=== cmp_trend_monitor ===
**cmp_trend_monitor: cell placement**

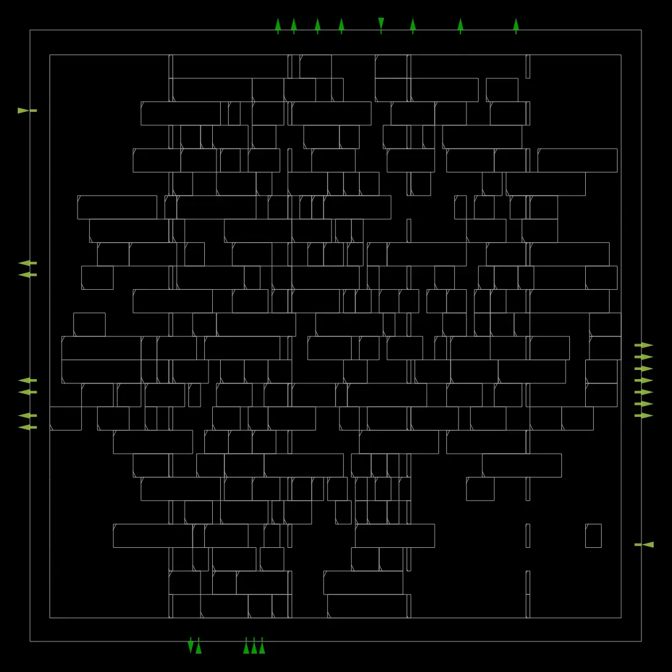
**cmp_trend_monitor: I/O nets highlighted**

(4 px per um)
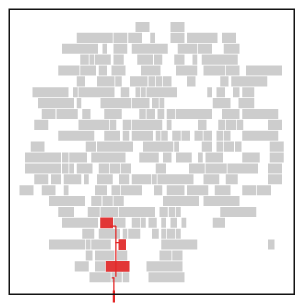
===== src/rtl/cmp_pkg.sv =====
// Shared comparator-side definitions: relation state encoding and flag decode.
package cmp_pkg;

  localparam logic [1:0] ST_UNKNOWN = 2'b00;
  localparam logic [1:0] ST_BELOW   = 2'b01;
  localparam logic [1:0] ST_EQUAL   = 2'b10;
  localparam logic [1:0] ST_ABOVE   = 2'b11;

  typedef struct packed {
    logic       legal;
    logic [1:0] st;
  } cmp_dec_t;

  // Only exactly one-hot {le,eq,gr} is a legal comparator result.
  function automatic cmp_dec_t cmp_decode(input logic le, input logic eq, input logic gr);
    cmp_dec_t d;
    d.legal = 1'b1;
    d.st    = ST_UNKNOWN;
    case ({le, eq, gr})
      3'b100:  d.st = ST_BELOW;
      3'b010:  d.st = ST_EQUAL;
      3'b001:  d.st = ST_ABOVE;
      default: d.legal = 1'b0;
    endcase
    return d;
  endfunction

endpackage


===== src/rtl/cmp_persist_filter.sv =====
// Persistence filter: tracks a candidate class and how many consecutive
// legal samples agreed with it; strobes commit when the run reaches PERSIST.
module cmp_persist_filter
  import cmp_pkg::*;
#(
  parameter int PERSIST = 4
) (
  input  logic       clk,
  input  logic       rst_n,
  input  logic       smp_vld,
  input  logic [1:0] smp_st,
  input  logic [1:0] cur_st,
  output logic       commit,
  output logic [1:0] commit_st
);

  localparam logic [3:0] RUN_MAX = 4'(PERSIST);

  logic [1:0] cand_p0, cand_nxt;
  logic [3:0] run_p0, run_nxt;

  function automatic logic [3:0] run_sat_inc(input logic [3:0] r);
    return (r >= RUN_MAX) ? RUN_MAX : r + 4'd1;
  endfunction

  always_comb begin
    cand_nxt = cand_p0;
    run_nxt  = run_p0;
    if (smp_vld) begin
      if (smp_st == cand_p0) begin
        run_nxt = run_sat_inc(run_p0);
      end else begin
        cand_nxt = smp_st;
        run_nxt  = 4'd1;
      end
    end
  end

  // Commit is evaluated on the updated run so it lands on the sampling edge.
  assign commit    = smp_vld && (run_nxt == RUN_MAX) && (cand_nxt != cur_st);
  assign commit_st = cand_nxt;

  // ---- stage p0: candidate / run registers ----
  always_ff @(posedge clk or negedge rst_n) begin
    if (!rst_n) begin
      cand_p0 <= ST_UNKNOWN;
      run_p0  <= 4'd0;
    end else begin
      cand_p0 <= cand_nxt;
      run_p0  <= run_nxt;
    end
  end

endmodule


===== src/rtl/cmp_trend_monitor.sv =====
// Debounced relation tracker downstream of the 8-bit comparator: commits
// BELOW/EQUAL/ABOVE, pulses on crossings, counts them and flags bad flag sets.
module cmp_trend_monitor
  import cmp_pkg::*;
#(
  parameter int PERSIST = 4,
  parameter int CNT_W   = 16
) (
  input  logic             clk,
  input  logic             rst_n,
  input  logic             in_valid,
  input  logic             le,
  input  logic             eq,
  input  logic             gr,
  input  logic             clr,
  output logic [1:0]       state_out,
  output logic             rise_pulse,
  output logic             fall_pulse,
  output logic [CNT_W-1:0] cross_cnt,
  output logic             err
);

  cmp_dec_t   dec_p0;
  logic       vld_p0;
  logic       bad_p0;
  logic       commit;
  logic [1:0] commit_st;
  logic       rise_nxt;
  logic       fall_nxt;

  function automatic logic [CNT_W-1:0] cnt_sat_inc(input logic [CNT_W-1:0] v);
    return (&v) ? v : v + {{(CNT_W-1){1'b0}}, 1'b1};
  endfunction

  assign dec_p0 = cmp_decode(le, eq, gr);
  assign vld_p0 = in_valid && dec_p0.legal;
  assign bad_p0 = in_valid && !dec_p0.legal;

  cmp_persist_filter #(
    .PERSIST (PERSIST)
  ) u_filter (
    .clk       (clk),
    .rst_n     (rst_n),
    .smp_vld   (vld_p0),
    .smp_st    (dec_p0.st),
    .cur_st    (state_out),
    .commit    (commit),
    .commit_st (commit_st)
  );

  // Leaving UNKNOWN or entering EQUAL is never a crossing.
  assign rise_nxt = commit && (commit_st == ST_ABOVE) &&
                    ((state_out == ST_BELOW) || (state_out == ST_EQUAL));
  assign fall_nxt = commit && (commit_st == ST_BELOW) &&
                    ((state_out == ST_ABOVE) || (state_out == ST_EQUAL));

  // ---- stage p1: committed state, pulses, counter, error flag ----
  always_ff @(posedge clk or negedge rst_n) begin
    if (!rst_n) begin
      state_out  <= ST_UNKNOWN;
      rise_pulse <= 1'b0;
      fall_pulse <= 1'b0;
      cross_cnt  <= '0;
      err        <= 1'b0;
    end else begin
      if (commit) state_out <= commit_st;
      rise_pulse <= rise_nxt;
      fall_pulse <= fall_nxt;
      if (clr)                       cross_cnt <= '0;
      else if (rise_nxt || fall_nxt) cross_cnt <= cnt_sat_inc(cross_cnt);
      if (clr)         err <= 1'b0;
      else if (bad_p0) err <= 1'b1;
    end
  end

endmodule


===== config.mk =====
export PLATFORM = sky130hd
export DESIGN_NAME = cmp_trend_monitor
export DESIGN_NICKNAME = d
export VERILOG_FILES = /design/src/rtl/cmp_pkg.sv /design/src/rtl/cmp_persist_filter.sv /design/src/rtl/cmp_trend_monitor.sv
export SDC_FILE = /design/constraint.sdc
export NUM_CORES = 1
export LEC_CHECK = 0
export ABC_CLOCK_PERIOD_IN_PS = 2600
export CORE_MARGIN = 2
export CORE_UTILIZATION = 37
export DETAILED_ROUTE_END_ITERATION = 7
export GPL_TIMING_DRIVEN = 0
export PLACE_DENSITY_LB_ADDON = 0.2
export SYNTH_ARGS = -nofsm -noshare
export SYNTH_HDL_FRONTEND = slang
export SYNTH_HIERARCHICAL = 1
export SYNTH_SLANG_ARGS = --single-unit

===== constraint.sdc =====
create_clock -name clk -period 2.6 [get_ports clk]
set_clock_uncertainty 0.1 [all_clocks]
set_input_delay 0.39 -clock clk [delete_from_list [all_inputs] [get_ports clk]]
set_output_delay 0.39 -clock clk [all_outputs]
set_load 0.05 [all_outputs]

==> run summary <==
run results: Die Wd=70.9 um, Critical Path Max Stage Delay=320 ps, Dominant cell area share=0.408, synth cell count leaders=dfrtp_1, nor2_1, a21oi_1, nand2_1, Reg2Reg Depth=7, status=finished, violations left, n_taps=52, failing checks=setup timing, crit start category=input port, Post-Synth XOR/XNOR Area=0.0265, reg2reg setup slack=250 ps, H-tree Lvls=1, Worst slew margin=0.449, vias per cell=5.72, Final Hold Viols=0, dominant logic cell types in the final layout=dfrtp_1, clkdlybuf4s50_1, nor2_1, buf_4, fin worst setup slack=-14.1 ps, r2r endpoint=cross_cnt[13], GRT Overall Usage=0.174, CTS Buf Count=3, First-pass DRT Iterations=4, Setup-failing EPs final=6, CTS max path bufs=2, global placer's final weighted congestion=0.887
Notes on 'cell placement' of cmp_trend_monitor above:
fillers: 402
Seq area share: 0.293
non-filler instance count after layout: 258

Notes on 'I/O nets highlighted' of cmp_trend_monitor above:
legend:
  red:
    port: le
    bits: 1
    direction: input
    end_cells: 3
    buffers: 1
    wire: 18.9 um
PortBufs: 27
io pins: 28

-- sequential cells by signal (all words and copies together) (netlist names) --
name / cells
cross_cnt: 16
u_filter/run_p0: 4
state_out: 2
u_filter/cand_p0: 2
err: 1
fall_pulse: 1
rise_pulse: 1
-- critical path: cells and delay by family --
family | cells | cell delay (ps)
xor gates and xnor gates | 1 | 140
and+or+nand+nor | 4 | 660
AOI/OAI and AO/OA | 2 | 570
muxes | 2 | 640
buffers and inverters | 2 | 270
-- through the flow --
step | cell area (um^2) | utilization
after floorplan | 1690 | -
after global placement | 2030 | 0.469
after detailed placement | 2030 | 0.469
after CTS | 2260 | 0.523
after global routing | 2310 | 0.534
final | 2310 | 0.534
-- layer usage --
metal	track usage	wire, um	vias up
li1	-	-	686
met1	0.231	1860	732
met2	0.291	2050	52
met3	0.0256	207	6
met4	0.0587	60	0
met5	0	0	-
-- report_power, final --
group	switching [mW]	internal [mW]	leakage (nW)
Combinational	0.172	0.129	0.556
Clock	0.135	0.110	0.0228
Sequential	0.0368	0.459	0.366
Total	0.343	0.698	0.944
-- repair_timing --
action,in CTS,in global routing
setup buffers,10,1
hold endpoints to repair,0,0
pin swaps,10,6
endpoints found under the setup margin,17,16
hold buffers,0,0
resized,39,13

=== pulse_sync_arbiter ===
===== config.mk =====
export PLATFORM = sky130hd
export DESIGN_NAME = pulse_sync_arbiter
export DESIGN_NICKNAME = d
export VERILOG_FILES = /design/src/rtl/psa_pkg.sv /design/src/rtl/rr_arbiter.sv /design/src/rtl/pulse_sync_arbiter.sv
export SDC_FILE = /design/constraint.sdc
export NUM_CORES = 1
export LEC_CHECK = 0
export CAP_MARGIN = 20
export CORE_AREA = 2 2 100 64
export CTS_CLUSTER_DIAMETER = 80
export DETAILED_ROUTE_END_ITERATION = 16
export DIE_AREA = 0 0 102 66
export MAX_ROUTING_LAYER = met4
export PLACE_DENSITY_LB_ADDON = 0.12
export SYNTH_ARGS = -nofsm -noshare
export SYNTH_HDL_FRONTEND = slang
export SYNTH_SLANG_ARGS = --single-unit

===== constraint.sdc =====
create_clock -name clka -period 3.4 [get_ports clka]
set_input_delay 0.68 -clock clka [delete_from_list [all_inputs] [get_ports clka]]
set_output_delay 0.68 -clock clka [all_outputs]
set_load 0.005 [all_outputs]

===== src/rtl/psa_pkg.sv =====
// Shared types and default parameters for the pulse synchronizer arbiter.
package psa_pkg;

  typedef enum logic [1:0] {
    IDLE     = 2'd0,
    ISSUE    = 2'd1,
    WAIT_ACK = 2'd2,
    GAP      = 2'd3
  } psa_state_e;

  localparam int unsigned PSA_N_REQ       = 4;
  localparam int unsigned PSA_CNT_W       = 4;
  localparam int unsigned PSA_GAP_CYC     = 2;
  localparam int unsigned PSA_TIMEOUT_CYC = 64;

endpackage


===== src/rtl/rr_arbiter.sv =====
// Combinational round-robin pick: first requester at or after ptr_i, wrapping.
module rr_arbiter
  import psa_pkg::*;
#(
  parameter int unsigned N_REQ = PSA_N_REQ,
  parameter int unsigned ID_W  = $clog2(N_REQ)
) (
  input  logic [N_REQ-1:0] req_i,
  input  logic [ID_W-1:0]  ptr_i,
  output logic [N_REQ-1:0] gnt_c_o,
  output logic [ID_W-1:0]  idx_c_o,
  output logic             any_c_o
);

  // Scan N_REQ slots starting at the pointer; first hit wins.
  always_comb begin
    int unsigned pos;
    logic [ID_W-1:0] slot;
    gnt_c_o = '0;
    idx_c_o = '0;
    any_c_o = 1'b0;
    pos     = 0;
    slot    = '0;
    for (int unsigned k = 0; k < N_REQ; k++) begin
      pos = 32'(ptr_i) + k;
      if (pos >= N_REQ) pos = pos - N_REQ;
      slot = ID_W'(pos);
      if (!any_c_o && req_i[slot]) begin
        any_c_o       = 1'b1;
        gnt_c_o[slot] = 1'b1;
        idx_c_o       = slot;
      end
    end
  end

endmodule


===== src/rtl/pulse_sync_arbiter.sv =====
// Shares one clka->clkb pulse synchronizer among N_REQ requesters.
// Optional: define PSA_TIMEOUT_EN to abort WAIT_ACK after TIMEOUT_CYC cycles.
module pulse_sync_arbiter
  import psa_pkg::*;
#(
  parameter int unsigned N_REQ       = PSA_N_REQ,
  parameter int unsigned CNT_W       = PSA_CNT_W,
  parameter int unsigned GAP_CYC     = PSA_GAP_CYC,
  parameter int unsigned TIMEOUT_CYC = PSA_TIMEOUT_CYC,
  parameter int unsigned ID_W        = $clog2(N_REQ)
) (
  input  logic             clka,
  input  logic             rst,
  input  logic [N_REQ-1:0] req_pulse,
  input  logic             sync_ack,
  output logic             sync_pulse,
  output logic [ID_W-1:0]  sync_id,
  output logic             busy,
  output logic [N_REQ-1:0] ovf,
  output logic             timeout_err
);

  localparam int unsigned GAP_W = (GAP_CYC > 1) ? $clog2(GAP_CYC + 1) : 1;

  psa_state_e       state_q, state_d;
  logic [ID_W-1:0]  sync_id_q, sync_id_d;
  logic [ID_W-1:0]  rr_ptr_q, rr_ptr_d;
  logic [N_REQ-1:0] gnt_q, gnt_d;
  logic [GAP_W-1:0] gap_q, gap_d;
  logic             sync_pulse_q, sync_pulse_d;
  logic             busy_q, busy_d;
  logic [N_REQ-1:0] nz_c;
  logic [N_REQ-1:0] win_gnt_c;
  logic [ID_W-1:0]  win_idx_c;
  logic             any_c;
  logic             tmo_exp_c;

  // Per-requester saturating pending counters and sticky overflow flags.
  for (genvar g = 0; g < N_REQ; g++) begin : g_cnt
    logic [CNT_W-1:0] cnt_q, cnt_d;
    logic             ovf_q, ovf_d;
    logic             inc_c, dec_c;

    assign inc_c = req_pulse[g];
    assign dec_c = (state_q == ISSUE) && gnt_q[g];

    // Net change: increment saturates into ovf; inc and dec together cancel.
    always_comb begin
      cnt_d = cnt_q;
      ovf_d = ovf_q;
      if (inc_c && !dec_c) begin
        if (cnt_q == '1) ovf_d = 1'b1;
        else             cnt_d = cnt_q + CNT_W'(1);
      end else if (dec_c && !inc_c) begin
        cnt_d = cnt_q - CNT_W'(1);
      end
    end

    // Counter state register.
    always_ff @(posedge clka) begin
      if (rst) begin
        cnt_q <= '0;
        ovf_q <= 1'b0;
      end else begin
        cnt_q <= cnt_d;
        ovf_q <= ovf_d;
      end
    end

    assign nz_c[g] = (cnt_q != '0);
    assign ovf[g]  = ovf_q;
  end

  rr_arbiter #(
    .N_REQ (N_REQ),
    .ID_W  (ID_W)
  ) u_rr_arbiter (
    .req_i   (nz_c),
    .ptr_i   (rr_ptr_q),
    .gnt_c_o (win_gnt_c),
    .idx_c_o (win_idx_c),
    .any_c_o (any_c)
  );

`ifdef PSA_TIMEOUT_EN
  localparam int unsigned TMO_W = (TIMEOUT_CYC > 1) ? $clog2(TIMEOUT_CYC) : 1;

  logic [TMO_W-1:0] tmo_q;
  logic             terr_q;

  // WAIT_ACK cycle budget, reloaded while in ISSUE so each wait starts fresh.
  always_ff @(posedge clka) begin
    if (rst)                                       tmo_q <= '0;
    else if (state_q == ISSUE)                     tmo_q <= TMO_W'(TIMEOUT_CYC - 1);
    else if (state_q == WAIT_ACK && tmo_q != '0)   tmo_q <= tmo_q - TMO_W'(1);
  end

  assign tmo_exp_c = (state_q == WAIT_ACK) && !sync_ack && (tmo_q == '0);

  // Sticky timeout flag.
  always_ff @(posedge clka) begin
    if (rst)            terr_q <= 1'b0;
    else if (tmo_exp_c) terr_q <= 1'b1;
  end

  assign timeout_err = terr_q;
`else
  assign tmo_exp_c   = 1'b0;
  // Constant zero; the term only keeps TIMEOUT_CYC referenced in this build.
  assign timeout_err = 1'b0 && (TIMEOUT_CYC != 0);
`endif

  // Next-state, grant capture and registered-output decode.
  always_comb begin
    state_d      = state_q;
    sync_id_d    = sync_id_q;
    rr_ptr_d     = rr_ptr_q;
    gnt_d        = gnt_q;
    gap_d        = gap_q;
    sync_pulse_d = 1'b0;
    case (state_q)
      IDLE: begin
        if (any_c) begin
          state_d      = ISSUE;
          sync_id_d    = win_idx_c;
          gnt_d        = win_gnt_c;
          rr_ptr_d     = (win_idx_c == ID_W'(N_REQ - 1)) ? '0 : win_idx_c + ID_W'(1);
          sync_pulse_d = 1'b1;
        end
      end
      ISSUE: state_d = WAIT_ACK;
      WAIT_ACK: begin
        if (sync_ack || tmo_exp_c) begin
          if (GAP_CYC == 0) begin
            state_d = IDLE;
          end else begin
            state_d = GAP;
            gap_d   = GAP_W'(GAP_CYC);
          end
        end
      end
      GAP: begin
        if (gap_q <= GAP_W'(1)) state_d = IDLE;
        else                    gap_d   = gap_q - GAP_W'(1);
      end
      default: state_d = IDLE;
    endcase
    busy_d = (state_d != IDLE);
  end

  // FSM and output registers.
  always_ff @(posedge clka) begin
    if (rst) begin
      state_q      <= IDLE;
      sync_id_q    <= '0;
      rr_ptr_q     <= '0;
      gnt_q        <= '0;
      gap_q        <= '0;
      sync_pulse_q <= 1'b0;
      busy_q       <= 1'b0;
    end else begin
      state_q      <= state_d;
      sync_id_q    <= sync_id_d;
      rr_ptr_q     <= rr_ptr_d;
      gnt_q        <= gnt_d;
      gap_q        <= gap_d;
      sync_pulse_q <= sync_pulse_d;
      busy_q       <= busy_d;
    end
  end

  assign sync_pulse = sync_pulse_q;
  assign sync_id    = sync_id_q;
  assign busy       = busy_q;

endmodule


==> run summary <==
run results: Rows=22, Critical Path Sink Type=register, asr flop ratio synth=0, # clk buffers=6, GRT Overall Usage=0.168, area leader, netlist=dfxtp_1, Post-Synth XOR/XNOR Area=0.0466, Core Box Area=0.00584 mm^2, Crit Path Max Fanout=10, Post-Place Cell Area=0.00247 mm^2, Top class by area=combinational gates, Logic area=0.00148 mm^2, hold_buf cts=0, Non-Clock Buffer Area Fraction=0.0717, P_comb=1.07 mW, Setup-failing EPs final=0, clk ins delay skew pair=290 ps, status=complete, no violations, FA/HA/MAJ Cells, Area Fraction=0.135, registers=34, RSZ-0062 raised after global routing=no, flip-flops with a built-in enable=0, fp_density=0.386, CTS Buf Count=5, internal power=1.22 mW, Syn Std Cell Area=0.00225 mm^2, synth cell count leaders=dfxtp_1, nor2_1, ha_1, Top logic family=simple AND/OR/NAND/NOR gates, dpl hpwl=3680 um
## final timing paths
kind	end	slack, ps	cells past startpoint
worst max-delay path	rr_ptr_q[0]	630	7
worst min-delay path	g_cnt[3].ovf_q	460	1
worst max register to register	rr_ptr_q[0]	630	7
worst min register to register	g_cnt[3].ovf_q	460	1
## sequential cells by signal (all words and copies together), names as in the netlist
register,flops
rr_ptr_q,2
state_q,2
g_cnt.ovf_q,4
g_cnt.cnt_q,16
sync_pulse,1
busy,1
gnt_q,4
sync_id,2
gap_q,2
## placed cells by master (no fill, tap or decap), drive strengths merged, types with 4 or more instances in the layout
master	n
dfxtp	34
nor2	31
ha	18
nand2	16
clkdlybuf4s50	14
o21ai	14
xnor2	11
nand3	10
a21oi	9
mux2i	8
nand4	8
clkbuf	6
buf	6
a211oi	5
inv	5
nor4	5
nand3b	4
o21a	4
a21o	4
nor3b	4
a21bo	4
o22ai	4
a311oi	4
fa	4
or4	4
## routing by layer
metal,vias up,GRT usage,wire (um)
li1,942,-,-
met2,34,0.215,1860
met3,6,0.0381,249
met4,0,0.0533,57
met5,-,-,0
met1,829,0.254,2820
**pulse_sync_arbiter: metal layers overlaid**

(4 px per um) Two of the layers only.
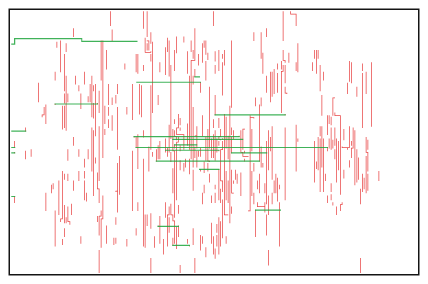
legend:
  green:
    layer: metal 3
    wire_length: 249 um
  red:
    layer: metal 2
    wire_length: 1860 um

**pulse_sync_arbiter: drive-strength map**

(4 px per um)
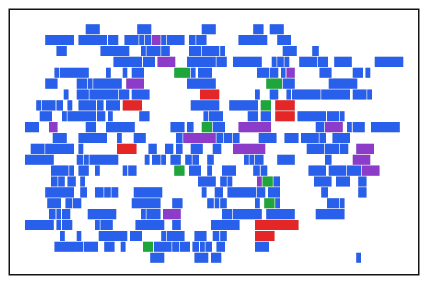
legend:
  green:
    size: _3 and _4 cells
    cells: 8
  red:
    size: _6 and larger
    cells: 7
  purple:
    size: _2 cells
    cells: 14
  blue:
    size: _0 and _1 cells
    cells: 236


=== sb_msg_decoder ===
**sb_msg_decoder: I/O nets highlighted**

(2 px per um)
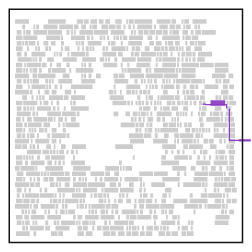
**sb_msg_decoder: metal layers overlaid**

(4 px per um) Two of the layers only.
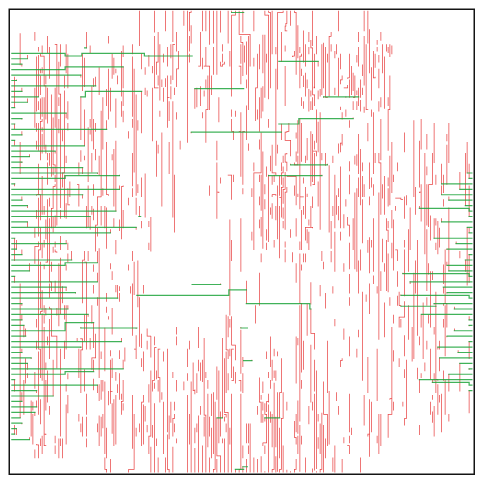
==> config.mk <==
export PLATFORM = sky130hd
export DESIGN_NAME = sb_msg_decoder
export DESIGN_NICKNAME = d
export VERILOG_FILES = /design/src/rtl/sb_pkg.sv /design/src/rtl/sb_parity_chk.sv /design/src/rtl/sb_msg_decoder.sv
export SDC_FILE = /design/constraint.sdc
export NUM_CORES = 1
export LEC_CHECK = 0
export ABC_AREA = 1
export CORE_MARGIN = 2
export CORE_UTILIZATION = 40
export CTS_BUF_LIST = sky130_fd_sc_hd__clkbuf_16
export DETAILED_ROUTE_END_ITERATION = 8
export PLACE_DENSITY = 0.77
export SYNTH_ARGS = -nofsm -noshare
export SYNTH_HDL_FRONTEND = slang
export SYNTH_SLANG_ARGS = --single-unit
==> constraint.sdc <==
create_clock -name clk_100MHz -period 1.8 [get_ports clk_100MHz]
set_input_delay 0.36 -clock clk_100MHz [delete_from_list [all_inputs] [get_ports clk_100MHz]]
set_output_delay 0.36 -clock clk_100MHz [all_outputs]
set_load 0.05 [all_outputs]
==> src/rtl/sb_pkg.sv <==
// Shared sideband decoder types: opcodes, header bit positions, header struct and FSM states.
package sb_pkg;

    localparam logic [4:0] SB_OPC_MSG_NODATA = 5'b10010;
    localparam logic [4:0] SB_OPC_MSG_DATA   = 5'b11011;

    localparam int SB_HDR_DP_BIT = 63;
    localparam int SB_HDR_CP_BIT = 62;

    typedef struct packed {
        logic        dp;
        logic        cp;
        logic [2:0]  srcid;
        logic [2:0]  dstid;
        logic [7:0]  msgcode;
        logic [7:0]  msgsubcode;
        logic [15:0] msginfo;
        logic [18:0] rsvd;
        logic [4:0]  opcode;
    } sb_hdr_t;

    typedef enum logic [1:0] {
        SB_ST_IDLE = 2'd0,
        SB_ST_DATA = 2'd1,
        SB_ST_OUT  = 2'd2
    } sb_state_e;

endpackage

==> src/rtl/sb_parity_chk.sv <==
// Combinational CP/DP pass flags for a header and its optional data word.
module sb_parity_chk
    import sb_pkg::*;
(
    input  sb_hdr_t     hdr_i,
    input  logic [63:0] data_i,
    input  logic        has_data_i,
    output logic        cp_ok_o,
    output logic        dp_ok_o
);

    // CP equals the XOR of bits [61:0], i.e. bits [62:0] have even parity.
    assign cp_ok_o = ~(^hdr_i[SB_HDR_CP_BIT:0]);
    assign dp_ok_o = has_data_i ? (hdr_i[SB_HDR_DP_BIT] == ^data_i)
                                : (hdr_i[SB_HDR_DP_BIT] == 1'b0);

endmodule

==> src/rtl/sb_msg_decoder.sv <==
// Sideband message decoder: header (+ data word) -> decoded fields; parity checks under SB_PARITY_CHECK_EN.
// Latency: word_ack_o and msg_valid_o one cycle after the completing capture; error pulses one cycle after the event.
// Backpressure: while a message waits for msg_ready_i no word is acknowledged.
module sb_msg_decoder
    import sb_pkg::*;
#(
    parameter int TIMEOUT_CYCLES = 256,
    parameter int ERR_CNT_W      = 8
) (
    input  logic                 clk_100MHz,
    input  logic                 reset_n,
    input  logic                 enable_i,
    input  logic [63:0]          word_i,
    input  logic                 word_valid_i,
    output logic                 word_ack_o,
    output logic                 msg_valid_o,
    input  logic                 msg_ready_i,
    output logic [4:0]           opcode_o,
    output logic [2:0]           srcid_o,
    output logic [2:0]           dstid_o,
    output logic [7:0]           msgcode_o,
    output logic [7:0]           msgsubcode_o,
    output logic [15:0]          msginfo_o,
    output logic                 has_data_o,
    output logic [63:0]          data_o,
    output logic                 err_parity_o,
    output logic                 err_opcode_o,
    output logic                 err_timeout_o,
    output logic [ERR_CNT_W-1:0] err_cnt_o
);

    localparam int               TMO_W    = $clog2(TIMEOUT_CYCLES + 1);
    localparam logic [TMO_W-1:0] TMO_LAST = TMO_W'(TIMEOUT_CYCLES - 1);

    sb_state_e              state_q, state_d;
    sb_hdr_t                hdr_q, hdr_d, word_hdr;
    logic [63:0]            data_q, data_d;
    logic                   has_data_q, has_data_d;
    logic                   msg_valid_q, msg_valid_d;
    logic                   ack_q, ack_d;
    logic                   err_par_q, err_par_d;
    logic                   err_op_q, err_op_d;
    logic                   err_tmo_q, err_tmo_d;
    logic [TMO_W-1:0]       tmo_cnt_q, tmo_cnt_d;
    logic [ERR_CNT_W-1:0]   err_cnt_q, err_cnt_d;
    logic                   cap;
    logic                   cp_ok, dp_ok;

    assign word_hdr = sb_hdr_t'(word_i);

`ifdef SB_PARITY_CHECK_EN
    sb_hdr_t chk_hdr;

    // In DATA the stored header supplies DP while word_i carries the payload.
    assign chk_hdr = (state_q == SB_ST_DATA) ? hdr_q : word_hdr;

    sb_parity_chk u_parity_chk (
        .hdr_i      (chk_hdr),
        .data_i     (word_i),
        .has_data_i (state_q == SB_ST_DATA),
        .cp_ok_o    (cp_ok),
        .dp_ok_o    (dp_ok)
    );
`else
    logic unused_par_bits;

    assign cp_ok           = 1'b1;
    assign dp_ok           = 1'b1;
    assign unused_par_bits = ^{hdr_q.dp, hdr_q.cp, hdr_q.rsvd};
`endif

    always_comb begin
        state_d     = state_q;
        hdr_d       = hdr_q;
        data_d      = data_q;
        has_data_d  = has_data_q;
        msg_valid_d = msg_valid_q;
        tmo_cnt_d   = tmo_cnt_q;
        err_cnt_d   = err_cnt_q;
        ack_d       = 1'b0;
        err_par_d   = 1'b0;
        err_op_d    = 1'b0;
        err_tmo_d   = 1'b0;
        cap         = word_valid_i && !ack_q &&
                      (((state_q == SB_ST_IDLE) && enable_i) || (state_q == SB_ST_DATA));

        case (state_q)
            SB_ST_IDLE: begin
                if (cap) begin
                    ack_d = 1'b1;
                    if (word_hdr.opcode == SB_OPC_MSG_NODATA) begin
                        if (cp_ok && dp_ok) begin
                            hdr_d       = word_hdr;
                            data_d      = '0;
                            has_data_d  = 1'b0;
                            msg_valid_d = 1'b1;
                            state_d     = SB_ST_OUT;
                        end else begin
                            err_par_d = 1'b1;
                        end
                    end else if (word_hdr.opcode == SB_OPC_MSG_DATA) begin
                        if (cp_ok) begin
                            hdr_d     = word_hdr;
                            tmo_cnt_d = '0;
                            state_d   = SB_ST_DATA;
                        end else begin
                            err_par_d = 1'b1;
                        end
                    end else begin
                        err_op_d = 1'b1;
                    end
                end
            end
            SB_ST_DATA: begin
                // A word landing on the final timeout cycle still wins.
                if (cap) begin
                    ack_d = 1'b1;
                    if (dp_ok) begin
                        data_d      = word_i;
                        has_data_d  = 1'b1;
                        msg_valid_d = 1'b1;
                        state_d     = SB_ST_OUT;
                    end else begin
                        err_par_d = 1'b1;
                        state_d   = SB_ST_IDLE;
                    end
                end else if (tmo_cnt_q == TMO_LAST) begin
                    err_tmo_d = 1'b1;
                    state_d   = SB_ST_IDLE;
                end else begin
                    tmo_cnt_d = tmo_cnt_q + 1'b1;
                end
            end
            SB_ST_OUT: begin
                if (msg_ready_i) begin
                    msg_valid_d = 1'b0;
                    state_d     = SB_ST_IDLE;
                end
            end
            default: state_d = SB_ST_IDLE;
        endcase

        if ((err_par_d || err_op_d || err_tmo_d) && (err_cnt_q != '1)) begin
            err_cnt_d = err_cnt_q + 1'b1;
        end
    end

    always_ff @(posedge clk_100MHz) begin
        if (!reset_n) begin
            state_q     <= SB_ST_IDLE;
            hdr_q       <= '0;
            data_q      <= '0;
            has_data_q  <= 1'b0;
            msg_valid_q <= 1'b0;
            ack_q       <= 1'b0;
            err_par_q   <= 1'b0;
            err_op_q    <= 1'b0;
            err_tmo_q   <= 1'b0;
            tmo_cnt_q   <= '0;
            err_cnt_q   <= '0;
        end else begin
            state_q     <= state_d;
            hdr_q       <= hdr_d;
            data_q      <= data_d;
            has_data_q  <= has_data_d;
            msg_valid_q <= msg_valid_d;
            ack_q       <= ack_d;
            err_par_q   <= err_par_d;
            err_op_q    <= err_op_d;
            err_tmo_q   <= err_tmo_d;
            tmo_cnt_q   <= tmo_cnt_d;
            err_cnt_q   <= err_cnt_d;
        end
    end

    assign word_ack_o    = ack_q;
    assign msg_valid_o   = msg_valid_q;
    assign opcode_o      = hdr_q.opcode;
    assign srcid_o       = hdr_q.srcid;
    assign dstid_o       = hdr_q.dstid;
    assign msgcode_o     = hdr_q.msgcode;
    assign msgsubcode_o  = hdr_q.msgsubcode;
    assign msginfo_o     = hdr_q.msginfo;
    assign has_data_o    = has_data_q;
    assign data_o        = data_q;
    assign err_parity_o  = err_par_q;
    assign err_opcode_o  = err_op_q;
    assign err_timeout_o = err_tmo_q;
    assign err_cnt_o     = err_cnt_q;

endmodule
==> run summary <==
run results: status=complete, no violations, Simple Share, Synth=0.260, Levels on crit path=7, Non-Clock Buffer Area Fraction=0.263, clock network power share=0.488, 1st-iter DRT viols=277, non-filler instance count after layout=1048, P_comb=444 uW, clk slew on worst S/H paths=60 ps, reg2reg setup slack=120 ps, wire length of the first global-routing pass=22200 um, vias per cell=4.70, fp_density=0.413, CP bufs+invs=1, # clk buffers=17, pwr dens=862 mW/mm^2, DRC Markers=0, layout cell share with drive strength beyond 1=0.256, Rows=40, crit start category=register, Syn Std Cell Area=0.00501 mm^2, final hold slack=457 ps, registers=131, TritonCTS clock tree=yes, Worst path most repeated cell=nand3_1
About 'I/O nets highlighted' of sb_msg_decoder:
legend:
  purple:
    port: msg_valid_o
    bits: 1
    direction: output
    end_cells: 1
    buffers: 1
    wire: 35.6 um
PortBufs: 188
io pins: 190

About 'metal layers overlaid' of sb_msg_decoder:
legend:
  red:
    layer: metal 2
    wire_length: 6300 um
  green:
    layer: metal 3
    wire_length: 1260 um
DR WL/cell: 13.3 um
GRT Overall Usage: 0.211
DRT Wirelength: 14000 um
via count: 4927

[Yosys cell counts (all sizes together)]
master | count | share of area
dfxtp | 131 | 0.52
nand4 | 4 | 0.0062
nand3 | 24 | 0.025
nand3b | 1 | 0.0015
inv | 23 | 0.017
buf | 23 | 0.034
clkbuf | 13 | 0.0097
a21boi | 1 | 0.0015
o21ai | 45 | 0.048
ha | 3 | 0.0075
nor3b | 1 | 0.0015
nand2 | 175 | 0.13
nor2 | 109 | 0.086
nor3 | 6 | 0.0070
a31oi | 1 | 0.0013
a21oi | 86 | 0.088
conb | 1 | 0.00075
xor2 | 5 | 0.0087
[timing repair]
| item | in CTS | in global routing |
|---|---|---|
| endpoints found under the hold margin | 0 | 0 |
| setup endpoints to repair | 16 | 18 |
| resized | 7 | 17 |
| hold buffers | 0 | 0 |
| pin swaps | 3 | 15 |
| setup buffers | 1 | 0 |
| cloned | 0 | 1 |
[metal layers]
metal,vias up,track usage,share of wire
li1,2538,-,-
met1,2225,0.251,0.44
met2,149,0.334,0.45
met3,15,0.0983,0.090
met4,0,0.0794,0.014
met5,-,0,0

=== matrix_op_scheduler ===
File: src/rtl/matrix_pkg.sv
// matrix_pkg: shared opcode, geometry and scheduler-state types for the matrix engine
// Exports op_e (engine opcodes), MAT_DIM/IN_W/OUT_W geometry, and sched_state_e.
package matrix_pkg;
  typedef enum logic [1:0] {OP_ADD = 2'd0, OP_SUB = 2'd1, OP_MULE = 2'd2, OP_PASS = 2'd3} op_e;
  localparam int MAT_DIM = 4;
  localparam int IN_W = 8;
  localparam int OUT_W = 16;
  typedef enum logic [1:0] {S_IDLE, S_ISSUE, S_WAIT, S_DONE} sched_state_e;
endpackage

File: src/rtl/rr_arbiter.sv
// rr_arbiter: combinational round-robin pick of the first request at or after a pointer
// Ports: i_req request vector, i_ptr priority start index, i_en enable,
//        o_grant_valid any request granted, o_grant_idx granted index.
module rr_arbiter #(
  parameter int N = 2,
  parameter int IW = $clog2(N)
) (
  input  logic [N-1:0]  i_req,
  input  logic [IW-1:0] i_ptr,
  input  logic          i_en,
  output logic          o_grant_valid,
  output logic [IW-1:0] o_grant_idx
);
  assign o_grant_valid = i_en & |i_req;
  // Scan offsets from farthest to nearest so the nearest requester at or after i_ptr wins.
  always_comb begin
    o_grant_idx = '0;
    for (int k = N - 1; k >= 0; k--)
      if (i_req[(int'(i_ptr) + k) % N]) o_grant_idx = IW'((int'(i_ptr) + k) % N);
  end
endmodule

File: src/rtl/matrix_op_scheduler.sv
// matrix_op_scheduler: round-robin sharing of one matrix engine with start/done handshake and watchdog
// Ports: req/req_op requester levels and opcodes, ack/err completion pulses, busy,
//        eng_start/eng_op/eng_sel engine control, eng_done engine completion,
//        timeout_cnt saturating count of aborted operations.
module matrix_op_scheduler
  import matrix_pkg::*;
#(
  parameter int NUM_REQ = 2,
  parameter int TIMEOUT_CYC = 128,
  parameter int CNT_W = 8
) (
  input  logic                       clk,
  input  logic                       rst_n,
  input  logic [NUM_REQ-1:0]         req,
  input  logic [2*NUM_REQ-1:0]       req_op,
  output logic [NUM_REQ-1:0]         ack,
  output logic [NUM_REQ-1:0]         err,
  output logic                       busy,
  output logic                       eng_start,
  output logic [1:0]                 eng_op,
  output logic [$clog2(NUM_REQ)-1:0] eng_sel,
  input  logic                       eng_done,
  output logic [CNT_W-1:0]           timeout_cnt
);
  localparam int IW = $clog2(NUM_REQ);
  localparam int TW = $clog2(TIMEOUT_CYC + 1);
  sched_state_e r_state;
  logic [IW-1:0] r_rr_ptr;
  logic [TW-1:0] r_timer;
  logic w_grant_valid;
  logic [IW-1:0] w_grant_idx;
  logic [NUM_REQ-1:0] w_sel_oh;
  rr_arbiter #(.N(NUM_REQ)) u_arb (
    .i_req(req),
    .i_ptr(r_rr_ptr),
    .i_en(r_state == S_IDLE),
    .o_grant_valid(w_grant_valid),
    .o_grant_idx(w_grant_idx)
  );
  assign w_sel_oh = NUM_REQ'(1) << eng_sel;
  assign busy = r_state != S_IDLE;
  always_ff @(posedge clk or negedge rst_n) begin
    if (!rst_n) begin
      r_state <= S_IDLE;
      r_rr_ptr <= '0;
      r_timer <= '0;
      ack <= '0;
      err <= '0;
      eng_start <= 1'b0;
      eng_op <= '0;
      eng_sel <= '0;
      timeout_cnt <= '0;
    end else begin
      case (r_state)
        S_IDLE: if (w_grant_valid) begin
          eng_sel <= w_grant_idx;
          eng_op <= req_op[{w_grant_idx, 1'b0} +: 2];
          eng_start <= 1'b1;
          r_state <= S_ISSUE;
        end
        S_ISSUE: begin
          eng_start <= 1'b0;
          r_timer <= '0;
          r_state <= S_WAIT;
        end
        S_WAIT: begin
          r_timer <= r_timer + 1'b1;
          // A done arriving on the final watchdog cycle still counts as a clean completion.
          if (eng_done || r_timer == TW'(TIMEOUT_CYC - 1)) begin
            ack <= w_sel_oh;
            err <= eng_done ? '0 : w_sel_oh;
            if (!eng_done && !(&timeout_cnt)) timeout_cnt <= timeout_cnt + 1'b1;
            r_state <= S_DONE;
          end
        end
        default: begin
          ack <= '0;
          err <= '0;
          r_rr_ptr <= (int'(eng_sel) == NUM_REQ - 1) ? '0 : eng_sel + 1'b1;
          r_state <= S_IDLE;
        end
      endcase
    end
  end
endmodule

File: config.mk
export PLATFORM = sky130hd
export DESIGN_NAME = matrix_op_scheduler
export DESIGN_NICKNAME = d
export VERILOG_FILES = /design/src/rtl/matrix_pkg.sv /design/src/rtl/rr_arbiter.sv /design/src/rtl/matrix_op_scheduler.sv
export SDC_FILE = /design/constraint.sdc
export NUM_CORES = 1
export LEC_CHECK = 0
export CORE_ASPECT_RATIO = 2
export CORE_UTILIZATION = 48
export DETAILED_ROUTE_END_ITERATION = 10
export GPL_ROUTABILITY_DRIVEN = 0
export PLACE_DENSITY = 0.77
export RECOVER_POWER = 25
export SLEW_MARGIN = 20
export SYNTH_ARGS = -nofsm -noshare
export SYNTH_HDL_FRONTEND = slang
export SYNTH_SLANG_ARGS = --single-unit
export TNS_END_PERCENT = 1
File: constraint.sdc
create_clock -name clk -period 3.8 [get_ports clk]
set_input_delay 1.14 -clock clk [delete_from_list [all_inputs] [get_ports clk]]
set_output_delay 1.14 -clock clk [all_outputs]
set_load 0.1 [all_outputs]
==> run summary <==
run results: Top Usage Layer GRT=met2, met3 WL post-DR=76 um, Tcrit/Tclk final=0.720, Dominant cell area share=0.493, flip-flops with a built-in enable=0, Pwr Total=1.25 mW, asr flop ratio synth=1.00, grt total ovfl=0, GR Util met1=0.210, ys flops=27, fp_density=0.501, TritonCTS clock tree=yes, Worst slew margin=0.0240, synth warn=0, f_max=365 MHz, non-filler instance count after layout=186, status=complete, no violations, Comb power frac=0.546, 1st-iter DRT viols=18
area by class of cell:
class | instances | area, um^2
clock buffer | 4 | 45.0
fill | 236 | 1090
inverter | 11 | 41.3
multi-input combinational | 89 | 636
sequential | 27 | 676
tap | 29 | 36.3
timing repair buffer | 26 | 211
final timing paths:
kind                                   to  slack, ps  cells past startpoint  startpoint
setup reg to reg           timeout_cnt[1]       1400                      6  r_state[0]
setup / recovery           timeout_cnt[1]       1060                      5    eng_done
max in group asynchronous       eng_start       1210                      2       rst_n
min in group asynchronous  timeout_cnt[7]       1730                      2       rst_n
hold / removal                  eng_op[0]        490                      2   eng_op[0]
hold reg to reg                 eng_op[0]        490                      2   eng_op[0]
power groups by stage:
stage | registers [mW] | logic, mW | clock network, mW
6_report | 0.401 | 0.683 | 0.166
5_1_grt | 0.411 | 0.731 | 0.175
4_1_cts | 0.402 | 0.691 | 0.166
3_5_place_dp | 0.409 | 0.690 | 0
3_3_place_gp | 0.402 | 0.664 | 0
2_1_floorplan | 0.658 | 0.282 | 0
worst max-delay path, delay by kind of cell:
kind | cells | cell delay [ps]
AND/OR/NAND/NOR | 3 | 1030
buffers and inverters | 1 | 390
multiplexers | 1 | 330
**matrix_op_scheduler: drive-strength map**

(8 px per um)
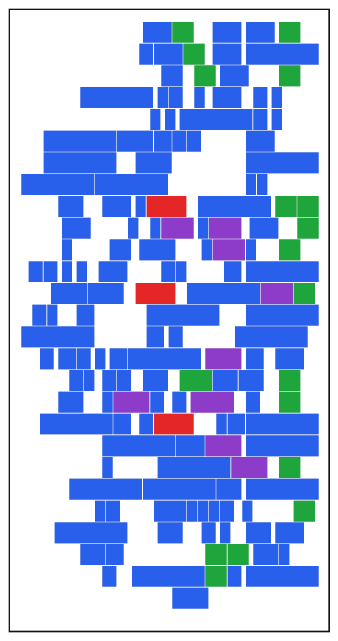
legend:
  red:
    size: _6 and larger
    cells: 3
  blue:
    size: _0 and _1 cells
    cells: 127
  purple:
    size: _2 cells
    cells: 9
  green:
    size: _3 and _4 cells
    cells: 18
Non-Clock Buffer Count: 26
Area growth, synth to finish: 20.0%
design area: 0.00165 mm^2
fin worst setup slack: 1060 ps

**matrix_op_scheduler: metal layers overlaid**

(8 px per um) Two of the layers only.
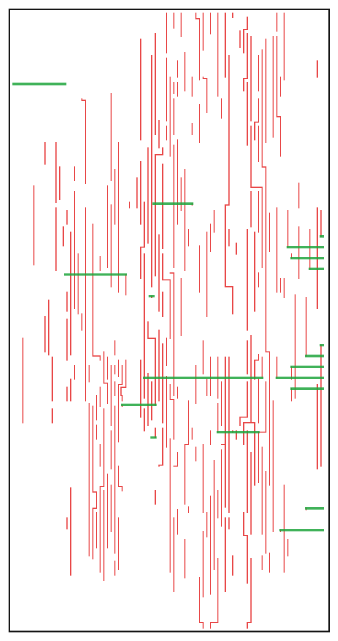
legend:
  green:
    layer: metal 3
    wire_length: 76.6 um
  red:
    layer: metal 2
    wire_length: 1570 um
via count: 1052
GRT Overall Usage: 0.201

**matrix_op_scheduler: cell placement**

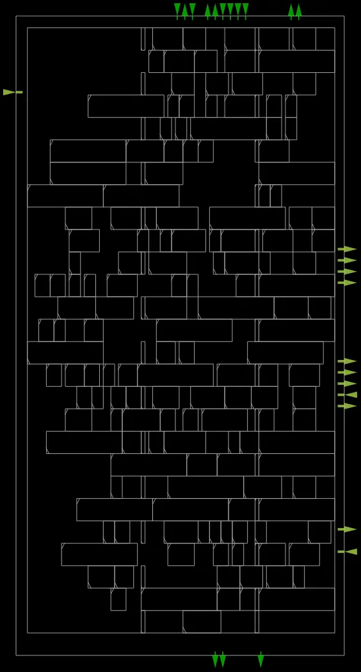
Core Box Area: 0.00274 mm^2
utilization after layout: 0.601
Rows: 27


=== driver_array_core ===
**driver_array_core: metal layers overlaid**

(3 px per um) Two of the layers only.
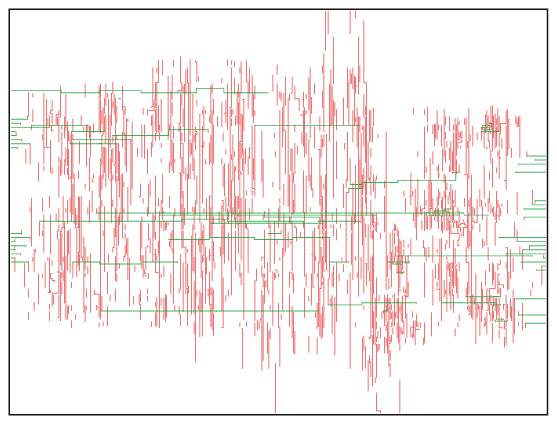
**driver_array_core: I/O nets highlighted**

(1.5 px per um)
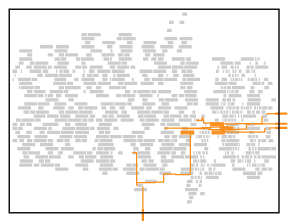
**driver_array_core: ports around the boundary**

(3 px per um) Pins as bars across the die edge, other pins in grey.
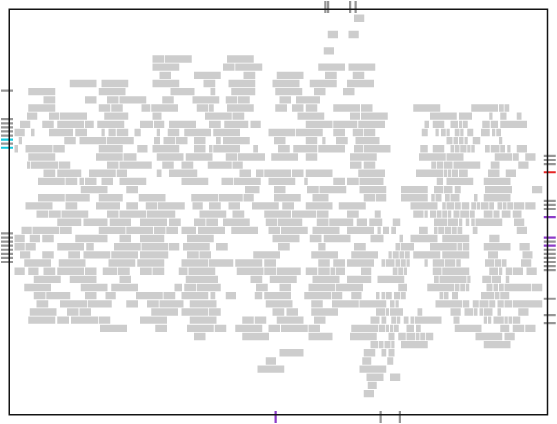
## src/rtl/driver_array_core.sv

```systemverilog
// Multi-channel H-bridge dot driver: per-channel polarity/enable pattern words stepped by a
// shared index, with a dead-time interval inserted whenever a channel leaves its driving state.
module driver_array_core #(
  parameter int NUM_CHANNELS = 4,
  parameter int CH_ADDR_W    = 2,
  parameter int PATTERN_LEN  = 16,
  parameter int IDX_W        = 4,
  parameter int DEADTIME     = 3,
  parameter int DT_W         = 4
) (
  input  logic                      clock,
  input  logic                      reset,
  input  logic                      cfg_write,
  input  logic                      cfg_sel,
  input  logic [CH_ADDR_W-1:0]      cfg_channel,
  input  logic [PATTERN_LEN-1:0]    cfg_data,
  input  logic                      run,
  input  logic                      step,
  input  logic                      step_clear,
  input  logic                      output_active,
  input  logic [NUM_CHANNELS-1:0]   invert,
  output logic [IDX_W-1:0]          step_index,
  output logic                      cycle_done,
  output logic [2*NUM_CHANNELS-1:0] driver_io,
  output logic                      busy
);

  typedef enum logic [1:0] {IDLE, DRIVE, DEAD} ch_state_t;

  localparam logic [IDX_W-1:0] LAST_IDX  = IDX_W'(PATTERN_LEN - 1);
  localparam logic [DT_W-1:0]  DEAD_LOAD = DT_W'(DEADTIME - 1);

  logic [PATTERN_LEN-1:0] state_word  [NUM_CHANNELS];
  logic [PATTERN_LEN-1:0] enable_word [NUM_CHANNELS];
  logic [IDX_W-1:0]       index_q;
  logic                   done_q;
  ch_state_t              ch_state [NUM_CHANNELS];
  logic                   ch_pol   [NUM_CHANNELS];
  logic [DT_W-1:0]        ch_cnt   [NUM_CHANNELS];
  logic [NUM_CHANNELS-1:0] req_on;
  logic [NUM_CHANNELS-1:0] req_pol;
  logic [NUM_CHANNELS-1:0] dead_vec;

  // Channel numbers with no matching loop iteration simply never get written.
  always_ff @(posedge clock or posedge reset) begin
    if (reset) begin
      for (int c = 0; c < NUM_CHANNELS; c++) begin
        state_word[c]  <= '0;
        enable_word[c] <= '0;
      end
    end else if (cfg_write) begin
      for (int c = 0; c < NUM_CHANNELS; c++) begin
        if (cfg_channel == CH_ADDR_W'(c)) begin
          if (cfg_sel) enable_word[c] <= cfg_data;
          else         state_word[c]  <= cfg_data;
        end
      end
    end
  end

  always_ff @(posedge clock or posedge reset) begin
    if (reset) begin
      index_q <= '0;
      done_q  <= 1'b0;
    end else if (step_clear) begin
      index_q <= '0;
      done_q  <= 1'b0;
    end else if (step && run) begin
      if (index_q == LAST_IDX) begin
        index_q <= '0;
        done_q  <= 1'b1;
      end else begin
        index_q <= index_q + 1'b1;
        done_q  <= 1'b0;
      end
    end else begin
      done_q <= 1'b0;
    end
  end

  always_comb begin
    req_on  = '0;
    req_pol = '0;
    for (int c = 0; c < NUM_CHANNELS; c++) begin
      req_on[c]  = output_active & enable_word[c][index_q];
      req_pol[c] = state_word[c][index_q] ^ invert[c];
    end
  end

  // The request is only consulted on the DEAD exit cycle, so mid-dead changes cannot restart it.
  always_ff @(posedge clock or posedge reset) begin
    if (reset) begin
      for (int c = 0; c < NUM_CHANNELS; c++) begin
        ch_state[c] <= IDLE;
        ch_pol[c]   <= 1'b0;
        ch_cnt[c]   <= '0;
      end
    end else begin
      for (int c = 0; c < NUM_CHANNELS; c++) begin
        case (ch_state[c])
          IDLE: begin
            if (req_on[c]) begin
              ch_state[c] <= DRIVE;
              ch_pol[c]   <= req_pol[c];
            end
          end
          DRIVE: begin
            if (!req_on[c] || (req_pol[c] != ch_pol[c])) begin
              ch_state[c] <= DEAD;
              ch_cnt[c]   <= DEAD_LOAD;
            end
          end
          DEAD: begin
            if (ch_cnt[c] == '0) begin
              if (req_on[c]) begin
                ch_state[c] <= DRIVE;
                ch_pol[c]   <= req_pol[c];
              end else begin
                ch_state[c] <= IDLE;
              end
            end else begin
              ch_cnt[c] <= ch_cnt[c] - 1'b1;
            end
          end
          default: ch_state[c] <= IDLE;
        endcase
      end
    end
  end

  always_comb begin
    driver_io = '0;
    dead_vec  = '0;
    for (int c = 0; c < NUM_CHANNELS; c++) begin
      if (ch_state[c] == DRIVE) begin
        driver_io[2*c+1] = ch_pol[c];
        driver_io[2*c]   = ~ch_pol[c];
      end
      dead_vec[c] = (ch_state[c] == DEAD);
    end
  end

  assign busy       = |dead_vec;
  assign step_index = index_q;
  assign cycle_done = done_q;

endmodule

```

## config.mk

```make
export PLATFORM = sky130hd
export DESIGN_NAME = driver_array_core
export DESIGN_NICKNAME = d
export VERILOG_FILES = /design/src/rtl/driver_array_core.sv
export SDC_FILE = /design/constraint.sdc
export NUM_CORES = 1
export LEC_CHECK = 0
export CAP_MARGIN = 20
export CORE_ASPECT_RATIO = 0.75
export CORE_UTILIZATION = 34
export CTS_CLUSTER_DIAMETER = 40
export CTS_CLUSTER_SIZE = 8
export DETAILED_ROUTE_END_ITERATION = 8
export GPL_TIMING_DRIVEN = 0
export SETUP_SLACK_MARGIN = 0.2
export SLEW_MARGIN = 20
export SYNTH_ARGS = -nofsm -noshare
export SYNTH_HDL_FRONTEND = slang
export SYNTH_SLANG_ARGS = --single-unit
```

## constraint.sdc

```tcl
create_clock -name clock -period 14.25 [get_ports clock]
set_clock_uncertainty 0.1 [all_clocks]
set_input_delay 2.1375 -clock clock [delete_from_list [all_inputs] [get_ports clock]]
set_output_delay 2.1375 -clock clock [all_outputs]
set_load 0.01 [all_outputs]
```

==> run summary <==
run results: die area=0.0241 mm^2, measured slew at the worst slew-check pin=655 ps, vias per cell=5.34, Final TNS setup=0 ps, synth warn=0, vias in the first global route=5298, DRT Wirelength=18600 um, most used logic cell in the final layout=dfrtp_1, Mapped Cells=581, Post-layout nets=675, # Cells Yosys=581, status=complete, no violations, Final Hold Viols=0, fillers=2099, worst min path class=register to register, fp_density=0.347, tool warnings=26, n_taps=300, layout cell share with drive strength beyond 1=0.193
## Picture notes: 'metal layers overlaid' of driver_array_core
legend:
  green:
    layer: metal 3
    wire_length: 1170 um
  red:
    layer: metal 2
    wire_length: 8480 um

## Picture notes: 'I/O nets highlighted' of driver_array_core
legend:
  orange:
    port: step_index
    bits: 4
    direction: output
    end_cells: 4
    buffers: 4
    wire: 322 um

## Picture notes: 'ports around the boundary' of driver_array_core
legend:
  cyan:
    port: cfg_channel
    pins: 2
    direction: input
    edge: left
  purple:
    port: step_index
    pins: 4
    direction: output
    edge: 3 right, 1 bottom
  red:
    port: busy
    pins: 1
    direction: output
    edge: right
all pins by edge: 20 right, 17 left, 4 top, 3 bottom

cell families after synthesis:
kind of cell | count (synthesis) | share of synthesized area
flip-flops | 161 | 0.505
multiplexers | 185 | 0.310
buffers and inverters | 43 | 0.0289
AND-OR/OR-AND | 75 | 0.0612
AND/OR/NAND/NOR | 97 | 0.0685
adder cells (fa/ha/maj) | 5 | 0.00784
XOR/XNOR | 15 | 0.0183
layer usage:
metal,up-vias,global-route usage
li1,2290,-
met1,2671,0.236
met2,122,0.251
met3,7,0.0479
met4,0,0.0395
met5,-,0
worst max-delay path by stage:
| stage | start | end | slack (ps) |
|---|---|---|---|
| 2_1_floorplan | reset | ch_cnt[0] | 7660 |
| 3_3_place_gp | reset | state_word[9] | 5710 |
| 4_1_cts | ch_state[0] | busy | 9880 |
| 5_1_grt | ch_state[0] | busy | 9750 |
| 3_5_place_dp | output_active | ch_pol[1] | 10020 |
| 6_report | ch_state[0] | busy | 9880 |
power by group:
part / switching, mW / total (mW) / internal (mW) / leakage (nW)
Sequential: 0.0736 / 0.645 / 0.571 / 1.95
Clock: 0.202 / 0.483 / 0.281 / 0.301
Combinational: 0.213 / 0.422 / 0.209 / 1.54

=== ifetch_queue ===
**ifetch_queue: metal layers overlaid**

(3 px per um) Two of the layers only.
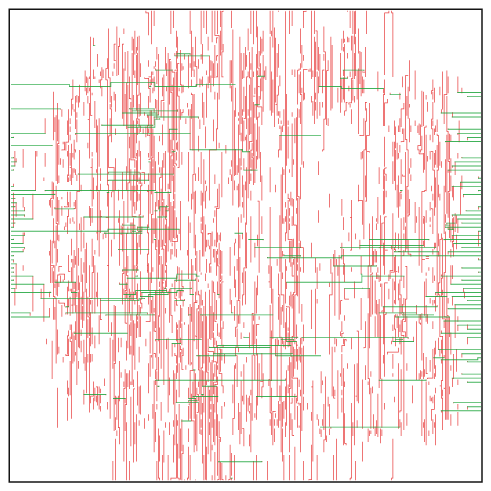
**ifetch_queue: cell placement**

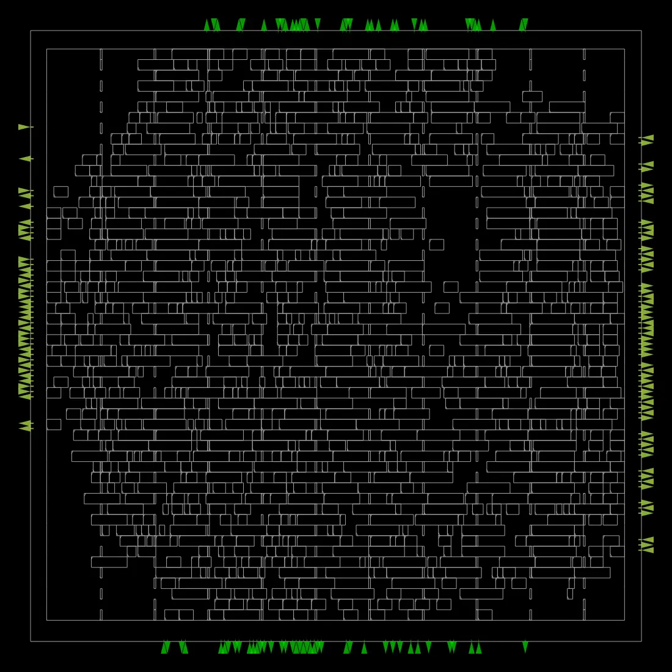
<file path="src/rtl/ifetch_queue.sv">
// Instruction fetch unit: single-outstanding memory requester feeding a small FIFO toward decode.
// Optional `IFQ_STALL_CNT_EN adds a saturating decode-starvation counter (stall_cnt).
module ifetch_queue #(
  parameter int unsigned QDEPTH = 2
) (
  input  logic        clk,
  input  logic        rst_n,
  input  logic        redirect,
  input  logic [31:0] redirect_pc,
  output logic        imem_req,
  output logic [31:0] imem_addr,
  input  logic        imem_gnt,
  input  logic        imem_rvalid,
  input  logic [31:0] imem_rdata,
  output logic        ifq_valid,
  output logic [31:0] ifq_instr,
  output logic [31:0] ifq_pc,
  input  logic        ifq_ready
`ifdef IFQ_STALL_CNT_EN
  ,
  output logic [31:0] stall_cnt
`endif
);

  localparam int unsigned PW = (QDEPTH > 1) ? $clog2(QDEPTH) : 1;
  localparam int unsigned CW = $clog2(QDEPTH + 1);

  typedef enum logic [1:0] {FETCH, WAIT, DRAIN} state_t;

  typedef struct packed {
    logic [31:0] instr;
    logic [31:0] pc;
  } entry_t;

  state_t          state, state_n;
  logic [31:0]     fetch_pc, fetch_pc_n;
  logic [31:0]     req_pc, req_pc_n;
  logic [PW-1:0]   rptr, rptr_n, wptr, wptr_n;
  logic [CW-1:0]   count, count_n;
  logic            imem_req_n, ifq_valid_n;
  entry_t          head, head_n;
  entry_t          mem [QDEPTH];
  entry_t          push_entry;
  logic            grant, push, pop;

  function automatic logic [PW-1:0] ptr_inc(input logic [PW-1:0] p);
    return (p == PW'(QDEPTH - 1)) ? '0 : p + PW'(1);
  endfunction

  assign imem_addr  = fetch_pc;
  assign ifq_instr  = head.instr;
  assign ifq_pc     = head.pc;
  assign push_entry = '{instr: imem_rdata, pc: req_pc};

  // Redirect outranks everything; pop is only meaningful when the head is valid.
  assign grant = imem_req && imem_gnt;
  assign push  = (state == WAIT) && imem_rvalid && !redirect;
  assign pop   = ifq_valid && ifq_ready && !redirect;

  always_comb begin
    state_n    = state;
    fetch_pc_n = fetch_pc;
    req_pc_n   = req_pc;
    rptr_n     = rptr;
    wptr_n     = wptr;
    count_n    = count;
    head_n     = head;

    if (redirect) begin
      fetch_pc_n = redirect_pc;
      rptr_n     = '0;
      wptr_n     = '0;
      count_n    = '0;
      // An in-flight request must be drained before fetching again.
      case (state)
        FETCH:   state_n = grant ? DRAIN : FETCH;
        WAIT:    state_n = imem_rvalid ? FETCH : DRAIN;
        DRAIN:   state_n = imem_rvalid ? FETCH : DRAIN;
        default: state_n = FETCH;
      endcase
    end else begin
      case (state)
        FETCH: begin
          if (grant) begin
            fetch_pc_n = fetch_pc + 32'd1;
            req_pc_n   = fetch_pc;
            state_n    = WAIT;
          end
        end
        WAIT:    if (imem_rvalid) state_n = FETCH;
        DRAIN:   if (imem_rvalid) state_n = FETCH;
        default: state_n = FETCH;
      endcase
      if (push) wptr_n = ptr_inc(wptr);
      if (pop)  rptr_n = ptr_inc(rptr);
      case ({push, pop})
        2'b10:   count_n = count + CW'(1);
        2'b01:   count_n = count - CW'(1);
        default: count_n = count;
      endcase
    end

    // Head register follows the next read pointer; a push into the head slot bypasses storage.
    if (count_n != '0) begin
      if (push && (rptr_n == wptr)) head_n = push_entry;
      else                          head_n = mem[rptr_n];
    end

    imem_req_n  = (state_n == FETCH) && (count_n < CW'(QDEPTH));
    ifq_valid_n = (count_n != '0);
  end

  always_ff @(posedge clk or negedge rst_n) begin
    if (!rst_n) begin
      state     <= FETCH;
      fetch_pc  <= '0;
      req_pc    <= '0;
      rptr      <= '0;
      wptr      <= '0;
      count     <= '0;
      imem_req  <= 1'b0;
      ifq_valid <= 1'b0;
      head      <= '0;
    end else begin
      state     <= state_n;
      fetch_pc  <= fetch_pc_n;
      req_pc    <= req_pc_n;
      rptr      <= rptr_n;
      wptr      <= wptr_n;
      count     <= count_n;
      imem_req  <= imem_req_n;
      ifq_valid <= ifq_valid_n;
      head      <= head_n;
    end
  end

  // Queue storage carries no reset; validity is tracked by count.
  always_ff @(posedge clk) begin
    if (push) mem[wptr] <= push_entry;
  end

`ifdef IFQ_STALL_CNT_EN
  always_ff @(posedge clk or negedge rst_n) begin
    if (!rst_n) begin
      stall_cnt <= '0;
    end else if (ifq_ready && !ifq_valid && (stall_cnt != 32'hFFFF_FFFF)) begin
      stall_cnt <= stall_cnt + 32'd1;
    end
  end
`endif

endmodule

</file>
<file path="config.mk">
export PLATFORM = sky130hd
export DESIGN_NAME = ifetch_queue
export DESIGN_NICKNAME = d
export VERILOG_FILES = /design/src/rtl/ifetch_queue.sv
export SDC_FILE = /design/constraint.sdc
export NUM_CORES = 1
export LEC_CHECK = 0
export CAP_MARGIN = 20
export CORE_MARGIN = 4
export CORE_UTILIZATION = 48
export DETAILED_ROUTE_END_ITERATION = 16
export PLACE_DENSITY = 0.75
export REMOVE_ABC_BUFFERS = 1
export SYNTH_ARGS = -nofsm -noshare
export SYNTH_HDL_FRONTEND = slang
export SYNTH_SLANG_ARGS = --single-unit
</file>
<file path="constraint.sdc">
create_clock -name clk -period 4 [get_ports clk]
set_input_delay 0.8 -clock clk [delete_from_list [all_inputs] [get_ports clk]]
set_output_delay 0.8 -clock clk [all_outputs]
set_load 0.005 [all_outputs]
</file>
==> run summary <==
run results: status=complete, no violations, fin worst setup slack=1080 ps, Post-layout nets=1057, TritonCTS Sinks=264, post-CTS sizing=0, Cell Type Count=55, measured slew at the worst slew-check pin=1020 ps, worst setup path start=imem_rvalid, synth warn=0, Synth top cell by count=nand2_1, H-tree Lvls=1, max-slew violation total from the final report=0, reg2reg setup slack=1270 ps, tool warnings=29, Die H=157 um, final hold slack=378 ps, fillers=1658, Post-Place Cell Area=0.0126 mm^2, internal power=6.15 mW, Worst slew margin=0.318, Non-Clock Buffer Area Fraction=0.138
About 'metal layers overlaid' of ifetch_queue:
legend:
  green:
    layer: metal 3
    wire_length: 2020 um
  red:
    layer: metal 2
    wire_length: 13200 um

About 'cell placement' of ifetch_queue:
Seq area share: 0.535
Core Box Area: 0.0218 mm^2
registers: 264

[per-stage QoR]
stage               setup TNS [ps]  total power, mW
finish                           0             8.47
global placement                 0             5.95
detailed placement               0             6.05
CTS                              0             8.53
floorplan                  -219250             4.77
global route                     0             8.87
[flip-flops by register name (all words and copies together), names as in the netlist]
register	count
req_pc	32
ifq_valid	1
ifq_pc	32
count	2
wptr	1
mem	128
imem_req	1
state	2
imem_addr	32
rptr	1
ifq_instr	32
[cell families after synthesis]
logic type                 share of synthesized area
DFF                                            0.679
and+or+nand+nor                                0.111
AOI/OAI and AO/OA                              0.132
buffers and inverters                         0.0300
muxes                                         0.0294
xor gates and xnor gates                      0.0120
adders and majority gates                    0.00587
[layer usage]
metal / vias up / wire length [um] / GRT usage
li1: 3479 / - / -
met1: 3872 / 11600 / 0.304
met2: 317 / 13200 / 0.357
met3: 49 / 2020 / 0.0377
met4: 0 / 668 / 0.0672
met5: - / 0 / 0
[critical path, stage by stage]
cell and delay [ps]:
clkdlybuf4s50_1 580, nand3b_1 120, buf_4 180, ha_1 320
nor3b_1 190, a211oi_4 290, o21a_2 200, buf_4 400
a31oi_1 160

=== pc_unit_flat ===
## src/rtl/pc_unit_pkg.sv

```systemverilog
// ============================================================================
// Module  : pc_unit_pkg
// Brief   : Shared CPU types: PC-unit FSM states, branch ops, exception causes.
// Revision: 1.0 - initial release
// ============================================================================
`default_nettype none

package pc_unit_pkg;

  typedef enum logic [1:0] {
    ST_RUN     = 2'd0,
    ST_VEC_REQ = 2'd1,
    ST_DONE    = 2'd2
  } pc_state_e;

  typedef enum logic [1:0] {
    BR_EQ = 2'b00,
    BR_NE = 2'b01,
    BR_GT = 2'b10,
    BR_LE = 2'b11
  } br_op_e;

  localparam logic [1:0] EXC_ALIGN  = 2'd0;
  localparam logic [1:0] EXC_OPCODE = 2'd1;
  localparam logic [1:0] EXC_OVF    = 2'd2;
  localparam logic [1:0] EXC_DIV0   = 2'd3;

endpackage

`default_nettype wire

```

## src/rtl/pc_unit_if.sv

```systemverilog
// ============================================================================
// Module  : pc_unit_if
// Brief   : Control/vector bus between the CPU core and the PC register stage.
// Revision: 1.0 - initial release
// ============================================================================
`default_nettype none

interface pc_unit_if;
  logic [31:0] pc_next;
  logic        pc_write;
  logic        pc_write_cond;
  logic [1:0]  branch_op;
  logic        alu_zero;
  logic        alu_gt;
  logic        exc_req;
  logic [1:0]  exc_code;
  logic        vec_req;
  logic [31:0] vec_addr;
  logic        vec_valid;
  logic [7:0]  vec_data;
  logic [31:0] pc;
  logic [31:0] epc;
  logic [1:0]  exc_cause;
  logic        exc_busy;
  logic        exc_done;

  // Core / memory side
  modport master (
    output pc_next, pc_write, pc_write_cond, branch_op, alu_zero, alu_gt,
           exc_req, exc_code, vec_valid, vec_data,
    input  vec_req, vec_addr, pc, epc, exc_cause, exc_busy, exc_done
  );

  // PC register stage side
  modport slave (
    input  pc_next, pc_write, pc_write_cond, branch_op, alu_zero, alu_gt,
           exc_req, exc_code, vec_valid, vec_data,
    output vec_req, vec_addr, pc, epc, exc_cause, exc_busy, exc_done
  );
endinterface

`default_nettype wire

```

## src/rtl/pc_unit_branch_cond.sv

```systemverilog
// ============================================================================
// Module  : branch_cond
// Brief   : Combinational branch-taken evaluator from branch op and ALU flags.
// Revision: 1.0 - initial release
// ============================================================================
`default_nettype none

module branch_cond
  import pc_unit_pkg::*;
(
  input  wire logic [1:0] branch_op_i,
  input  wire logic       alu_zero_i,
  input  wire logic       alu_gt_i,
  output logic            taken_o
);

  always_comb begin
    taken_o = 1'b0;
    case (branch_op_i)
      BR_EQ:   taken_o =  alu_zero_i;
      BR_NE:   taken_o = ~alu_zero_i;
      BR_GT:   taken_o =  alu_gt_i;
      BR_LE:   taken_o = ~alu_gt_i;
      default: taken_o = 1'b0;
    endcase
  end

endmodule

`default_nettype wire

```

## src/rtl/pc_unit.sv

```systemverilog
// ============================================================================
// Module  : pc_unit
// Brief   : PC/EPC register stage with exception vector fetch sequence.
//           Optional macro PC_ALIGN_CHECK_EN traps misaligned PC writes.
// Revision: 1.0 - initial release
// ============================================================================
`default_nettype none

module pc_unit
  import pc_unit_pkg::*;
#(
  parameter logic [31:0] RESET_PC = 32'h0000_0000,
  parameter logic [31:0] VEC_BASE = 32'd252
) (
  input  wire logic  clk,
  input  wire logic  reset_n,
  pc_unit_if.slave   bus
);

  pc_state_e   state_q, state_d;
  logic [31:0] pc_q, pc_d;
  logic [31:0] epc_q, epc_d;
  logic [1:0]  cause_q, cause_d;
  logic        w_taken;
  logic        w_write_en;
  logic        w_align_fault;

  branch_cond u_branch_cond (
    .branch_op_i (bus.branch_op),
    .alu_zero_i  (bus.alu_zero),
    .alu_gt_i    (bus.alu_gt),
    .taken_o     (w_taken)
  );

  assign w_write_en = bus.pc_write | (bus.pc_write_cond & w_taken);

`ifdef PC_ALIGN_CHECK_EN
  assign w_align_fault = w_write_en & (bus.pc_next[1:0] != 2'b00);
`else
  assign w_align_fault = 1'b0;
`endif

  always_comb begin
    state_d = state_q;
    pc_d    = pc_q;
    epc_d   = epc_q;
    cause_d = cause_q;
    case (state_q)
      ST_RUN: begin
        // Exceptions take priority over any PC write in the same cycle.
        if (bus.exc_req) begin
          epc_d   = pc_q - 32'd4;
          cause_d = bus.exc_code;
          state_d = ST_VEC_REQ;
        end else if (w_align_fault) begin
          epc_d   = pc_q - 32'd4;
          cause_d = EXC_ALIGN;
          state_d = ST_VEC_REQ;
        end else if (w_write_en) begin
          pc_d = bus.pc_next;
        end
      end
      ST_VEC_REQ: begin
        if (bus.vec_valid) begin
          pc_d    = {24'b0, bus.vec_data};
          state_d = ST_DONE;
        end
      end
      ST_DONE: state_d = ST_RUN;
      default: state_d = ST_RUN;
    endcase
  end

  always_ff @(posedge clk) begin
    if (!reset_n) begin
      state_q <= ST_RUN;
      pc_q    <= RESET_PC;
      epc_q   <= 32'd0;
      cause_q <= 2'd0;
    end else begin
      state_q <= state_d;
      pc_q    <= pc_d;
      epc_q   <= epc_d;
      cause_q <= cause_d;
    end
  end

  // Handshake outputs decode registered state only.
  assign bus.vec_req   = (state_q == ST_VEC_REQ);
  assign bus.vec_addr  = (state_q == ST_VEC_REQ) ? (VEC_BASE + {30'b0, cause_q}) : 32'd0;
  assign bus.exc_busy  = (state_q != ST_RUN);
  assign bus.exc_done  = (state_q == ST_DONE);
  assign bus.pc        = pc_q;
  assign bus.epc       = epc_q;
  assign bus.exc_cause = cause_q;

endmodule

`default_nettype wire

```

## src/flat_wrapper.sv

```systemverilog
// flat-port wrapper written by rule: the top's interface ports become plain ports
module pc_unit_flat import pc_unit_pkg::*;
#(
  parameter logic [31:0] RESET_PC = 32'h0000_0000,
  parameter logic [31:0] VEC_BASE = 32'd252
)
  (clk, reset_n, bus_pc_next, bus_pc_write, bus_pc_write_cond, bus_branch_op, bus_alu_zero, bus_alu_gt, bus_exc_req, bus_exc_code, bus_vec_valid, bus_vec_data, bus_vec_req, bus_vec_addr, bus_pc, bus_epc, bus_exc_cause, bus_exc_busy, bus_exc_done);
  pc_unit_if bus_i ();
  input  wire logic clk;
  input  wire logic reset_n;
  input wire logic [$bits(bus_i.pc_next)-1:0] bus_pc_next;
  input wire logic [$bits(bus_i.pc_write)-1:0] bus_pc_write;
  input wire logic [$bits(bus_i.pc_write_cond)-1:0] bus_pc_write_cond;
  input wire logic [$bits(bus_i.branch_op)-1:0] bus_branch_op;
  input wire logic [$bits(bus_i.alu_zero)-1:0] bus_alu_zero;
  input wire logic [$bits(bus_i.alu_gt)-1:0] bus_alu_gt;
  input wire logic [$bits(bus_i.exc_req)-1:0] bus_exc_req;
  input wire logic [$bits(bus_i.exc_code)-1:0] bus_exc_code;
  input wire logic [$bits(bus_i.vec_valid)-1:0] bus_vec_valid;
  input wire logic [$bits(bus_i.vec_data)-1:0] bus_vec_data;
  output wire logic [$bits(bus_i.vec_req)-1:0] bus_vec_req;
  output wire logic [$bits(bus_i.vec_addr)-1:0] bus_vec_addr;
  output wire logic [$bits(bus_i.pc)-1:0] bus_pc;
  output wire logic [$bits(bus_i.epc)-1:0] bus_epc;
  output wire logic [$bits(bus_i.exc_cause)-1:0] bus_exc_cause;
  output wire logic [$bits(bus_i.exc_busy)-1:0] bus_exc_busy;
  output wire logic [$bits(bus_i.exc_done)-1:0] bus_exc_done;
  assign bus_i.pc_next = bus_pc_next;
  assign bus_i.pc_write = bus_pc_write;
  assign bus_i.pc_write_cond = bus_pc_write_cond;
  assign bus_i.branch_op = bus_branch_op;
  assign bus_i.alu_zero = bus_alu_zero;
  assign bus_i.alu_gt = bus_alu_gt;
  assign bus_i.exc_req = bus_exc_req;
  assign bus_i.exc_code = bus_exc_code;
  assign bus_i.vec_valid = bus_vec_valid;
  assign bus_i.vec_data = bus_vec_data;
  assign bus_vec_req = bus_i.vec_req;
  assign bus_vec_addr = bus_i.vec_addr;
  assign bus_pc = bus_i.pc;
  assign bus_epc = bus_i.epc;
  assign bus_exc_cause = bus_i.exc_cause;
  assign bus_exc_busy = bus_i.exc_busy;
  assign bus_exc_done = bus_i.exc_done;
  pc_unit #(.RESET_PC(RESET_PC), .VEC_BASE(VEC_BASE)) u_core (.clk(clk), .reset_n(reset_n), .bus(bus_i));
endmodule
```

## config.mk

```make
export PLATFORM = sky130hd
export DESIGN_NAME = pc_unit_flat
export DESIGN_NICKNAME = d
export VERILOG_FILES = /design/src/rtl/pc_unit_pkg.sv /design/src/rtl/pc_unit_if.sv /design/src/rtl/pc_unit_branch_cond.sv /design/src/rtl/pc_unit.sv /design/src/flat_wrapper.sv
export SDC_FILE = /design/constraint.sdc
export NUM_CORES = 1
export LEC_CHECK = 0
export ABC_AREA = 1
export CAP_MARGIN = 20
export CORE_ASPECT_RATIO = 1.75
export CORE_MARGIN = 2
export CORE_UTILIZATION = 44
export CTS_CLUSTER_SIZE = 20
export DETAILED_ROUTE_END_ITERATION = 7
export PLACE_DENSITY_LB_ADDON = 0.15
export SLEW_MARGIN = 20
export SYNTH_ARGS = -nofsm -noshare
export SYNTH_HDL_FRONTEND = slang
export SYNTH_HIERARCHICAL = 1
export SYNTH_SLANG_ARGS = --single-unit
```

## constraint.sdc

```tcl
create_clock -name clk -period 1.5 [get_ports clk]
set_input_delay 0.225 -clock clk [delete_from_list [all_inputs] [get_ports clk]]
set_output_delay 0.225 -clock clk [all_outputs]
set_load 0.05 [all_outputs]
```

**pc_unit_flat: I/O nets highlighted**

(3 px per um)
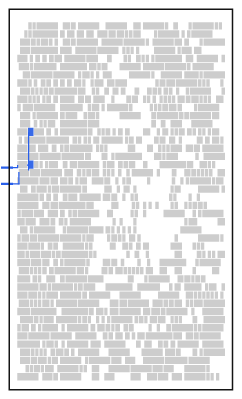
legend:
  blue:
    port: bus_exc_code
    bits: 2
    direction: input
    end_cells: 2
    buffers: 2
    wire: 22.4 um

==> run summary <==
run results: status=finished, violations left, failing checks=setup timing, Setup-failing EPs final=3, die area=0.00934 mm^2, 1st-iter DRT viols=196, Highest Signal Layer=met4, worst min path class=input port to register, # Cells Yosys=576, cell leakage power=3.05 nW, final hold slack=472 ps, hold_buf cts=0, Post-layout nets=802, Chip Area, Yosys=0.00376 mm^2, Antenna Nets Post-Route=0, clock network power share=0.264, flip-flops with a built-in enable=0, asr flop ratio synth=0, final-layout clock-cell area share=0.0450, DR WL/cell=15.5 um, GR Util met1=0.294, fin worst setup slack=-65.2 ps, Logic area=0.00206 mm^2
-- cells in the mapped netlist, types with 6 or more instances --
cell      number  area [um^2]
a21oi_1       38          190
buf_2          7         35.0
buf_4         31          233
buf_6          6         67.6
clkbuf_1       9         33.8
dfxtp_1       68         1360
inv_1         61          229
nand2_1      126          473
nand2_2        6         37.5
nand3_1       46          230
nand4_1        6         37.5
nor2_1        98          368
nor2_2         7         43.8
o21ai_0       34          170
-- worst paths after layout --
path         slack [ps]  cells after the start                 to              start
max                 -70                      8   u_core/bus.pc[8]  u_core/state_q[0]
min                 470                      3  u_core/bus.pc[17]    bus_pc_next[17]
max reg2reg         -70                      8   u_core/bus.pc[8]  u_core/state_q[0]
min reg2reg         500                      2  u_core/bus.epc[1]  u_core/bus.epc[1]
-- state kept, by name, summed over array words and instances, names as in the netlist --
signal                flops
u_core/bus.exc_cause      2
u_core/bus.epc           32
u_core/bus.pc            32
u_core/state_q            2
-- logic make-up after synthesis --
group,after synthesis,share of synthesized area
simple gates,295,0.333
buf+inv,117,0.162
compound gates,87,0.123
flops,68,0.362
xor+xnor,7,0.0163
fa+ha+maj,1,0.00333
other cells,1,0.000997

=== ibex_ifetch_pmp_err_tracker ===
### src/rtl/ibex_ifetch_pmp_err_tracker.sv
// Purpose: remembers the last DEPTH distinct fetch addresses and whether each hit a PMP error, plus fetch/error stats.
// Latency: query result one cycle after query_valid_i; occupancy and counters reflect the post-edge state.
// Backpressure: none; a fetch and a query can be accepted every cycle.
module ibex_ifetch_pmp_err_tracker #(
  parameter int DEPTH  = 8,
  parameter int ADDR_W = 32,
  parameter int CNT_W  = 16
) (
  input  logic                     clk,
  input  logic                     reset,
  input  logic                     fetch_valid_i,
  input  logic [ADDR_W-1:0]        fetch_addr_i,
  input  logic                     fetch_pmp_err_i,
  input  logic                     flush_i,
  input  logic                     query_valid_i,
  input  logic [ADDR_W-1:0]        query_addr_i,
  output logic                     query_resp_valid_o,
  output logic                     query_hit_o,
  output logic                     query_pmp_err_o,
  output logic [$clog2(DEPTH):0]   occupancy_o,
  output logic [CNT_W-1:0]         fetch_count_o,
  output logic [CNT_W-1:0]         err_count_o
);

  localparam int PTR_W = $clog2(DEPTH);
  localparam int OCC_W = PTR_W + 1;

  logic              valid_q [DEPTH];
  logic [ADDR_W-1:0] addr_q  [DEPTH];
  logic              err_q   [DEPTH];
  logic [PTR_W-1:0]  wr_ptr_q;
  logic [OCC_W-1:0]  occ_q;
  logic [CNT_W-1:0]  fetch_cnt_q;
  logic [CNT_W-1:0]  err_cnt_q;

  logic              resp_vld_q;
  logic              resp_hit_q;
  logic              resp_err_q;

  logic              f_hit;
  logic [PTR_W-1:0]  f_idx;
  logic              q_hit;
  logic              q_err;

  // Look up the fetch address in the pre-edge table; addresses are unique so at most one entry matches.
  always_comb begin
    f_hit = 1'b0;
    f_idx = '0;
    for (int i = 0; i < DEPTH; i++) begin
      if (valid_q[i] && (addr_q[i] == fetch_addr_i)) begin
        f_hit = 1'b1;
        f_idx = PTR_W'(i);
      end
    end
  end

  // Look up the query address in the pre-edge table (no bypass of this cycle's fetch or flush).
  always_comb begin
    q_hit = 1'b0;
    q_err = 1'b0;
    for (int i = 0; i < DEPTH; i++) begin
      if (valid_q[i] && (addr_q[i] == query_addr_i)) begin
        q_hit = 1'b1;
        q_err = err_q[i];
      end
    end
  end

  // Table update: flush first, then the fetch either refreshes a matching entry or allocates at wr_ptr.
  always_ff @(posedge clk) begin
    if (reset) begin
      for (int i = 0; i < DEPTH; i++) begin
        valid_q[i] <= 1'b0;
        addr_q[i]  <= '0;
        err_q[i]   <= 1'b0;
      end
      wr_ptr_q <= '0;
      occ_q    <= '0;
    end else begin
      if (flush_i) begin
        for (int i = 0; i < DEPTH; i++) begin
          valid_q[i] <= 1'b0;
        end
      end
      if (fetch_valid_i) begin
        if (flush_i) begin
          // After a flush the table is empty, so the fetch always lands in slot 0.
          valid_q[0] <= 1'b1;
          addr_q[0]  <= fetch_addr_i;
          err_q[0]   <= fetch_pmp_err_i;
          wr_ptr_q   <= PTR_W'(1);
          occ_q      <= OCC_W'(1);
        end else if (f_hit) begin
          err_q[f_idx] <= fetch_pmp_err_i;
        end else begin
          valid_q[wr_ptr_q] <= 1'b1;
          addr_q[wr_ptr_q]  <= fetch_addr_i;
          err_q[wr_ptr_q]   <= fetch_pmp_err_i;
          wr_ptr_q          <= wr_ptr_q + 1'b1;
          // Entries fill in ring order from slot 0, so an invalid slot at wr_ptr means the table is not yet full.
          if (!valid_q[wr_ptr_q]) begin
            occ_q <= occ_q + 1'b1;
          end
        end
      end else if (flush_i) begin
        wr_ptr_q <= '0;
        occ_q    <= '0;
      end
    end
  end

  // Saturating statistics; only reset clears them, flush leaves them alone.
  always_ff @(posedge clk) begin
    if (reset) begin
      fetch_cnt_q <= '0;
      err_cnt_q   <= '0;
    end else if (fetch_valid_i) begin
      if (fetch_cnt_q != '1) begin
        fetch_cnt_q <= fetch_cnt_q + 1'b1;
      end
      if (fetch_pmp_err_i && (err_cnt_q != '1)) begin
        err_cnt_q <= err_cnt_q + 1'b1;
      end
    end
  end

  // Register the query response; hit and error are forced low when no query was made.
  always_ff @(posedge clk) begin
    if (reset) begin
      resp_vld_q <= 1'b0;
      resp_hit_q <= 1'b0;
      resp_err_q <= 1'b0;
    end else begin
      resp_vld_q <= query_valid_i;
      resp_hit_q <= query_valid_i & q_hit;
      resp_err_q <= query_valid_i & q_err;
    end
  end

  assign query_resp_valid_o = resp_vld_q;
  assign query_hit_o        = resp_hit_q;
  assign query_pmp_err_o    = resp_err_q;
  assign occupancy_o        = occ_q;
  assign fetch_count_o      = fetch_cnt_q;
  assign err_count_o        = err_cnt_q;

endmodule
### config.mk
export PLATFORM = sky130hd
export DESIGN_NAME = ibex_ifetch_pmp_err_tracker
export DESIGN_NICKNAME = d
export VERILOG_FILES = /design/src/rtl/ibex_ifetch_pmp_err_tracker.sv
export SDC_FILE = /design/constraint.sdc
export NUM_CORES = 1
export LEC_CHECK = 0
export CAP_MARGIN = 15
export CORE_UTILIZATION = 55
export DETAILED_ROUTE_END_ITERATION = 8
export GPL_ROUTABILITY_DRIVEN = 1
export GPL_TIMING_DRIVEN = 0
export PLACE_DENSITY = 0.75
export RECOVER_POWER = 100
export REMOVE_ABC_BUFFERS = 1
export SLEW_MARGIN = 20
export SYNTH_ARGS = -nofsm -noshare
export SYNTH_HDL_FRONTEND = slang
export SYNTH_SLANG_ARGS = --single-unit
### constraint.sdc
create_clock -name clk -period 11.1 [get_ports clk]
set_clock_uncertainty 0.05 [all_clocks]
set_input_delay 2.22 -clock clk [delete_from_list [all_inputs] [get_ports clk]]
set_output_delay 2.22 -clock clk [all_outputs]
set_load 0.01 [all_outputs]
==> run summary <==
run results: status=finished, violations left, failing checks=capacitance limit, slew limit, # Cells Yosys=1664, Ant. Diodes=0, FF+latch area=0.00899 mm^2, Non-Clock Buffer Count=117, Cell Type Count=52, cell leakage power=7.33 nW, max-slew violation total from the final report=196, Post-layout nets=1760, via count=12852, global placer's final weighted congestion=0.944, combinational fraction of the cell area=0.427, final hold slack=426 ps, DRC Markers=0, vias per cell=5.97, Crit Path Max Fanout=34, worst min path class=register to register, final worst path period need=7920 ps, CTS max path bufs=3, Setup-failing EPs final=0, Max-cap violations=7, Die H=185 um, Syn Std Cell Area=0.0185 mm^2, pwr dens=140 mW/mm^2, tool warnings=25, layout cell share with drive strength beyond 1=0.0456
## through the flow
| stage | cell area [um^2] | power, mW | util | setup TNS [ps] | cells |
|---|---|---|---|---|---|
| CTS | 20700 | 2.86 | 0.631 | 0 | 2151 |
| global route | 20500 | 2.93 | 0.625 | 0 | 2151 |
| global placement | 19500 | 1.73 | 0.594 | -950 | 2082 |
| finish | 20500 | 2.86 | 0.625 | 0 | 2151 |
| detailed placement | 19600 | 1.74 | 0.597 | 0 | 2091 |
| floorplan | 17800 | 1.56 | - | 0 | 1532 |
## where the power goes
part	internal, mW	switching, mW	total, mW	leakage [nW]
combinational	0.130	0.212	0.341	3.61
clock	0.677	0.469	1.15	0.542
sequential	1.33	0.0387	1.37	3.18
## cell families after synthesis
kind of cell	after synthesis	synth area share
and+or+nand+nor	595	0.192
xor gates and xnor gates	534	0.253
DFF	317	0.486
buffers and inverters	147	0.0384
AOI/OAI and AO/OA	55	0.0203
muxes	12	0.00805
adders and majority gates	4	0.00271
## layer usage
layer,wire length [um],up-vias,GRT usage
met2,24900,719,0.515
met1,21000,6210,0.432
met5,0,-,0
li1,-,5741,-
met3,6270,182,0.0700
met4,3200,0,0.166
**ibex_ifetch_pmp_err_tracker: metal layers overlaid**

(2 px per um) Two of the layers only.
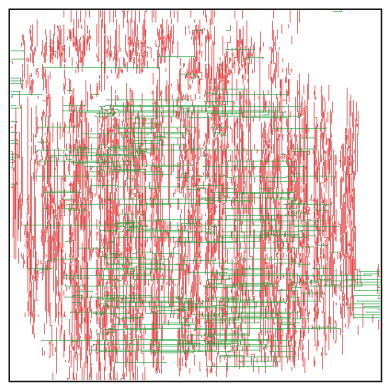
legend:
  red:
    layer: metal 2
    wire_length: 24.9 mm
  green:
    layer: metal 3
    wire_length: 6270 um

**ibex_ifetch_pmp_err_tracker: cell placement**

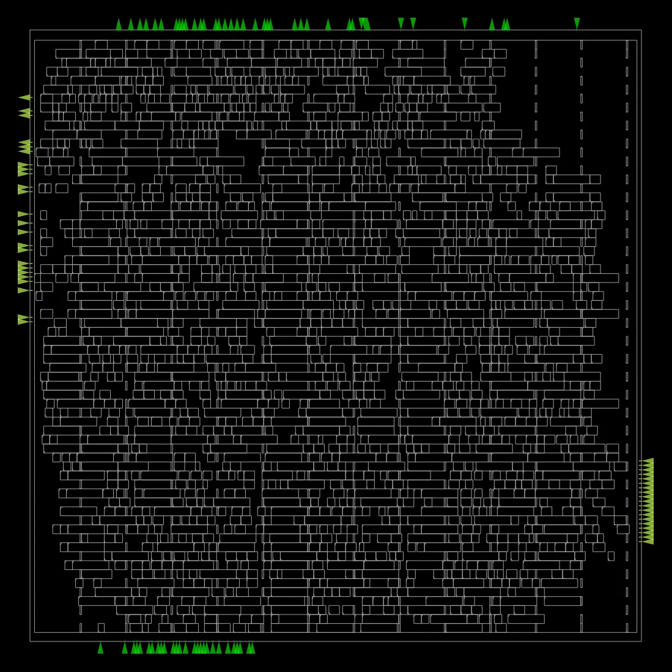
non-filler instance count after layout: 2151
Core Box Area: 0.0328 mm^2
registers: 317
Rows: 66


=== sign_truncator_flat ===
**sign_truncator_flat: I/O nets highlighted**

(3 px per um)
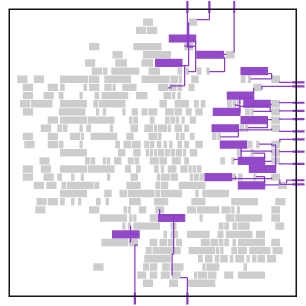
--- src/rtl/sign_truncator_if.sv ---
`timescale 1ns/1ps
`default_nettype none
// ============================================================================
// Module      : sign_truncator_if
// Description : Request/result handshake bundle for the sign truncator.
// Revision    : 1.0 - initial release
// ============================================================================
interface sign_truncator_if;
    logic        in_valid;
    logic        in_ready;
    logic [15:0] in_data;
    logic [3:0]  msb_num;
    logic        shift_first;
    logic        out_valid;
    logic        out_ready;
    logic [15:0] out_field;
    logic        out_ovf;
    logic        out_misalign;

    modport master (
        output in_valid, in_data, msb_num, shift_first, out_ready,
        input  in_ready, out_valid, out_field, out_ovf, out_misalign
    );

    modport slave (
        input  in_valid, in_data, msb_num, shift_first, out_ready,
        output in_ready, out_valid, out_field, out_ovf, out_misalign
    );
endinterface
`default_nettype wire

--- src/rtl/sign_truncator.sv ---
`timescale 1ns/1ps
`default_nettype none
// ============================================================================
// Module      : sign_truncator
// Description : Narrows a 16-bit signed value into an N-bit field, with
//               optional halving, overflow/misalign flags and error counter.
// Revision    : 1.0 - initial release
// ============================================================================
module sign_truncator #(
    parameter int CNT_W = 8
) (
    input  wire logic             clk,
    input  wire logic             rst_n,
    sign_truncator_if.slave       bus,
    input  wire logic             err_clr,
    output logic [CNT_W-1:0]      err_count
);

    localparam logic [CNT_W-1:0] C_ERR_MAX = '1;

    logic        r_s1_valid;
    logic [15:0] r_s1_v;
    logic [3:0]  r_s1_msb;
    logic        r_s1_mis;

    logic        r_s2_valid;
    logic [15:0] r_field;
    logic        r_ovf;
    logic        r_mis;

    logic [CNT_W-1:0] r_err;

    logic        w_s2_adv;
    logic        w_s1_adv;
    logic [15:0] w_aligned;
    logic [15:0] w_hi_mask;
    logic [15:0] w_hi_bits;
    logic        w_ovf;
    logic [15:0] w_field;
    logic        w_err_evt;

    assign w_s2_adv = !r_s2_valid || bus.out_ready;
    assign w_s1_adv = w_s2_adv || !r_s1_valid;

    assign w_aligned = bus.shift_first ? {bus.in_data[15], bus.in_data[15:1]}
                                       : bus.in_data;

    // The value fits when every bit from the field MSB upward is a copy of the sign.
    assign w_hi_mask = 16'hFFFF << r_s1_msb;
    assign w_hi_bits = r_s1_v & w_hi_mask;
    assign w_ovf     = !((w_hi_bits == 16'h0000) || (w_hi_bits == w_hi_mask));
    assign w_field   = r_s1_v & (16'hFFFF >> (4'd15 - r_s1_msb));

    assign w_err_evt = r_s2_valid && bus.out_ready && (r_ovf || r_mis);

    always_ff @(posedge clk or negedge rst_n) begin
        if (!rst_n) begin
            r_s1_valid <= 1'b0;
            r_s1_v     <= 16'h0000;
            r_s1_msb   <= 4'd0;
            r_s1_mis   <= 1'b0;
        end else if (w_s1_adv) begin
            r_s1_valid <= bus.in_valid;
            if (bus.in_valid) begin
                r_s1_v   <= w_aligned;
                r_s1_msb <= bus.msb_num;
                r_s1_mis <= bus.shift_first & bus.in_data[0];
            end
        end
    end

    always_ff @(posedge clk or negedge rst_n) begin
        if (!rst_n) begin
            r_s2_valid <= 1'b0;
            r_field    <= 16'h0000;
            r_ovf      <= 1'b0;
            r_mis      <= 1'b0;
        end else if (w_s2_adv) begin
            r_s2_valid <= r_s1_valid;
            if (r_s1_valid) begin
                r_field <= w_field;
                r_ovf   <= w_ovf;
                r_mis   <= r_s1_mis;
            end
        end
    end

    always_ff @(posedge clk or negedge rst_n) begin
        if (!rst_n) begin
            r_err <= '0;
        end else if (err_clr) begin
            r_err <= '0;
        end else if (w_err_evt && (r_err != C_ERR_MAX)) begin
            r_err <= r_err + 1'b1;
        end
    end

    assign bus.in_ready     = w_s1_adv;
    assign bus.out_valid    = r_s2_valid;
    assign bus.out_field    = r_field;
    assign bus.out_ovf      = r_ovf;
    assign bus.out_misalign = r_mis;
    assign err_count        = r_err;

endmodule
`default_nettype wire

--- src/flat_wrapper.sv ---
// flat-port wrapper written by rule: the top's interface ports become plain ports
module sign_truncator_flat 
#(
    parameter int CNT_W = 8
)
  (clk, rst_n, err_clr, err_count, bus_in_valid, bus_in_data, bus_msb_num, bus_shift_first, bus_out_ready, bus_in_ready, bus_out_valid, bus_out_field, bus_out_ovf, bus_out_misalign);
  sign_truncator_if bus_i ();
  input  wire logic clk;
  input  wire logic rst_n;
  input  wire logic err_clr;
  output logic [CNT_W-1:0] err_count;
  input wire logic [$bits(bus_i.in_valid)-1:0] bus_in_valid;
  input wire logic [$bits(bus_i.in_data)-1:0] bus_in_data;
  input wire logic [$bits(bus_i.msb_num)-1:0] bus_msb_num;
  input wire logic [$bits(bus_i.shift_first)-1:0] bus_shift_first;
  input wire logic [$bits(bus_i.out_ready)-1:0] bus_out_ready;
  output wire logic [$bits(bus_i.in_ready)-1:0] bus_in_ready;
  output wire logic [$bits(bus_i.out_valid)-1:0] bus_out_valid;
  output wire logic [$bits(bus_i.out_field)-1:0] bus_out_field;
  output wire logic [$bits(bus_i.out_ovf)-1:0] bus_out_ovf;
  output wire logic [$bits(bus_i.out_misalign)-1:0] bus_out_misalign;
  assign bus_i.in_valid = bus_in_valid;
  assign bus_i.in_data = bus_in_data;
  assign bus_i.msb_num = bus_msb_num;
  assign bus_i.shift_first = bus_shift_first;
  assign bus_i.out_ready = bus_out_ready;
  assign bus_in_ready = bus_i.in_ready;
  assign bus_out_valid = bus_i.out_valid;
  assign bus_out_field = bus_i.out_field;
  assign bus_out_ovf = bus_i.out_ovf;
  assign bus_out_misalign = bus_i.out_misalign;
  sign_truncator #(.CNT_W(CNT_W)) u_core (.clk(clk), .rst_n(rst_n), .bus(bus_i), .err_clr(err_clr), .err_count(err_count));
endmodule
--- config.mk ---
export PLATFORM = sky130hd
export DESIGN_NAME = sign_truncator_flat
export DESIGN_NICKNAME = d
export VERILOG_FILES = /design/src/rtl/sign_truncator_if.sv /design/src/rtl/sign_truncator.sv /design/src/flat_wrapper.sv
export SDC_FILE = /design/constraint.sdc
export NUM_CORES = 1
export LEC_CHECK = 0
export ABC_CLOCK_PERIOD_IN_PS = 1600
export CAP_MARGIN = 15
export CORE_MARGIN = 2
export CORE_UTILIZATION = 30
export DETAILED_ROUTE_END_ITERATION = 12
export PLACE_DENSITY_LB_ADDON = 0.3
export SLEW_MARGIN = 10
export SYNTH_ARGS = -nofsm -noshare
export SYNTH_HDL_FRONTEND = slang
export SYNTH_SLANG_ARGS = --single-unit
--- constraint.sdc ---
create_clock -name clk -period 1.6 [get_ports clk]
set_input_delay 0.32 -clock clk [delete_from_list [all_inputs] [get_ports clk]]
set_output_delay 0.32 -clock clk [all_outputs]
set_load 0.03 [all_outputs]
==> run summary <==
run results: status=complete, no violations, global placer's final weighted congestion=0.904, final hold slack=451 ps, Tcrit/Tclk final=0.957, biggest area cells=dfrtp_1, nand2_1, o21ai_0, Critical Path End=u_core.err_count[3], via count=2165, dominant synthesized flop cell=dfrtp_1, H-tree Lvls=2, antenna violations before repair=0, DR WL/cell=13.2 um, vias per cell=4.90, Critical Path Sink Type=register, critical-path cell list=ha_1 > a41o_4 > or3_1 > a21oi_1, pwr dens=973 mW/mm^2, wire length of the first global-routing pass=9910 um, Top Family by Delay on Critical Path=flip-flops, Hold EP=u_core.bus.out_valid, P_comb=973 uW, Post-layout nets=363, FA/HA/MAJ Cells, Area Fraction=0.00502, fp_density=0.307, Area growth, synth to finish=35.2%, cell leakage power=1.53 nW, Hold Path Origin=bus_out_ready, Die H=95.2 um, Slowest-stage cell, CP=dfrtp_2, synth cell count leaders=nand2_1, dfrtp_1, o21ai_0, worst setup path start=u_core.err_count[0], vias in the first global route=2036
## Picture notes: 'I/O nets highlighted' of sign_truncator_flat
legend:
  purple:
    port: bus_out_field
    bits: 16
    direction: output
    end_cells: 16
    buffers: 16
    wire: 353 um

[per-layer routing]
layer / track usage / vias to the layer above / share of wire
met5: 0 / - / 0
met2: 0.219 / 62 / 0.45
met4: 0.0302 / 0 / 0.010
li1: - / 1087 / -
met3: 0.0292 / 7 / 0.054
met1: 0.195 / 1009 / 0.49
[cell type report]
type | instances | area share
Clock buffer | 6 | 0.0215
Clock inverter | 2 | 0.00445
Timing Repair Buffer | 78 | 0.213
Inverter | 5 | 0.00557
Multi-Input combinational cell | 197 | 0.350
Tap cell | 105 | 0.0390
Sequential cell | 49 | 0.366
[per-stage QoR]
step                instances  TNS [ps]  power [mW]  setup slack, ps
floorplan                 268         0        2.15             3.66
global placement          432     -2540        2.63             -188
detailed placement        432     -3060        2.64             -208
CTS                       442         0        3.31             19.3
global route              442         0        3.50            0.409
finish                    442         0        3.28             68.3
[what timing repair did]
action,in CTS,in global routing
endpoints found under the setup margin,28,2
resized,27,6
hold buffers,1,0
buffers inserted,1,0
hold endpoints to repair,26,0
[worst reg2reg max path, stage by stage (launching register included)]
cell	delay, ps
dfrtp_2	440
ha_1	250
a41o_4	280
or3_1	350
a21oi_1	150

=== digit_scanner ===
===== src/rtl/disp_pkg.sv =====
// disp_pkg: shared definitions for the display path.
//   BLANK_CODE_D / NUM_W_D : default dark-digit code and digit code width
//   scan_st_e              : scanner state (IDLE, SCAN)
//   nibble_count()         : hex digits needed to show a value of given width
package disp_pkg;
  localparam int BLANK_CODE_D = 20;
  localparam int NUM_W_D      = 5;

  typedef enum logic {IDLE = 1'b0, SCAN = 1'b1} scan_st_e;

  function automatic int nibble_count(input int vw);
    return (vw + 3) / 4;
  endfunction
endpackage


===== src/rtl/scan_prescaler.sv =====
// scan_prescaler: terminal-count divider, counts 0..DIV-1.
//   CLK, RST_N : clock, async active-low reset
//   en         : count enable
//   clr        : synchronous clear (wins over en)
//   tick       : high during the terminal-count cycle while enabled
module scan_prescaler #(
  parameter int DIV = 1000
) (
  input  logic CLK,
  input  logic RST_N,
  input  logic en,
  input  logic clr,
  output logic tick
);
  localparam int CW = (DIV > 1) ? $clog2(DIV) : 1;

  logic [CW-1:0] cnt;

  assign tick = en && !clr && (cnt == CW'(DIV - 1));

  always_ff @(posedge CLK or negedge RST_N) begin
    if (!RST_N)   cnt <= '0;
    else if (clr) cnt <= '0;
    else if (en)  cnt <= tick ? '0 : cnt + CW'(1);
  end
endmodule


===== src/rtl/digit_scanner.sv =====
// digit_scanner: multiplexed seven-segment display scanner.
//   CLK, RST_N  : clock, async active-low reset
//   en          : scan enable (0 = idle display)
//   load, value : strobe + value captured into the pending register
//   lz_suppress : blank leading zero nibbles (digit 0 always shown)
//   blink       : blink the whole display, BLINK_FRAMES frames per half-period
//   dig         : one-hot digit select, bit 0 = least significant digit
//   num         : code for the selected digit, 0..15 or BLANK_CODE
//   frame_start : one-cycle pulse when digit 0 becomes active
module digit_scanner
  import disp_pkg::*;
#(
  parameter int NUM_DIGITS   = 4,
  parameter int VALUE_W      = 8,
  parameter int NUM_W        = NUM_W_D,
  parameter int BLANK_CODE   = BLANK_CODE_D,
  parameter int SCAN_DIV     = 1000,
  parameter int BLINK_FRAMES = 32
) (
  input  logic                  CLK,
  input  logic                  RST_N,
  input  logic                  en,
  input  logic                  load,
  input  logic [VALUE_W-1:0]    value,
  input  logic                  lz_suppress,
  input  logic                  blink,
  output logic [NUM_DIGITS-1:0] dig,
  output logic [NUM_W-1:0]      num,
  output logic                  frame_start
);
  localparam int NIBS = nibble_count(VALUE_W);
  // Nibble view is wide enough for both all value nibbles and every digit slot.
  localparam int MAXN = (NIBS > NUM_DIGITS) ? NIBS : NUM_DIGITS;
  localparam int MAXW = MAXN * 4;
  localparam int IW   = $clog2(NUM_DIGITS);
  localparam int FW   = (BLINK_FRAMES > 1) ? $clog2(BLINK_FRAMES) : 1;
  localparam logic [NUM_W-1:0] BLANK = NUM_W'(BLANK_CODE);

  scan_st_e             state, state_d;
  logic                 tick, wrap, acc;
  logic [IW-1:0]        idx, idx_d, nidx;
  logic [VALUE_W-1:0]   pending, snapshot, snap_d, snap_src;
  logic [MAXW-1:0]      pad_v;
  logic [MAXN-1:0]      lz;
  logic [3:0]           nib;
  logic [NUM_W-1:0]     code, num_d;
  logic [NUM_DIGITS-1:0] dig_d;
  logic                 fs_d, phase, phase_d;
  logic [FW-1:0]        fcnt, fcnt_d;

  // Counting starts the cycle after SCAN is entered, so the first tick lands
  // SCAN_DIV cycles after en is first sampled.
  scan_prescaler #(.DIV(SCAN_DIV)) u_pre (
    .CLK  (CLK),
    .RST_N(RST_N),
    .en   (en && (state == SCAN)),
    .clr  (!en || (state == IDLE)),
    .tick (tick)
  );

  always_comb begin
    state_d  = en ? SCAN : IDLE;
    wrap     = tick && (idx == IW'(NUM_DIGITS - 1));
    nidx     = wrap ? '0 : idx + IW'(1);
    // On the wrap the next digit-0 code already sees the new snapshot,
    // including a load arriving in the very same cycle.
    snap_src = snapshot;
    if (wrap) snap_src = load ? value : pending;
    pad_v    = MAXW'(snap_src);

    // lz[i]: every nibble at index >= i is zero.
    acc = 1'b1;
    lz  = '0;
    for (int i = MAXN - 1; i >= 0; i--) begin
      acc   = acc & (pad_v[4*i +: 4] == 4'd0);
      lz[i] = acc;
    end

    phase_d = phase;
    fcnt_d  = fcnt;
    if (!blink) begin
      phase_d = 1'b1;
      fcnt_d  = '0;
    end else if (wrap) begin
      if (fcnt == FW'(BLINK_FRAMES - 1)) begin
        fcnt_d  = '0;
        phase_d = !phase;
      end else begin
        fcnt_d = fcnt + FW'(1);
      end
    end

    nib  = pad_v[4*int'(nidx) +: 4];
    code = NUM_W'(nib);
    if ((int'(nidx) >= NIBS) ||
        (lz_suppress && (nidx != '0) && lz[nidx]) ||
        (blink && !phase_d))
      code = BLANK;

    idx_d  = idx;
    dig_d  = dig;
    num_d  = num;
    fs_d   = 1'b0;
    snap_d = snapshot;
    if (!en) begin
      idx_d   = '0;
      dig_d   = NUM_DIGITS'(1);
      num_d   = BLANK;
      phase_d = 1'b1;
      fcnt_d  = '0;
    end else if (tick) begin
      idx_d  = nidx;
      dig_d  = NUM_DIGITS'(1) << nidx;
      num_d  = code;
      fs_d   = wrap;
      snap_d = snap_src;
    end
  end

  always_ff @(posedge CLK or negedge RST_N) begin
    if (!RST_N) begin
      state       <= IDLE;
      idx         <= '0;
      pending     <= '0;
      snapshot    <= '0;
      phase       <= 1'b1;
      fcnt        <= '0;
      dig         <= NUM_DIGITS'(1);
      num         <= BLANK;
      frame_start <= 1'b0;
    end else begin
      state       <= state_d;
      idx         <= idx_d;
      if (load) pending <= value;
      snapshot    <= snap_d;
      phase       <= phase_d;
      fcnt        <= fcnt_d;
      dig         <= dig_d;
      num         <= num_d;
      frame_start <= fs_d;
    end
  end
endmodule


===== config.mk =====
export PLATFORM = sky130hd
export DESIGN_NAME = digit_scanner
export DESIGN_NICKNAME = d
export VERILOG_FILES = /design/src/rtl/disp_pkg.sv /design/src/rtl/scan_prescaler.sv /design/src/rtl/digit_scanner.sv
export SDC_FILE = /design/constraint.sdc
export NUM_CORES = 1
export LEC_CHECK = 0
export ABC_AREA = 1
export CAP_MARGIN = 20
export CORE_MARGIN = 2
export CORE_UTILIZATION = 59
export CTS_BUF_LIST = sky130_fd_sc_hd__clkbuf_8
export DETAILED_ROUTE_END_ITERATION = 10
export GPL_TIMING_DRIVEN = 0
export PLACE_DENSITY = 0.92
export SYNTH_ARGS = -nofsm -noshare
export SYNTH_HDL_FRONTEND = slang
export SYNTH_HIERARCHICAL = 1
export SYNTH_SLANG_ARGS = --single-unit
export TNS_END_PERCENT = 1

===== constraint.sdc =====
create_clock -name CLK -period 2.7 [get_ports CLK]
set_clock_uncertainty 0.1 [all_clocks]
set_input_delay 0.405 -clock CLK [delete_from_list [all_inputs] [get_ports CLK]]
set_output_delay 0.405 -clock CLK [all_outputs]
set_load 0.005 [all_outputs]

==> run summary <==
run results: reg2reg setup slack=410 ps, Core Box Area=0.00394 mm^2, DRC Markers=0, largest net degree at the start of global routing=25, global placer's final weighted congestion=0.812, status=complete, no violations, DRT Wirelength=4940 um, Simple Share, Synth=0.313, mux frac, synth=0, fin worst setup slack=407 ps, Post-Synth XOR/XNOR Area=0.0148, # Cells Yosys=286, Dominant cell area share=0.432, CTS max path bufs=2, root buf cell=clkbuf_8
[metal layers]
metal	vias to the layer above	global-route usage
met2	36	0.415
met5	-	0
met1	931	0.311
met3	8	0.0450
li1	972	-
met4	0	0.0893
[power breakdown]
group          switching [mW]  total [mW]  internal (mW)
Combinational          0.0464      0.0770         0.0306
Clock                   0.228       0.432          0.204
Sequential            0.00410       0.689          0.685
[placed cells by master, fill, tap and decap left out, types with 6 or more instances in the layout]
cell type,instances
nand2_1,95
dfrtp_1,41
inv_1,31
clkdlybuf4s50_1,20
nor2_1,18
nand3_1,18
o21ai_0,11
ha_1,8
nand2_2,6
clkbuf_8,6
[stage by stage]
step / utilization / instance area [um^2]
after floorplan: - / 2370
after global placement: 0.674 / 2660
after detailed placement: 0.680 / 2680
after CTS: 0.707 / 2790
after global routing: 0.710 / 2800
final: 0.710 / 2800
[final cells by class]
cell class                 instances  area [um^2]  area share
tap                               50         62.6      0.0224
inverter                          33          129      0.0461
clock buffer                       6         82.6      0.0295
buffer                             6         53.8      0.0192
sequential                        45         1130       0.404
clock inverter                     2         11.3     0.00403
timing repair buffer              24          255      0.0912
multi-input combinational        202         1070       0.383
**digit_scanner: I/O nets highlighted**

(4 px per um)
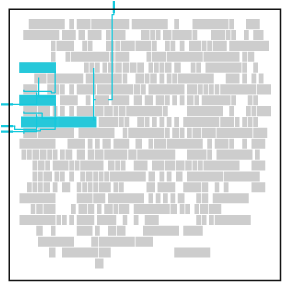
legend:
  cyan:
    port: dig
    bits: 4
    direction: output
    end_cells: 4
    buffers: 4
    wire: 112 um
io pins: 24
PortBufs: 22

**digit_scanner: metal layers overlaid**

(8 px per um) Two of the layers only.
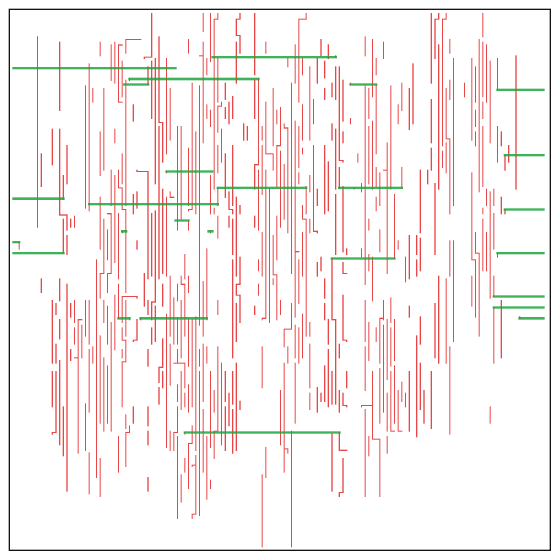
legend:
  green:
    layer: metal 3
    wire_length: 187 um
  red:
    layer: metal 2
    wire_length: 2500 um


=== rf_exe_pipe ===
**rf_exe_pipe: cell placement**

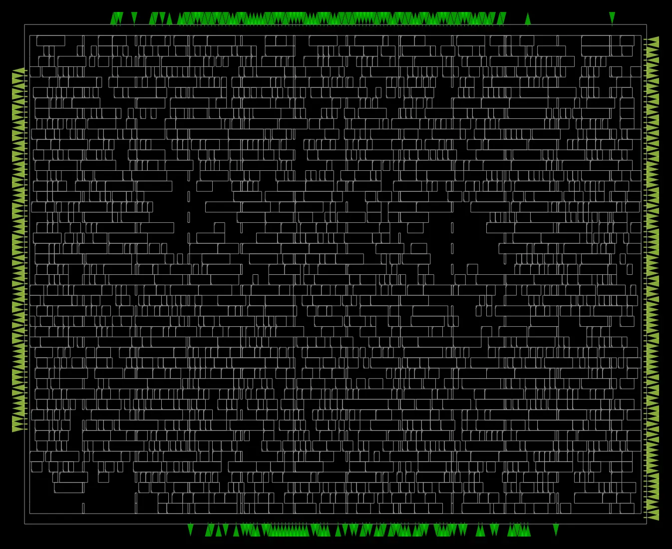
<file path="src/rtl/rf_exe_pipe.sv">
// Register-read to exe1 pipeline register pair with load-use bubbling and intra-pair RAW splitting.
// Optional load-use bubble counter enabled by defining RF_EXE_STALL_CNT_EN.
module rf_exe_pipe (
    input  logic        clk,
    input  logic        rst,
    input  logic        flush,
    input  logic        eu0_valid,
    input  logic        eu1_valid,
    output logic        in_ready,
    input  logic [4:0]  eu0_rj,
    input  logic [4:0]  eu0_rk,
    input  logic [4:0]  eu0_rd,
    input  logic [4:0]  eu1_rj,
    input  logic [4:0]  eu1_rk,
    input  logic [4:0]  eu1_rd,
    input  logic        eu0_en,
    input  logic        eu1_en,
    input  logic        eu0_load,
    input  logic        eu1_load,
    input  logic [31:0] data00,
    input  logic [31:0] data01,
    input  logic [31:0] data10,
    input  logic [31:0] data11,
    output logic        out_eu0_valid,
    output logic        out_eu1_valid,
    output logic [4:0]  out_eu0_rj,
    output logic [4:0]  out_eu0_rk,
    output logic [4:0]  out_eu0_rd,
    output logic [4:0]  out_eu1_rj,
    output logic [4:0]  out_eu1_rk,
    output logic [4:0]  out_eu1_rd,
    output logic        out_eu0_en,
    output logic        out_eu1_en,
    output logic        out_eu0_load,
    output logic        out_eu1_load,
    output logic [31:0] out_data00,
    output logic [31:0] out_data01,
    output logic [31:0] out_data10,
    output logic [31:0] out_data11,
    input  logic        out_ready
`ifdef RF_EXE_STALL_CNT_EN
    ,
    output logic [31:0] stall_cnt
`endif
);

    typedef enum logic {
        NORM  = 1'b0,
        SPLIT = 1'b1
    } state_e;

    typedef struct packed {
        logic        v;
        logic [4:0]  rj;
        logic [4:0]  rk;
        logic [4:0]  rd;
        logic        en;
        logic        ld;
        logic [31:0] da;
        logic [31:0] db;
    } lane_t;

    state_e state_q, state_d;
    lane_t  l0_q, l1_q, l0_d, l1_d;
    lane_t  in0, in1;
    logic   advance, load_use, intra, src0_hit, src1_hit;

    function automatic logic hit(input logic [4:0] r, input lane_t l);
        return l.v && l.en && l.ld && (l.rd != 5'd0) && (r == l.rd);
    endfunction

    always_comb begin
        in0 = '{v: eu0_valid, rj: eu0_rj, rk: eu0_rk, rd: eu0_rd, en: eu0_en, ld: eu0_load,
                da: data00, db: data01};
        in1 = '{v: eu1_valid, rj: eu1_rj, rk: eu1_rk, rd: eu1_rd, en: eu1_en, ld: eu1_load,
                da: data10, db: data11};
    end

    always_comb begin
        advance  = (!l0_q.v && !l1_q.v) || out_ready;
        src0_hit = eu0_valid && (hit(eu0_rj, l0_q) || hit(eu0_rj, l1_q) ||
                                 hit(eu0_rk, l0_q) || hit(eu0_rk, l1_q));
        src1_hit = eu1_valid && (hit(eu1_rj, l0_q) || hit(eu1_rj, l1_q) ||
                                 hit(eu1_rk, l0_q) || hit(eu1_rk, l1_q));
        // While splitting, lane0 has already left; only lane1 sources can still stall.
        load_use = (state_q == SPLIT) ? src1_hit : (src0_hit || src1_hit);
        intra    = eu0_valid && eu1_valid && eu0_en && (eu0_rd != 5'd0) &&
                   ((eu1_rj == eu0_rd) || (eu1_rk == eu0_rd));
    end

    always_comb begin
        state_d  = state_q;
        l0_d     = l0_q;
        l1_d     = l1_q;
        in_ready = 1'b0;
        if (advance) begin
            if (load_use) begin
                l0_d.v = 1'b0;
                l1_d.v = 1'b0;
            end else if (state_q == SPLIT) begin
                l0_d.v   = 1'b0;
                l1_d     = in1;
                in_ready = eu0_valid || eu1_valid;
                state_d  = NORM;
            end else if (intra) begin
                l0_d    = in0;
                l1_d.v  = 1'b0;
                state_d = SPLIT;
            end else begin
                l0_d     = in0;
                l1_d     = in1;
                in_ready = eu0_valid || eu1_valid;
            end
        end
        if (flush) begin
            l0_d.v   = 1'b0;
            l1_d.v   = 1'b0;
            state_d  = NORM;
            in_ready = 1'b0;
        end
        if (rst) begin
            in_ready = 1'b0;
        end
    end

    always_ff @(posedge clk) begin
        if (rst) begin
            state_q <= NORM;
            l0_q    <= '0;
            l1_q    <= '0;
        end else begin
            state_q <= state_d;
            l0_q    <= l0_d;
            l1_q    <= l1_d;
        end
    end

    assign out_eu0_valid = l0_q.v;
    assign out_eu0_rj    = l0_q.rj;
    assign out_eu0_rk    = l0_q.rk;
    assign out_eu0_rd    = l0_q.rd;
    assign out_eu0_en    = l0_q.en;
    assign out_eu0_load  = l0_q.ld;
    assign out_data00    = l0_q.da;
    assign out_data01    = l0_q.db;
    assign out_eu1_valid = l1_q.v;
    assign out_eu1_rj    = l1_q.rj;
    assign out_eu1_rk    = l1_q.rk;
    assign out_eu1_rd    = l1_q.rd;
    assign out_eu1_en    = l1_q.en;
    assign out_eu1_load  = l1_q.ld;
    assign out_data10    = l1_q.da;
    assign out_data11    = l1_q.db;

`ifdef RF_EXE_STALL_CNT_EN
    logic [31:0] stall_cnt_q;
    logic        bubble;

    assign bubble = advance && load_use && !flush;

    always_ff @(posedge clk) begin
        if (rst) begin
            stall_cnt_q <= '0;
        end else if (bubble) begin
            stall_cnt_q <= stall_cnt_q + 32'd1;
        end
    end

    assign stall_cnt = stall_cnt_q;
`endif

endmodule

</file>
<file path="config.mk">
export PLATFORM = sky130hd
export DESIGN_NAME = rf_exe_pipe
export DESIGN_NICKNAME = d
export VERILOG_FILES = /design/src/rtl/rf_exe_pipe.sv
export SDC_FILE = /design/constraint.sdc
export NUM_CORES = 1
export LEC_CHECK = 0
export ABC_AREA = 1
export CORE_ASPECT_RATIO = 0.8
export CORE_UTILIZATION = 39
export CTS_CLUSTER_DIAMETER = 50
export DETAILED_ROUTE_END_ITERATION = 10
export PLACE_DENSITY_LB_ADDON = 0.2
export RECOVER_POWER = 25
export SETUP_SLACK_MARGIN = 0.2
export SLEW_MARGIN = 5
export SYNTH_ARGS = -nofsm -noshare
export SYNTH_HDL_FRONTEND = slang
export SYNTH_SLANG_ARGS = --single-unit
</file>
<file path="constraint.sdc">
create_clock -name clk -period 1.8 [get_ports clk]
set_clock_uncertainty 0.1 [all_clocks]
set_input_delay 0.27 -clock clk [delete_from_list [all_inputs] [get_ports clk]]
set_output_delay 0.27 -clock clk [all_outputs]
set_load 0.05 [all_outputs]
</file>
==> run summary <==
run results: status=finished, violations left, failing checks=setup timing, vias in the first global route=8640, vias per cell=4.93, First-pass DRT Iterations=5, io pins=333, cell leakage power=7.63 nW, critical-path cell list=buf_6 > nand2_1 > nand2_1 > nor2_2 > nand3_1 > nand2_2 > nand2_2 > nand2_2 > nand2_2 > nand3_4 > nor2_4 > o21ai_2 > nor2_4 > buf_12, Inst Count DP=1855, synth warn=0, fin worst setup slack=-592 ps, pwr dens=809 mW/mm^2, Critical Path Max Stage Delay=410 ps, area leader, netlist=dfxtp_1, Setup-failing EPs final=166, final hold slack=366 ps, Dominant cell area share=0.409
Notes on 'cell placement' of rf_exe_pipe above:
Core Box Area: 0.0200 mm^2
Rows: 46

[path summary, 6_finish.rpt]
check | startpoint | to | slack (ps) | cells past startpoint
worst max register to register | out_eu1_rd[0] | out_data11[16] | -590 | 18
worst min register to register | out_data01[26] | out_data01[26] | 370 | 2
worst max-delay path | out_eu1_rd[0] | in_ready | -590 | 14
worst min-delay path | out_data01[26] | out_data01[26] | 370 | 2
[registers in the layout, indices dropped and copies added (netlist names), 32 cells and up]
name / cells
out_data01: 32
out_data00: 32
out_data10: 32
out_data11: 32
[what timing repair did]
item,CTS,global route
buffers inserted,30,10
endpoints found under the setup margin,168,169
resized,86,53
gates cloned,26,5
hold buffers,0,0
pin swaps,16,27
[through the flow]
stage,total power [mW],worst slack [ps]
floorplan,6.18,-334
global placement,7.40,-669
detailed placement,7.43,-699
CTS,11.4,-584
global route,11.9,-771
finish,11.4,-592
[cell type report]
class	instances	area share
multi-input combinational	811	0.273
tap	264	0.0234
sequential	165	0.237
timing repair buffer	504	0.378
clock inverter	12	0.00788
antenna	1	0.000177
inverter	182	0.0487
clock buffer	20	0.0324

=== lsu_mem_master ===
**lsu_mem_master: I/O nets highlighted**

(1.5 px per um)
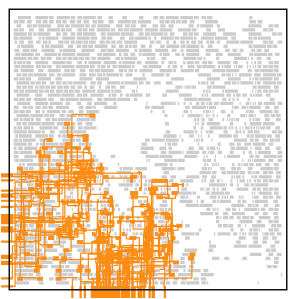
**lsu_mem_master: metal layers overlaid**

(2 px per um) Two of the layers only.
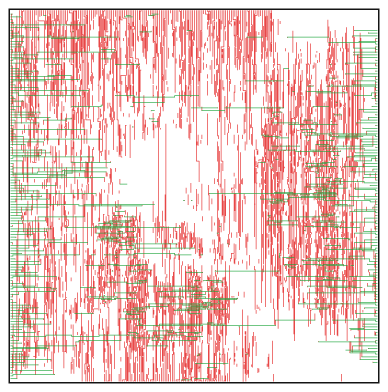
**lsu_mem_master: ports around the boundary**

(2 px per um) Pins as bars across the die edge, other pins in grey.
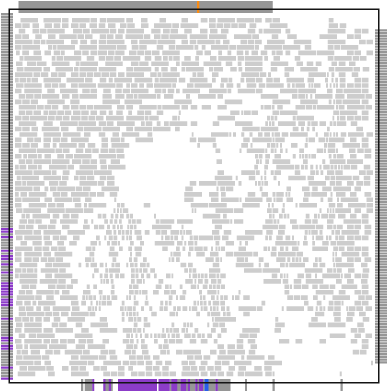
`config.mk`:
```
export PLATFORM = sky130hd
export DESIGN_NAME = lsu_mem_master
export DESIGN_NICKNAME = d
export VERILOG_FILES = /design/src/rtl/lsu_pkg.sv /design/src/rtl/lsu_load_align.sv /design/src/rtl/lsu_mem_master.sv
export SDC_FILE = /design/constraint.sdc
export NUM_CORES = 1
export LEC_CHECK = 0
export CAP_MARGIN = 10
export CORE_AREA = 2 2 182 184
export CTS_BUF_LIST = sky130_fd_sc_hd__clkbuf_4 sky130_fd_sc_hd__clkbuf_8
export DETAILED_ROUTE_END_ITERATION = 10
export DIE_AREA = 0 0 184 186
export PLACE_DENSITY = 0.77
export SLEW_MARGIN = 20
export SYNTH_ARGS = -nofsm -noshare
export SYNTH_HDL_FRONTEND = slang
export SYNTH_SLANG_ARGS = --single-unit
```
`constraint.sdc`:
```
create_clock -name clock -period 7 [get_ports clock]
set_input_delay 1.05 -clock clock [delete_from_list [all_inputs] [get_ports clock]]
set_output_delay 1.05 -clock clock [all_outputs]
set_load 0.02 [all_outputs]
```
`src/rtl/lsu_pkg.sv`:
```
// lsu_pkg: shared size/state types and size decode helpers for the LSU memory master
// Exports: size_e (access size), state_e (FSM state), size_to_mask(), size_to_bytes()
package lsu_pkg;
   typedef enum logic [1:0] {SZ_B, SZ_H, SZ_W, SZ_D} size_e;
   typedef enum logic [1:0] {ST_IDLE, ST_ACCESS, ST_RESP} state_e;

   // Length code for the memory port; depends on size only, never on the offset.
   function automatic logic [7:0] size_to_mask(size_e s);
      return s == SZ_B ? 8'h01 : s == SZ_H ? 8'h03 : s == SZ_W ? 8'h0F : 8'hFF;
   endfunction

   function automatic logic [3:0] size_to_bytes(size_e s);
      return 4'd1 << s;
   endfunction
endpackage

```
`src/rtl/lsu_load_align.sv`:
```
// lsu_load_align: selects the addressed byte lane of a doubleword and sign/zero-extends it
// Ports: rd_data (raw doubleword), off (byte offset), size, sgn (sign-extend) -> data (64b result)
module lsu_load_align
   import lsu_pkg::*;
(
   input  logic [63:0] rd_data,
   input  logic [2:0]  off,
   input  size_e       size,
   input  logic        sgn,
   output logic [63:0] data
);
   logic [63:0] lane;
   always_comb begin
      lane = rd_data >> {off, 3'b000};
      data = size == SZ_B ? {{56{sgn & lane[7]}},  lane[7:0]}  :
             size == SZ_H ? {{48{sgn & lane[15]}}, lane[15:0]} :
             size == SZ_W ? {{32{sgn & lane[31]}}, lane[31:0]} : lane;
   end
endmodule

```
`src/rtl/lsu_mem_master.sv`:
```
// lsu_mem_master: LSU back end issuing one single-cycle memory access per request with a registered response
// Ports: clock/reset (async active-low); req_* request handshake from MEM stage;
//        resp_* registered response handshake; rd_*/we_* memory read and write port
module lsu_mem_master
   import lsu_pkg::*;
#(
   parameter logic [63:0] PMEM_BASE = 64'h8000_0000,
   parameter logic [63:0] PMEM_SIZE = 64'h0800_0000
) (
   input  logic        clock,
   input  logic        reset,
   input  logic        req_valid,
   output logic        req_ready,
   input  logic        req_wen,
   input  logic [63:0] req_addr,
   input  logic [1:0]  req_size,
   input  logic        req_signed,
   input  logic [63:0] req_wdata,
   output logic        resp_valid,
   input  logic        resp_ready,
   output logic [63:0] resp_rdata,
   output logic        resp_misal,
   output logic        resp_fault,
   output logic        rd_en,
   output logic [63:0] rd_addr,
   input  logic [63:0] rd_data,
   output logic        we_en,
   output logic [63:0] we_addr,
   output logic [63:0] we_data,
   output logic [7:0]  we_mask
);
   state_e      state;
   size_e       sz_c, size_q;
   logic [2:0]  off_q, amask;
   logic        sgn_q, wen_q, misal_q, fault_q;
   logic        accept, misal_c, fault_c;
   logic [64:0] end_c;
   logic [63:0] ld_data;

   assign sz_c    = size_e'(req_size);
   assign amask   = 3'(size_to_bytes(sz_c) - 4'd1);
   assign misal_c = |(req_addr[2:0] & amask);
   // 65-bit end address so an access wrapping past 2^64 is reported as a fault
   assign end_c   = {1'b0, req_addr} + {61'b0, size_to_bytes(sz_c)};
   assign fault_c = req_addr < PMEM_BASE || end_c > ({1'b0, PMEM_BASE} + {1'b0, PMEM_SIZE});

   assign req_ready  = reset && state == ST_IDLE;
   assign resp_valid = state == ST_RESP;
   assign accept     = req_valid && req_ready;

   lsu_load_align u_align (
      .rd_data(rd_data),
      .off    (off_q),
      .size   (size_q),
      .sgn    (sgn_q),
      .data   (ld_data)
   );

   // Enables are registered at accept so they are high exactly for the ACCESS cycle;
   // address/data registers only move on legal accesses and otherwise hold.
   always_ff @(posedge clock or negedge reset) begin
      if (!reset) begin
         state      <= ST_IDLE;
         size_q     <= SZ_B;
         off_q      <= '0;
         sgn_q      <= 1'b0;
         wen_q      <= 1'b0;
         misal_q    <= 1'b0;
         fault_q    <= 1'b0;
         rd_en      <= 1'b0;
         we_en      <= 1'b0;
         rd_addr    <= '0;
         we_addr    <= '0;
         we_data    <= '0;
         we_mask    <= '0;
         resp_rdata <= '0;
         resp_misal <= 1'b0;
         resp_fault <= 1'b0;
      end else begin
         case (state)
            ST_IDLE: if (accept) begin
               state   <= ST_ACCESS;
               size_q  <= sz_c;
               off_q   <= req_addr[2:0];
               sgn_q   <= req_signed;
               wen_q   <= req_wen;
               misal_q <= misal_c;
               fault_q <= fault_c;
               if (!misal_c && !fault_c) begin
                  rd_en <= !req_wen;
                  we_en <= req_wen;
                  if (req_wen) begin
                     we_addr <= req_addr;
                     we_data <= req_wdata;
                     we_mask <= size_to_mask(sz_c);
                  end else begin
                     rd_addr <= {req_addr[63:3], 3'b000};
                  end
               end
            end
            ST_ACCESS: begin
               state      <= ST_RESP;
               rd_en      <= 1'b0;
               we_en      <= 1'b0;
               resp_rdata <= (!wen_q && !misal_q && !fault_q) ? ld_data : 64'd0;
               resp_misal <= misal_q;
               resp_fault <= fault_q;
            end
            ST_RESP: if (resp_ready) state <= ST_IDLE;
            default: state <= ST_IDLE;
         endcase
      end
   end
endmodule

```
==> run summary <==
run results: f_max=177 MHz, status=complete, no violations, final worst path period need=5660 ps, final hold slack=417 ps, post-synthesis sequential area ratio=0.501, flip-flops with a built-in enable=0, CP bufs+invs=2, pwr dens=206 mW/mm^2, n_taps=408, post-CTS sizing=0, critical-path cell list=clkdlybuf4s50_1 > and2_1 > ha_1 > nand3_1 > o22ai_1 > nand3_1 > or4_1 > mux2_2 > o22ai_1 > nand4b_1 > a2111oi_4 > buf_4 > mux2_2, TritonCTS clock tree=yes, Max-cap violations=0, wire length of the first global-routing pass=75200 um, Non-Clock Buffer Area Fraction=0.246, antenna violations before repair=4, Cell Type Count=60
Notes on 'I/O nets highlighted' of lsu_mem_master above:
legend:
  orange:
    port: req_addr
    bits: 64
    direction: input
    end_cells: 240
    buffers: 65
    wire: 6010 um
PortBufs: 466
io pins: 470

Notes on 'metal layers overlaid' of lsu_mem_master above:
legend:
  green:
    layer: metal 3
    wire_length: 5390 um
  red:
    layer: metal 2
    wire_length: 23.9 mm

Notes on 'ports around the boundary' of lsu_mem_master above:
legend:
  purple:
    port: req_addr
    pins: 64
    direction: input
    edge: 41 bottom, 23 left
  blue:
    port: req_size
    pins: 2
    direction: input
    edge: bottom
  orange:
    port: we_en
    pins: 1
    direction: output
    edge: top
all pins by edge: 138 top, 135 left, 123 right, 74 bottom
Die H: 186 um
Die Wd: 184 um

==> logic make-up after synthesis <==
group	Yosys count	synth area share
AND/OR/NAND/NOR	418	0.160
AND-OR/OR-AND	217	0.113
XOR/XNOR	17	0.0110
other	1	0.000276
multiplexers	200	0.174
buffers and inverters	101	0.0324
flip-flops	272	0.501
adder cells (fa/ha/maj)	7	0.00700
==> final timing paths <==
| path | end | start | depth (start not counted) |
|---|---|---|---|
| max in group asynchronous | we_data[41] | reset | 3 |
| max reg2reg | resp_rdata[21] | off_q[1] | 8 |
| max | rd_addr[29] | req_size[0] | 13 |
| min | we_addr[29] | reset | 1 |
| min reg2reg | rd_addr[31] | rd_addr[31] | 1 |
| min in group clock | rd_addr[31] | rd_addr[31] | 1 |
==> report_power, final <==
| part | switching, mW | internal, mW | total, mW |
|---|---|---|---|
| registers | 0.0227 | 1.59 | 1.61 |
| clock network | 0.698 | 0.899 | 1.60 |
| logic | 0.488 | 0.332 | 0.820 |
==> routing by layer <==
metal	wire length (um)	vias up	track usage
li1	-	5418	-
met1	18800	5924	0.353
met2	23900	753	0.479
met3	5390	112	0.0898
met4	1820	6	0.104
met5	39	-	0


==> layout pictures side by side <==
Metal layers overlaid.
Plate I
(3 px per um) Two of the layers only.
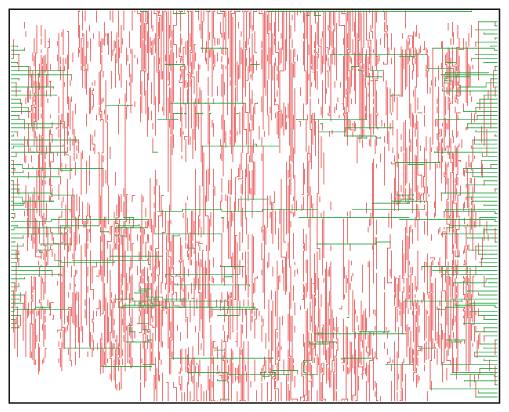
Plate II
(4 px per um) Two of the layers only.
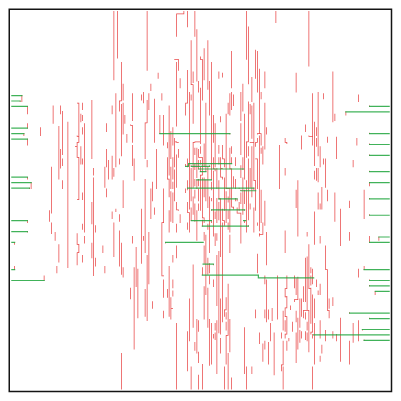
Plate III
(4 px per um) Two of the layers only.
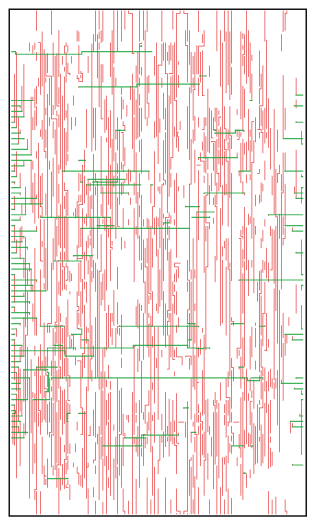
Plate IV
(6 px per um) Two of the layers only.
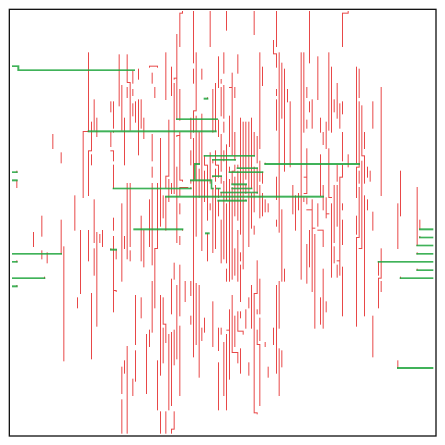
Of these, smallest die: Plate IV
Of these, largest die: Plate I
Plate II -> sign_truncator_flat
Plate IV -> cmp_trend_monitor
Plate I -> rf_exe_pipe
Plate III -> pc_unit_flat

Key to Plate III:
legend:
  green:
    layer: metal 3
    wire_length: 711 um
  red:
    layer: metal 2
    wire_length: 7440 um


==> notes/layouts.md <==
Pictures saved along the way, in no particular order.

I/O nets highlighted.
panel A
(4 px per um)
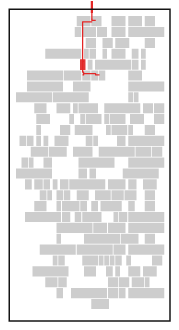
panel B
(1.5 px per um)
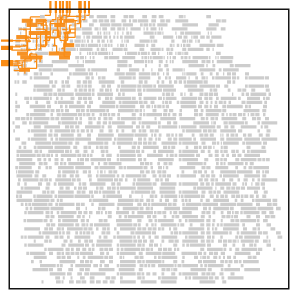
panel C
(1.5 px per um)
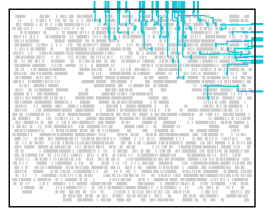
panel D
(2 px per um)
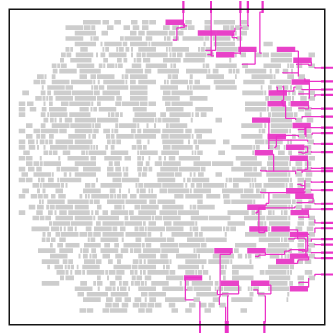
panel E
(3 px per um)
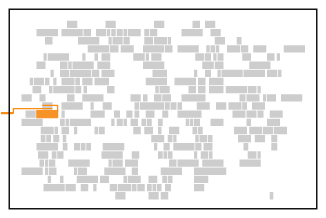
Of these, smallest die: panel A
Of these, largest die: panel B
rf_exe_pipe -> panel C
ifetch_queue -> panel D
matrix_op_scheduler -> panel A
ibex_ifetch_pmp_err_tracker -> panel B
pulse_sync_arbiter -> panel E

No activity file was given, so power comes from the tool's default toggle rates.
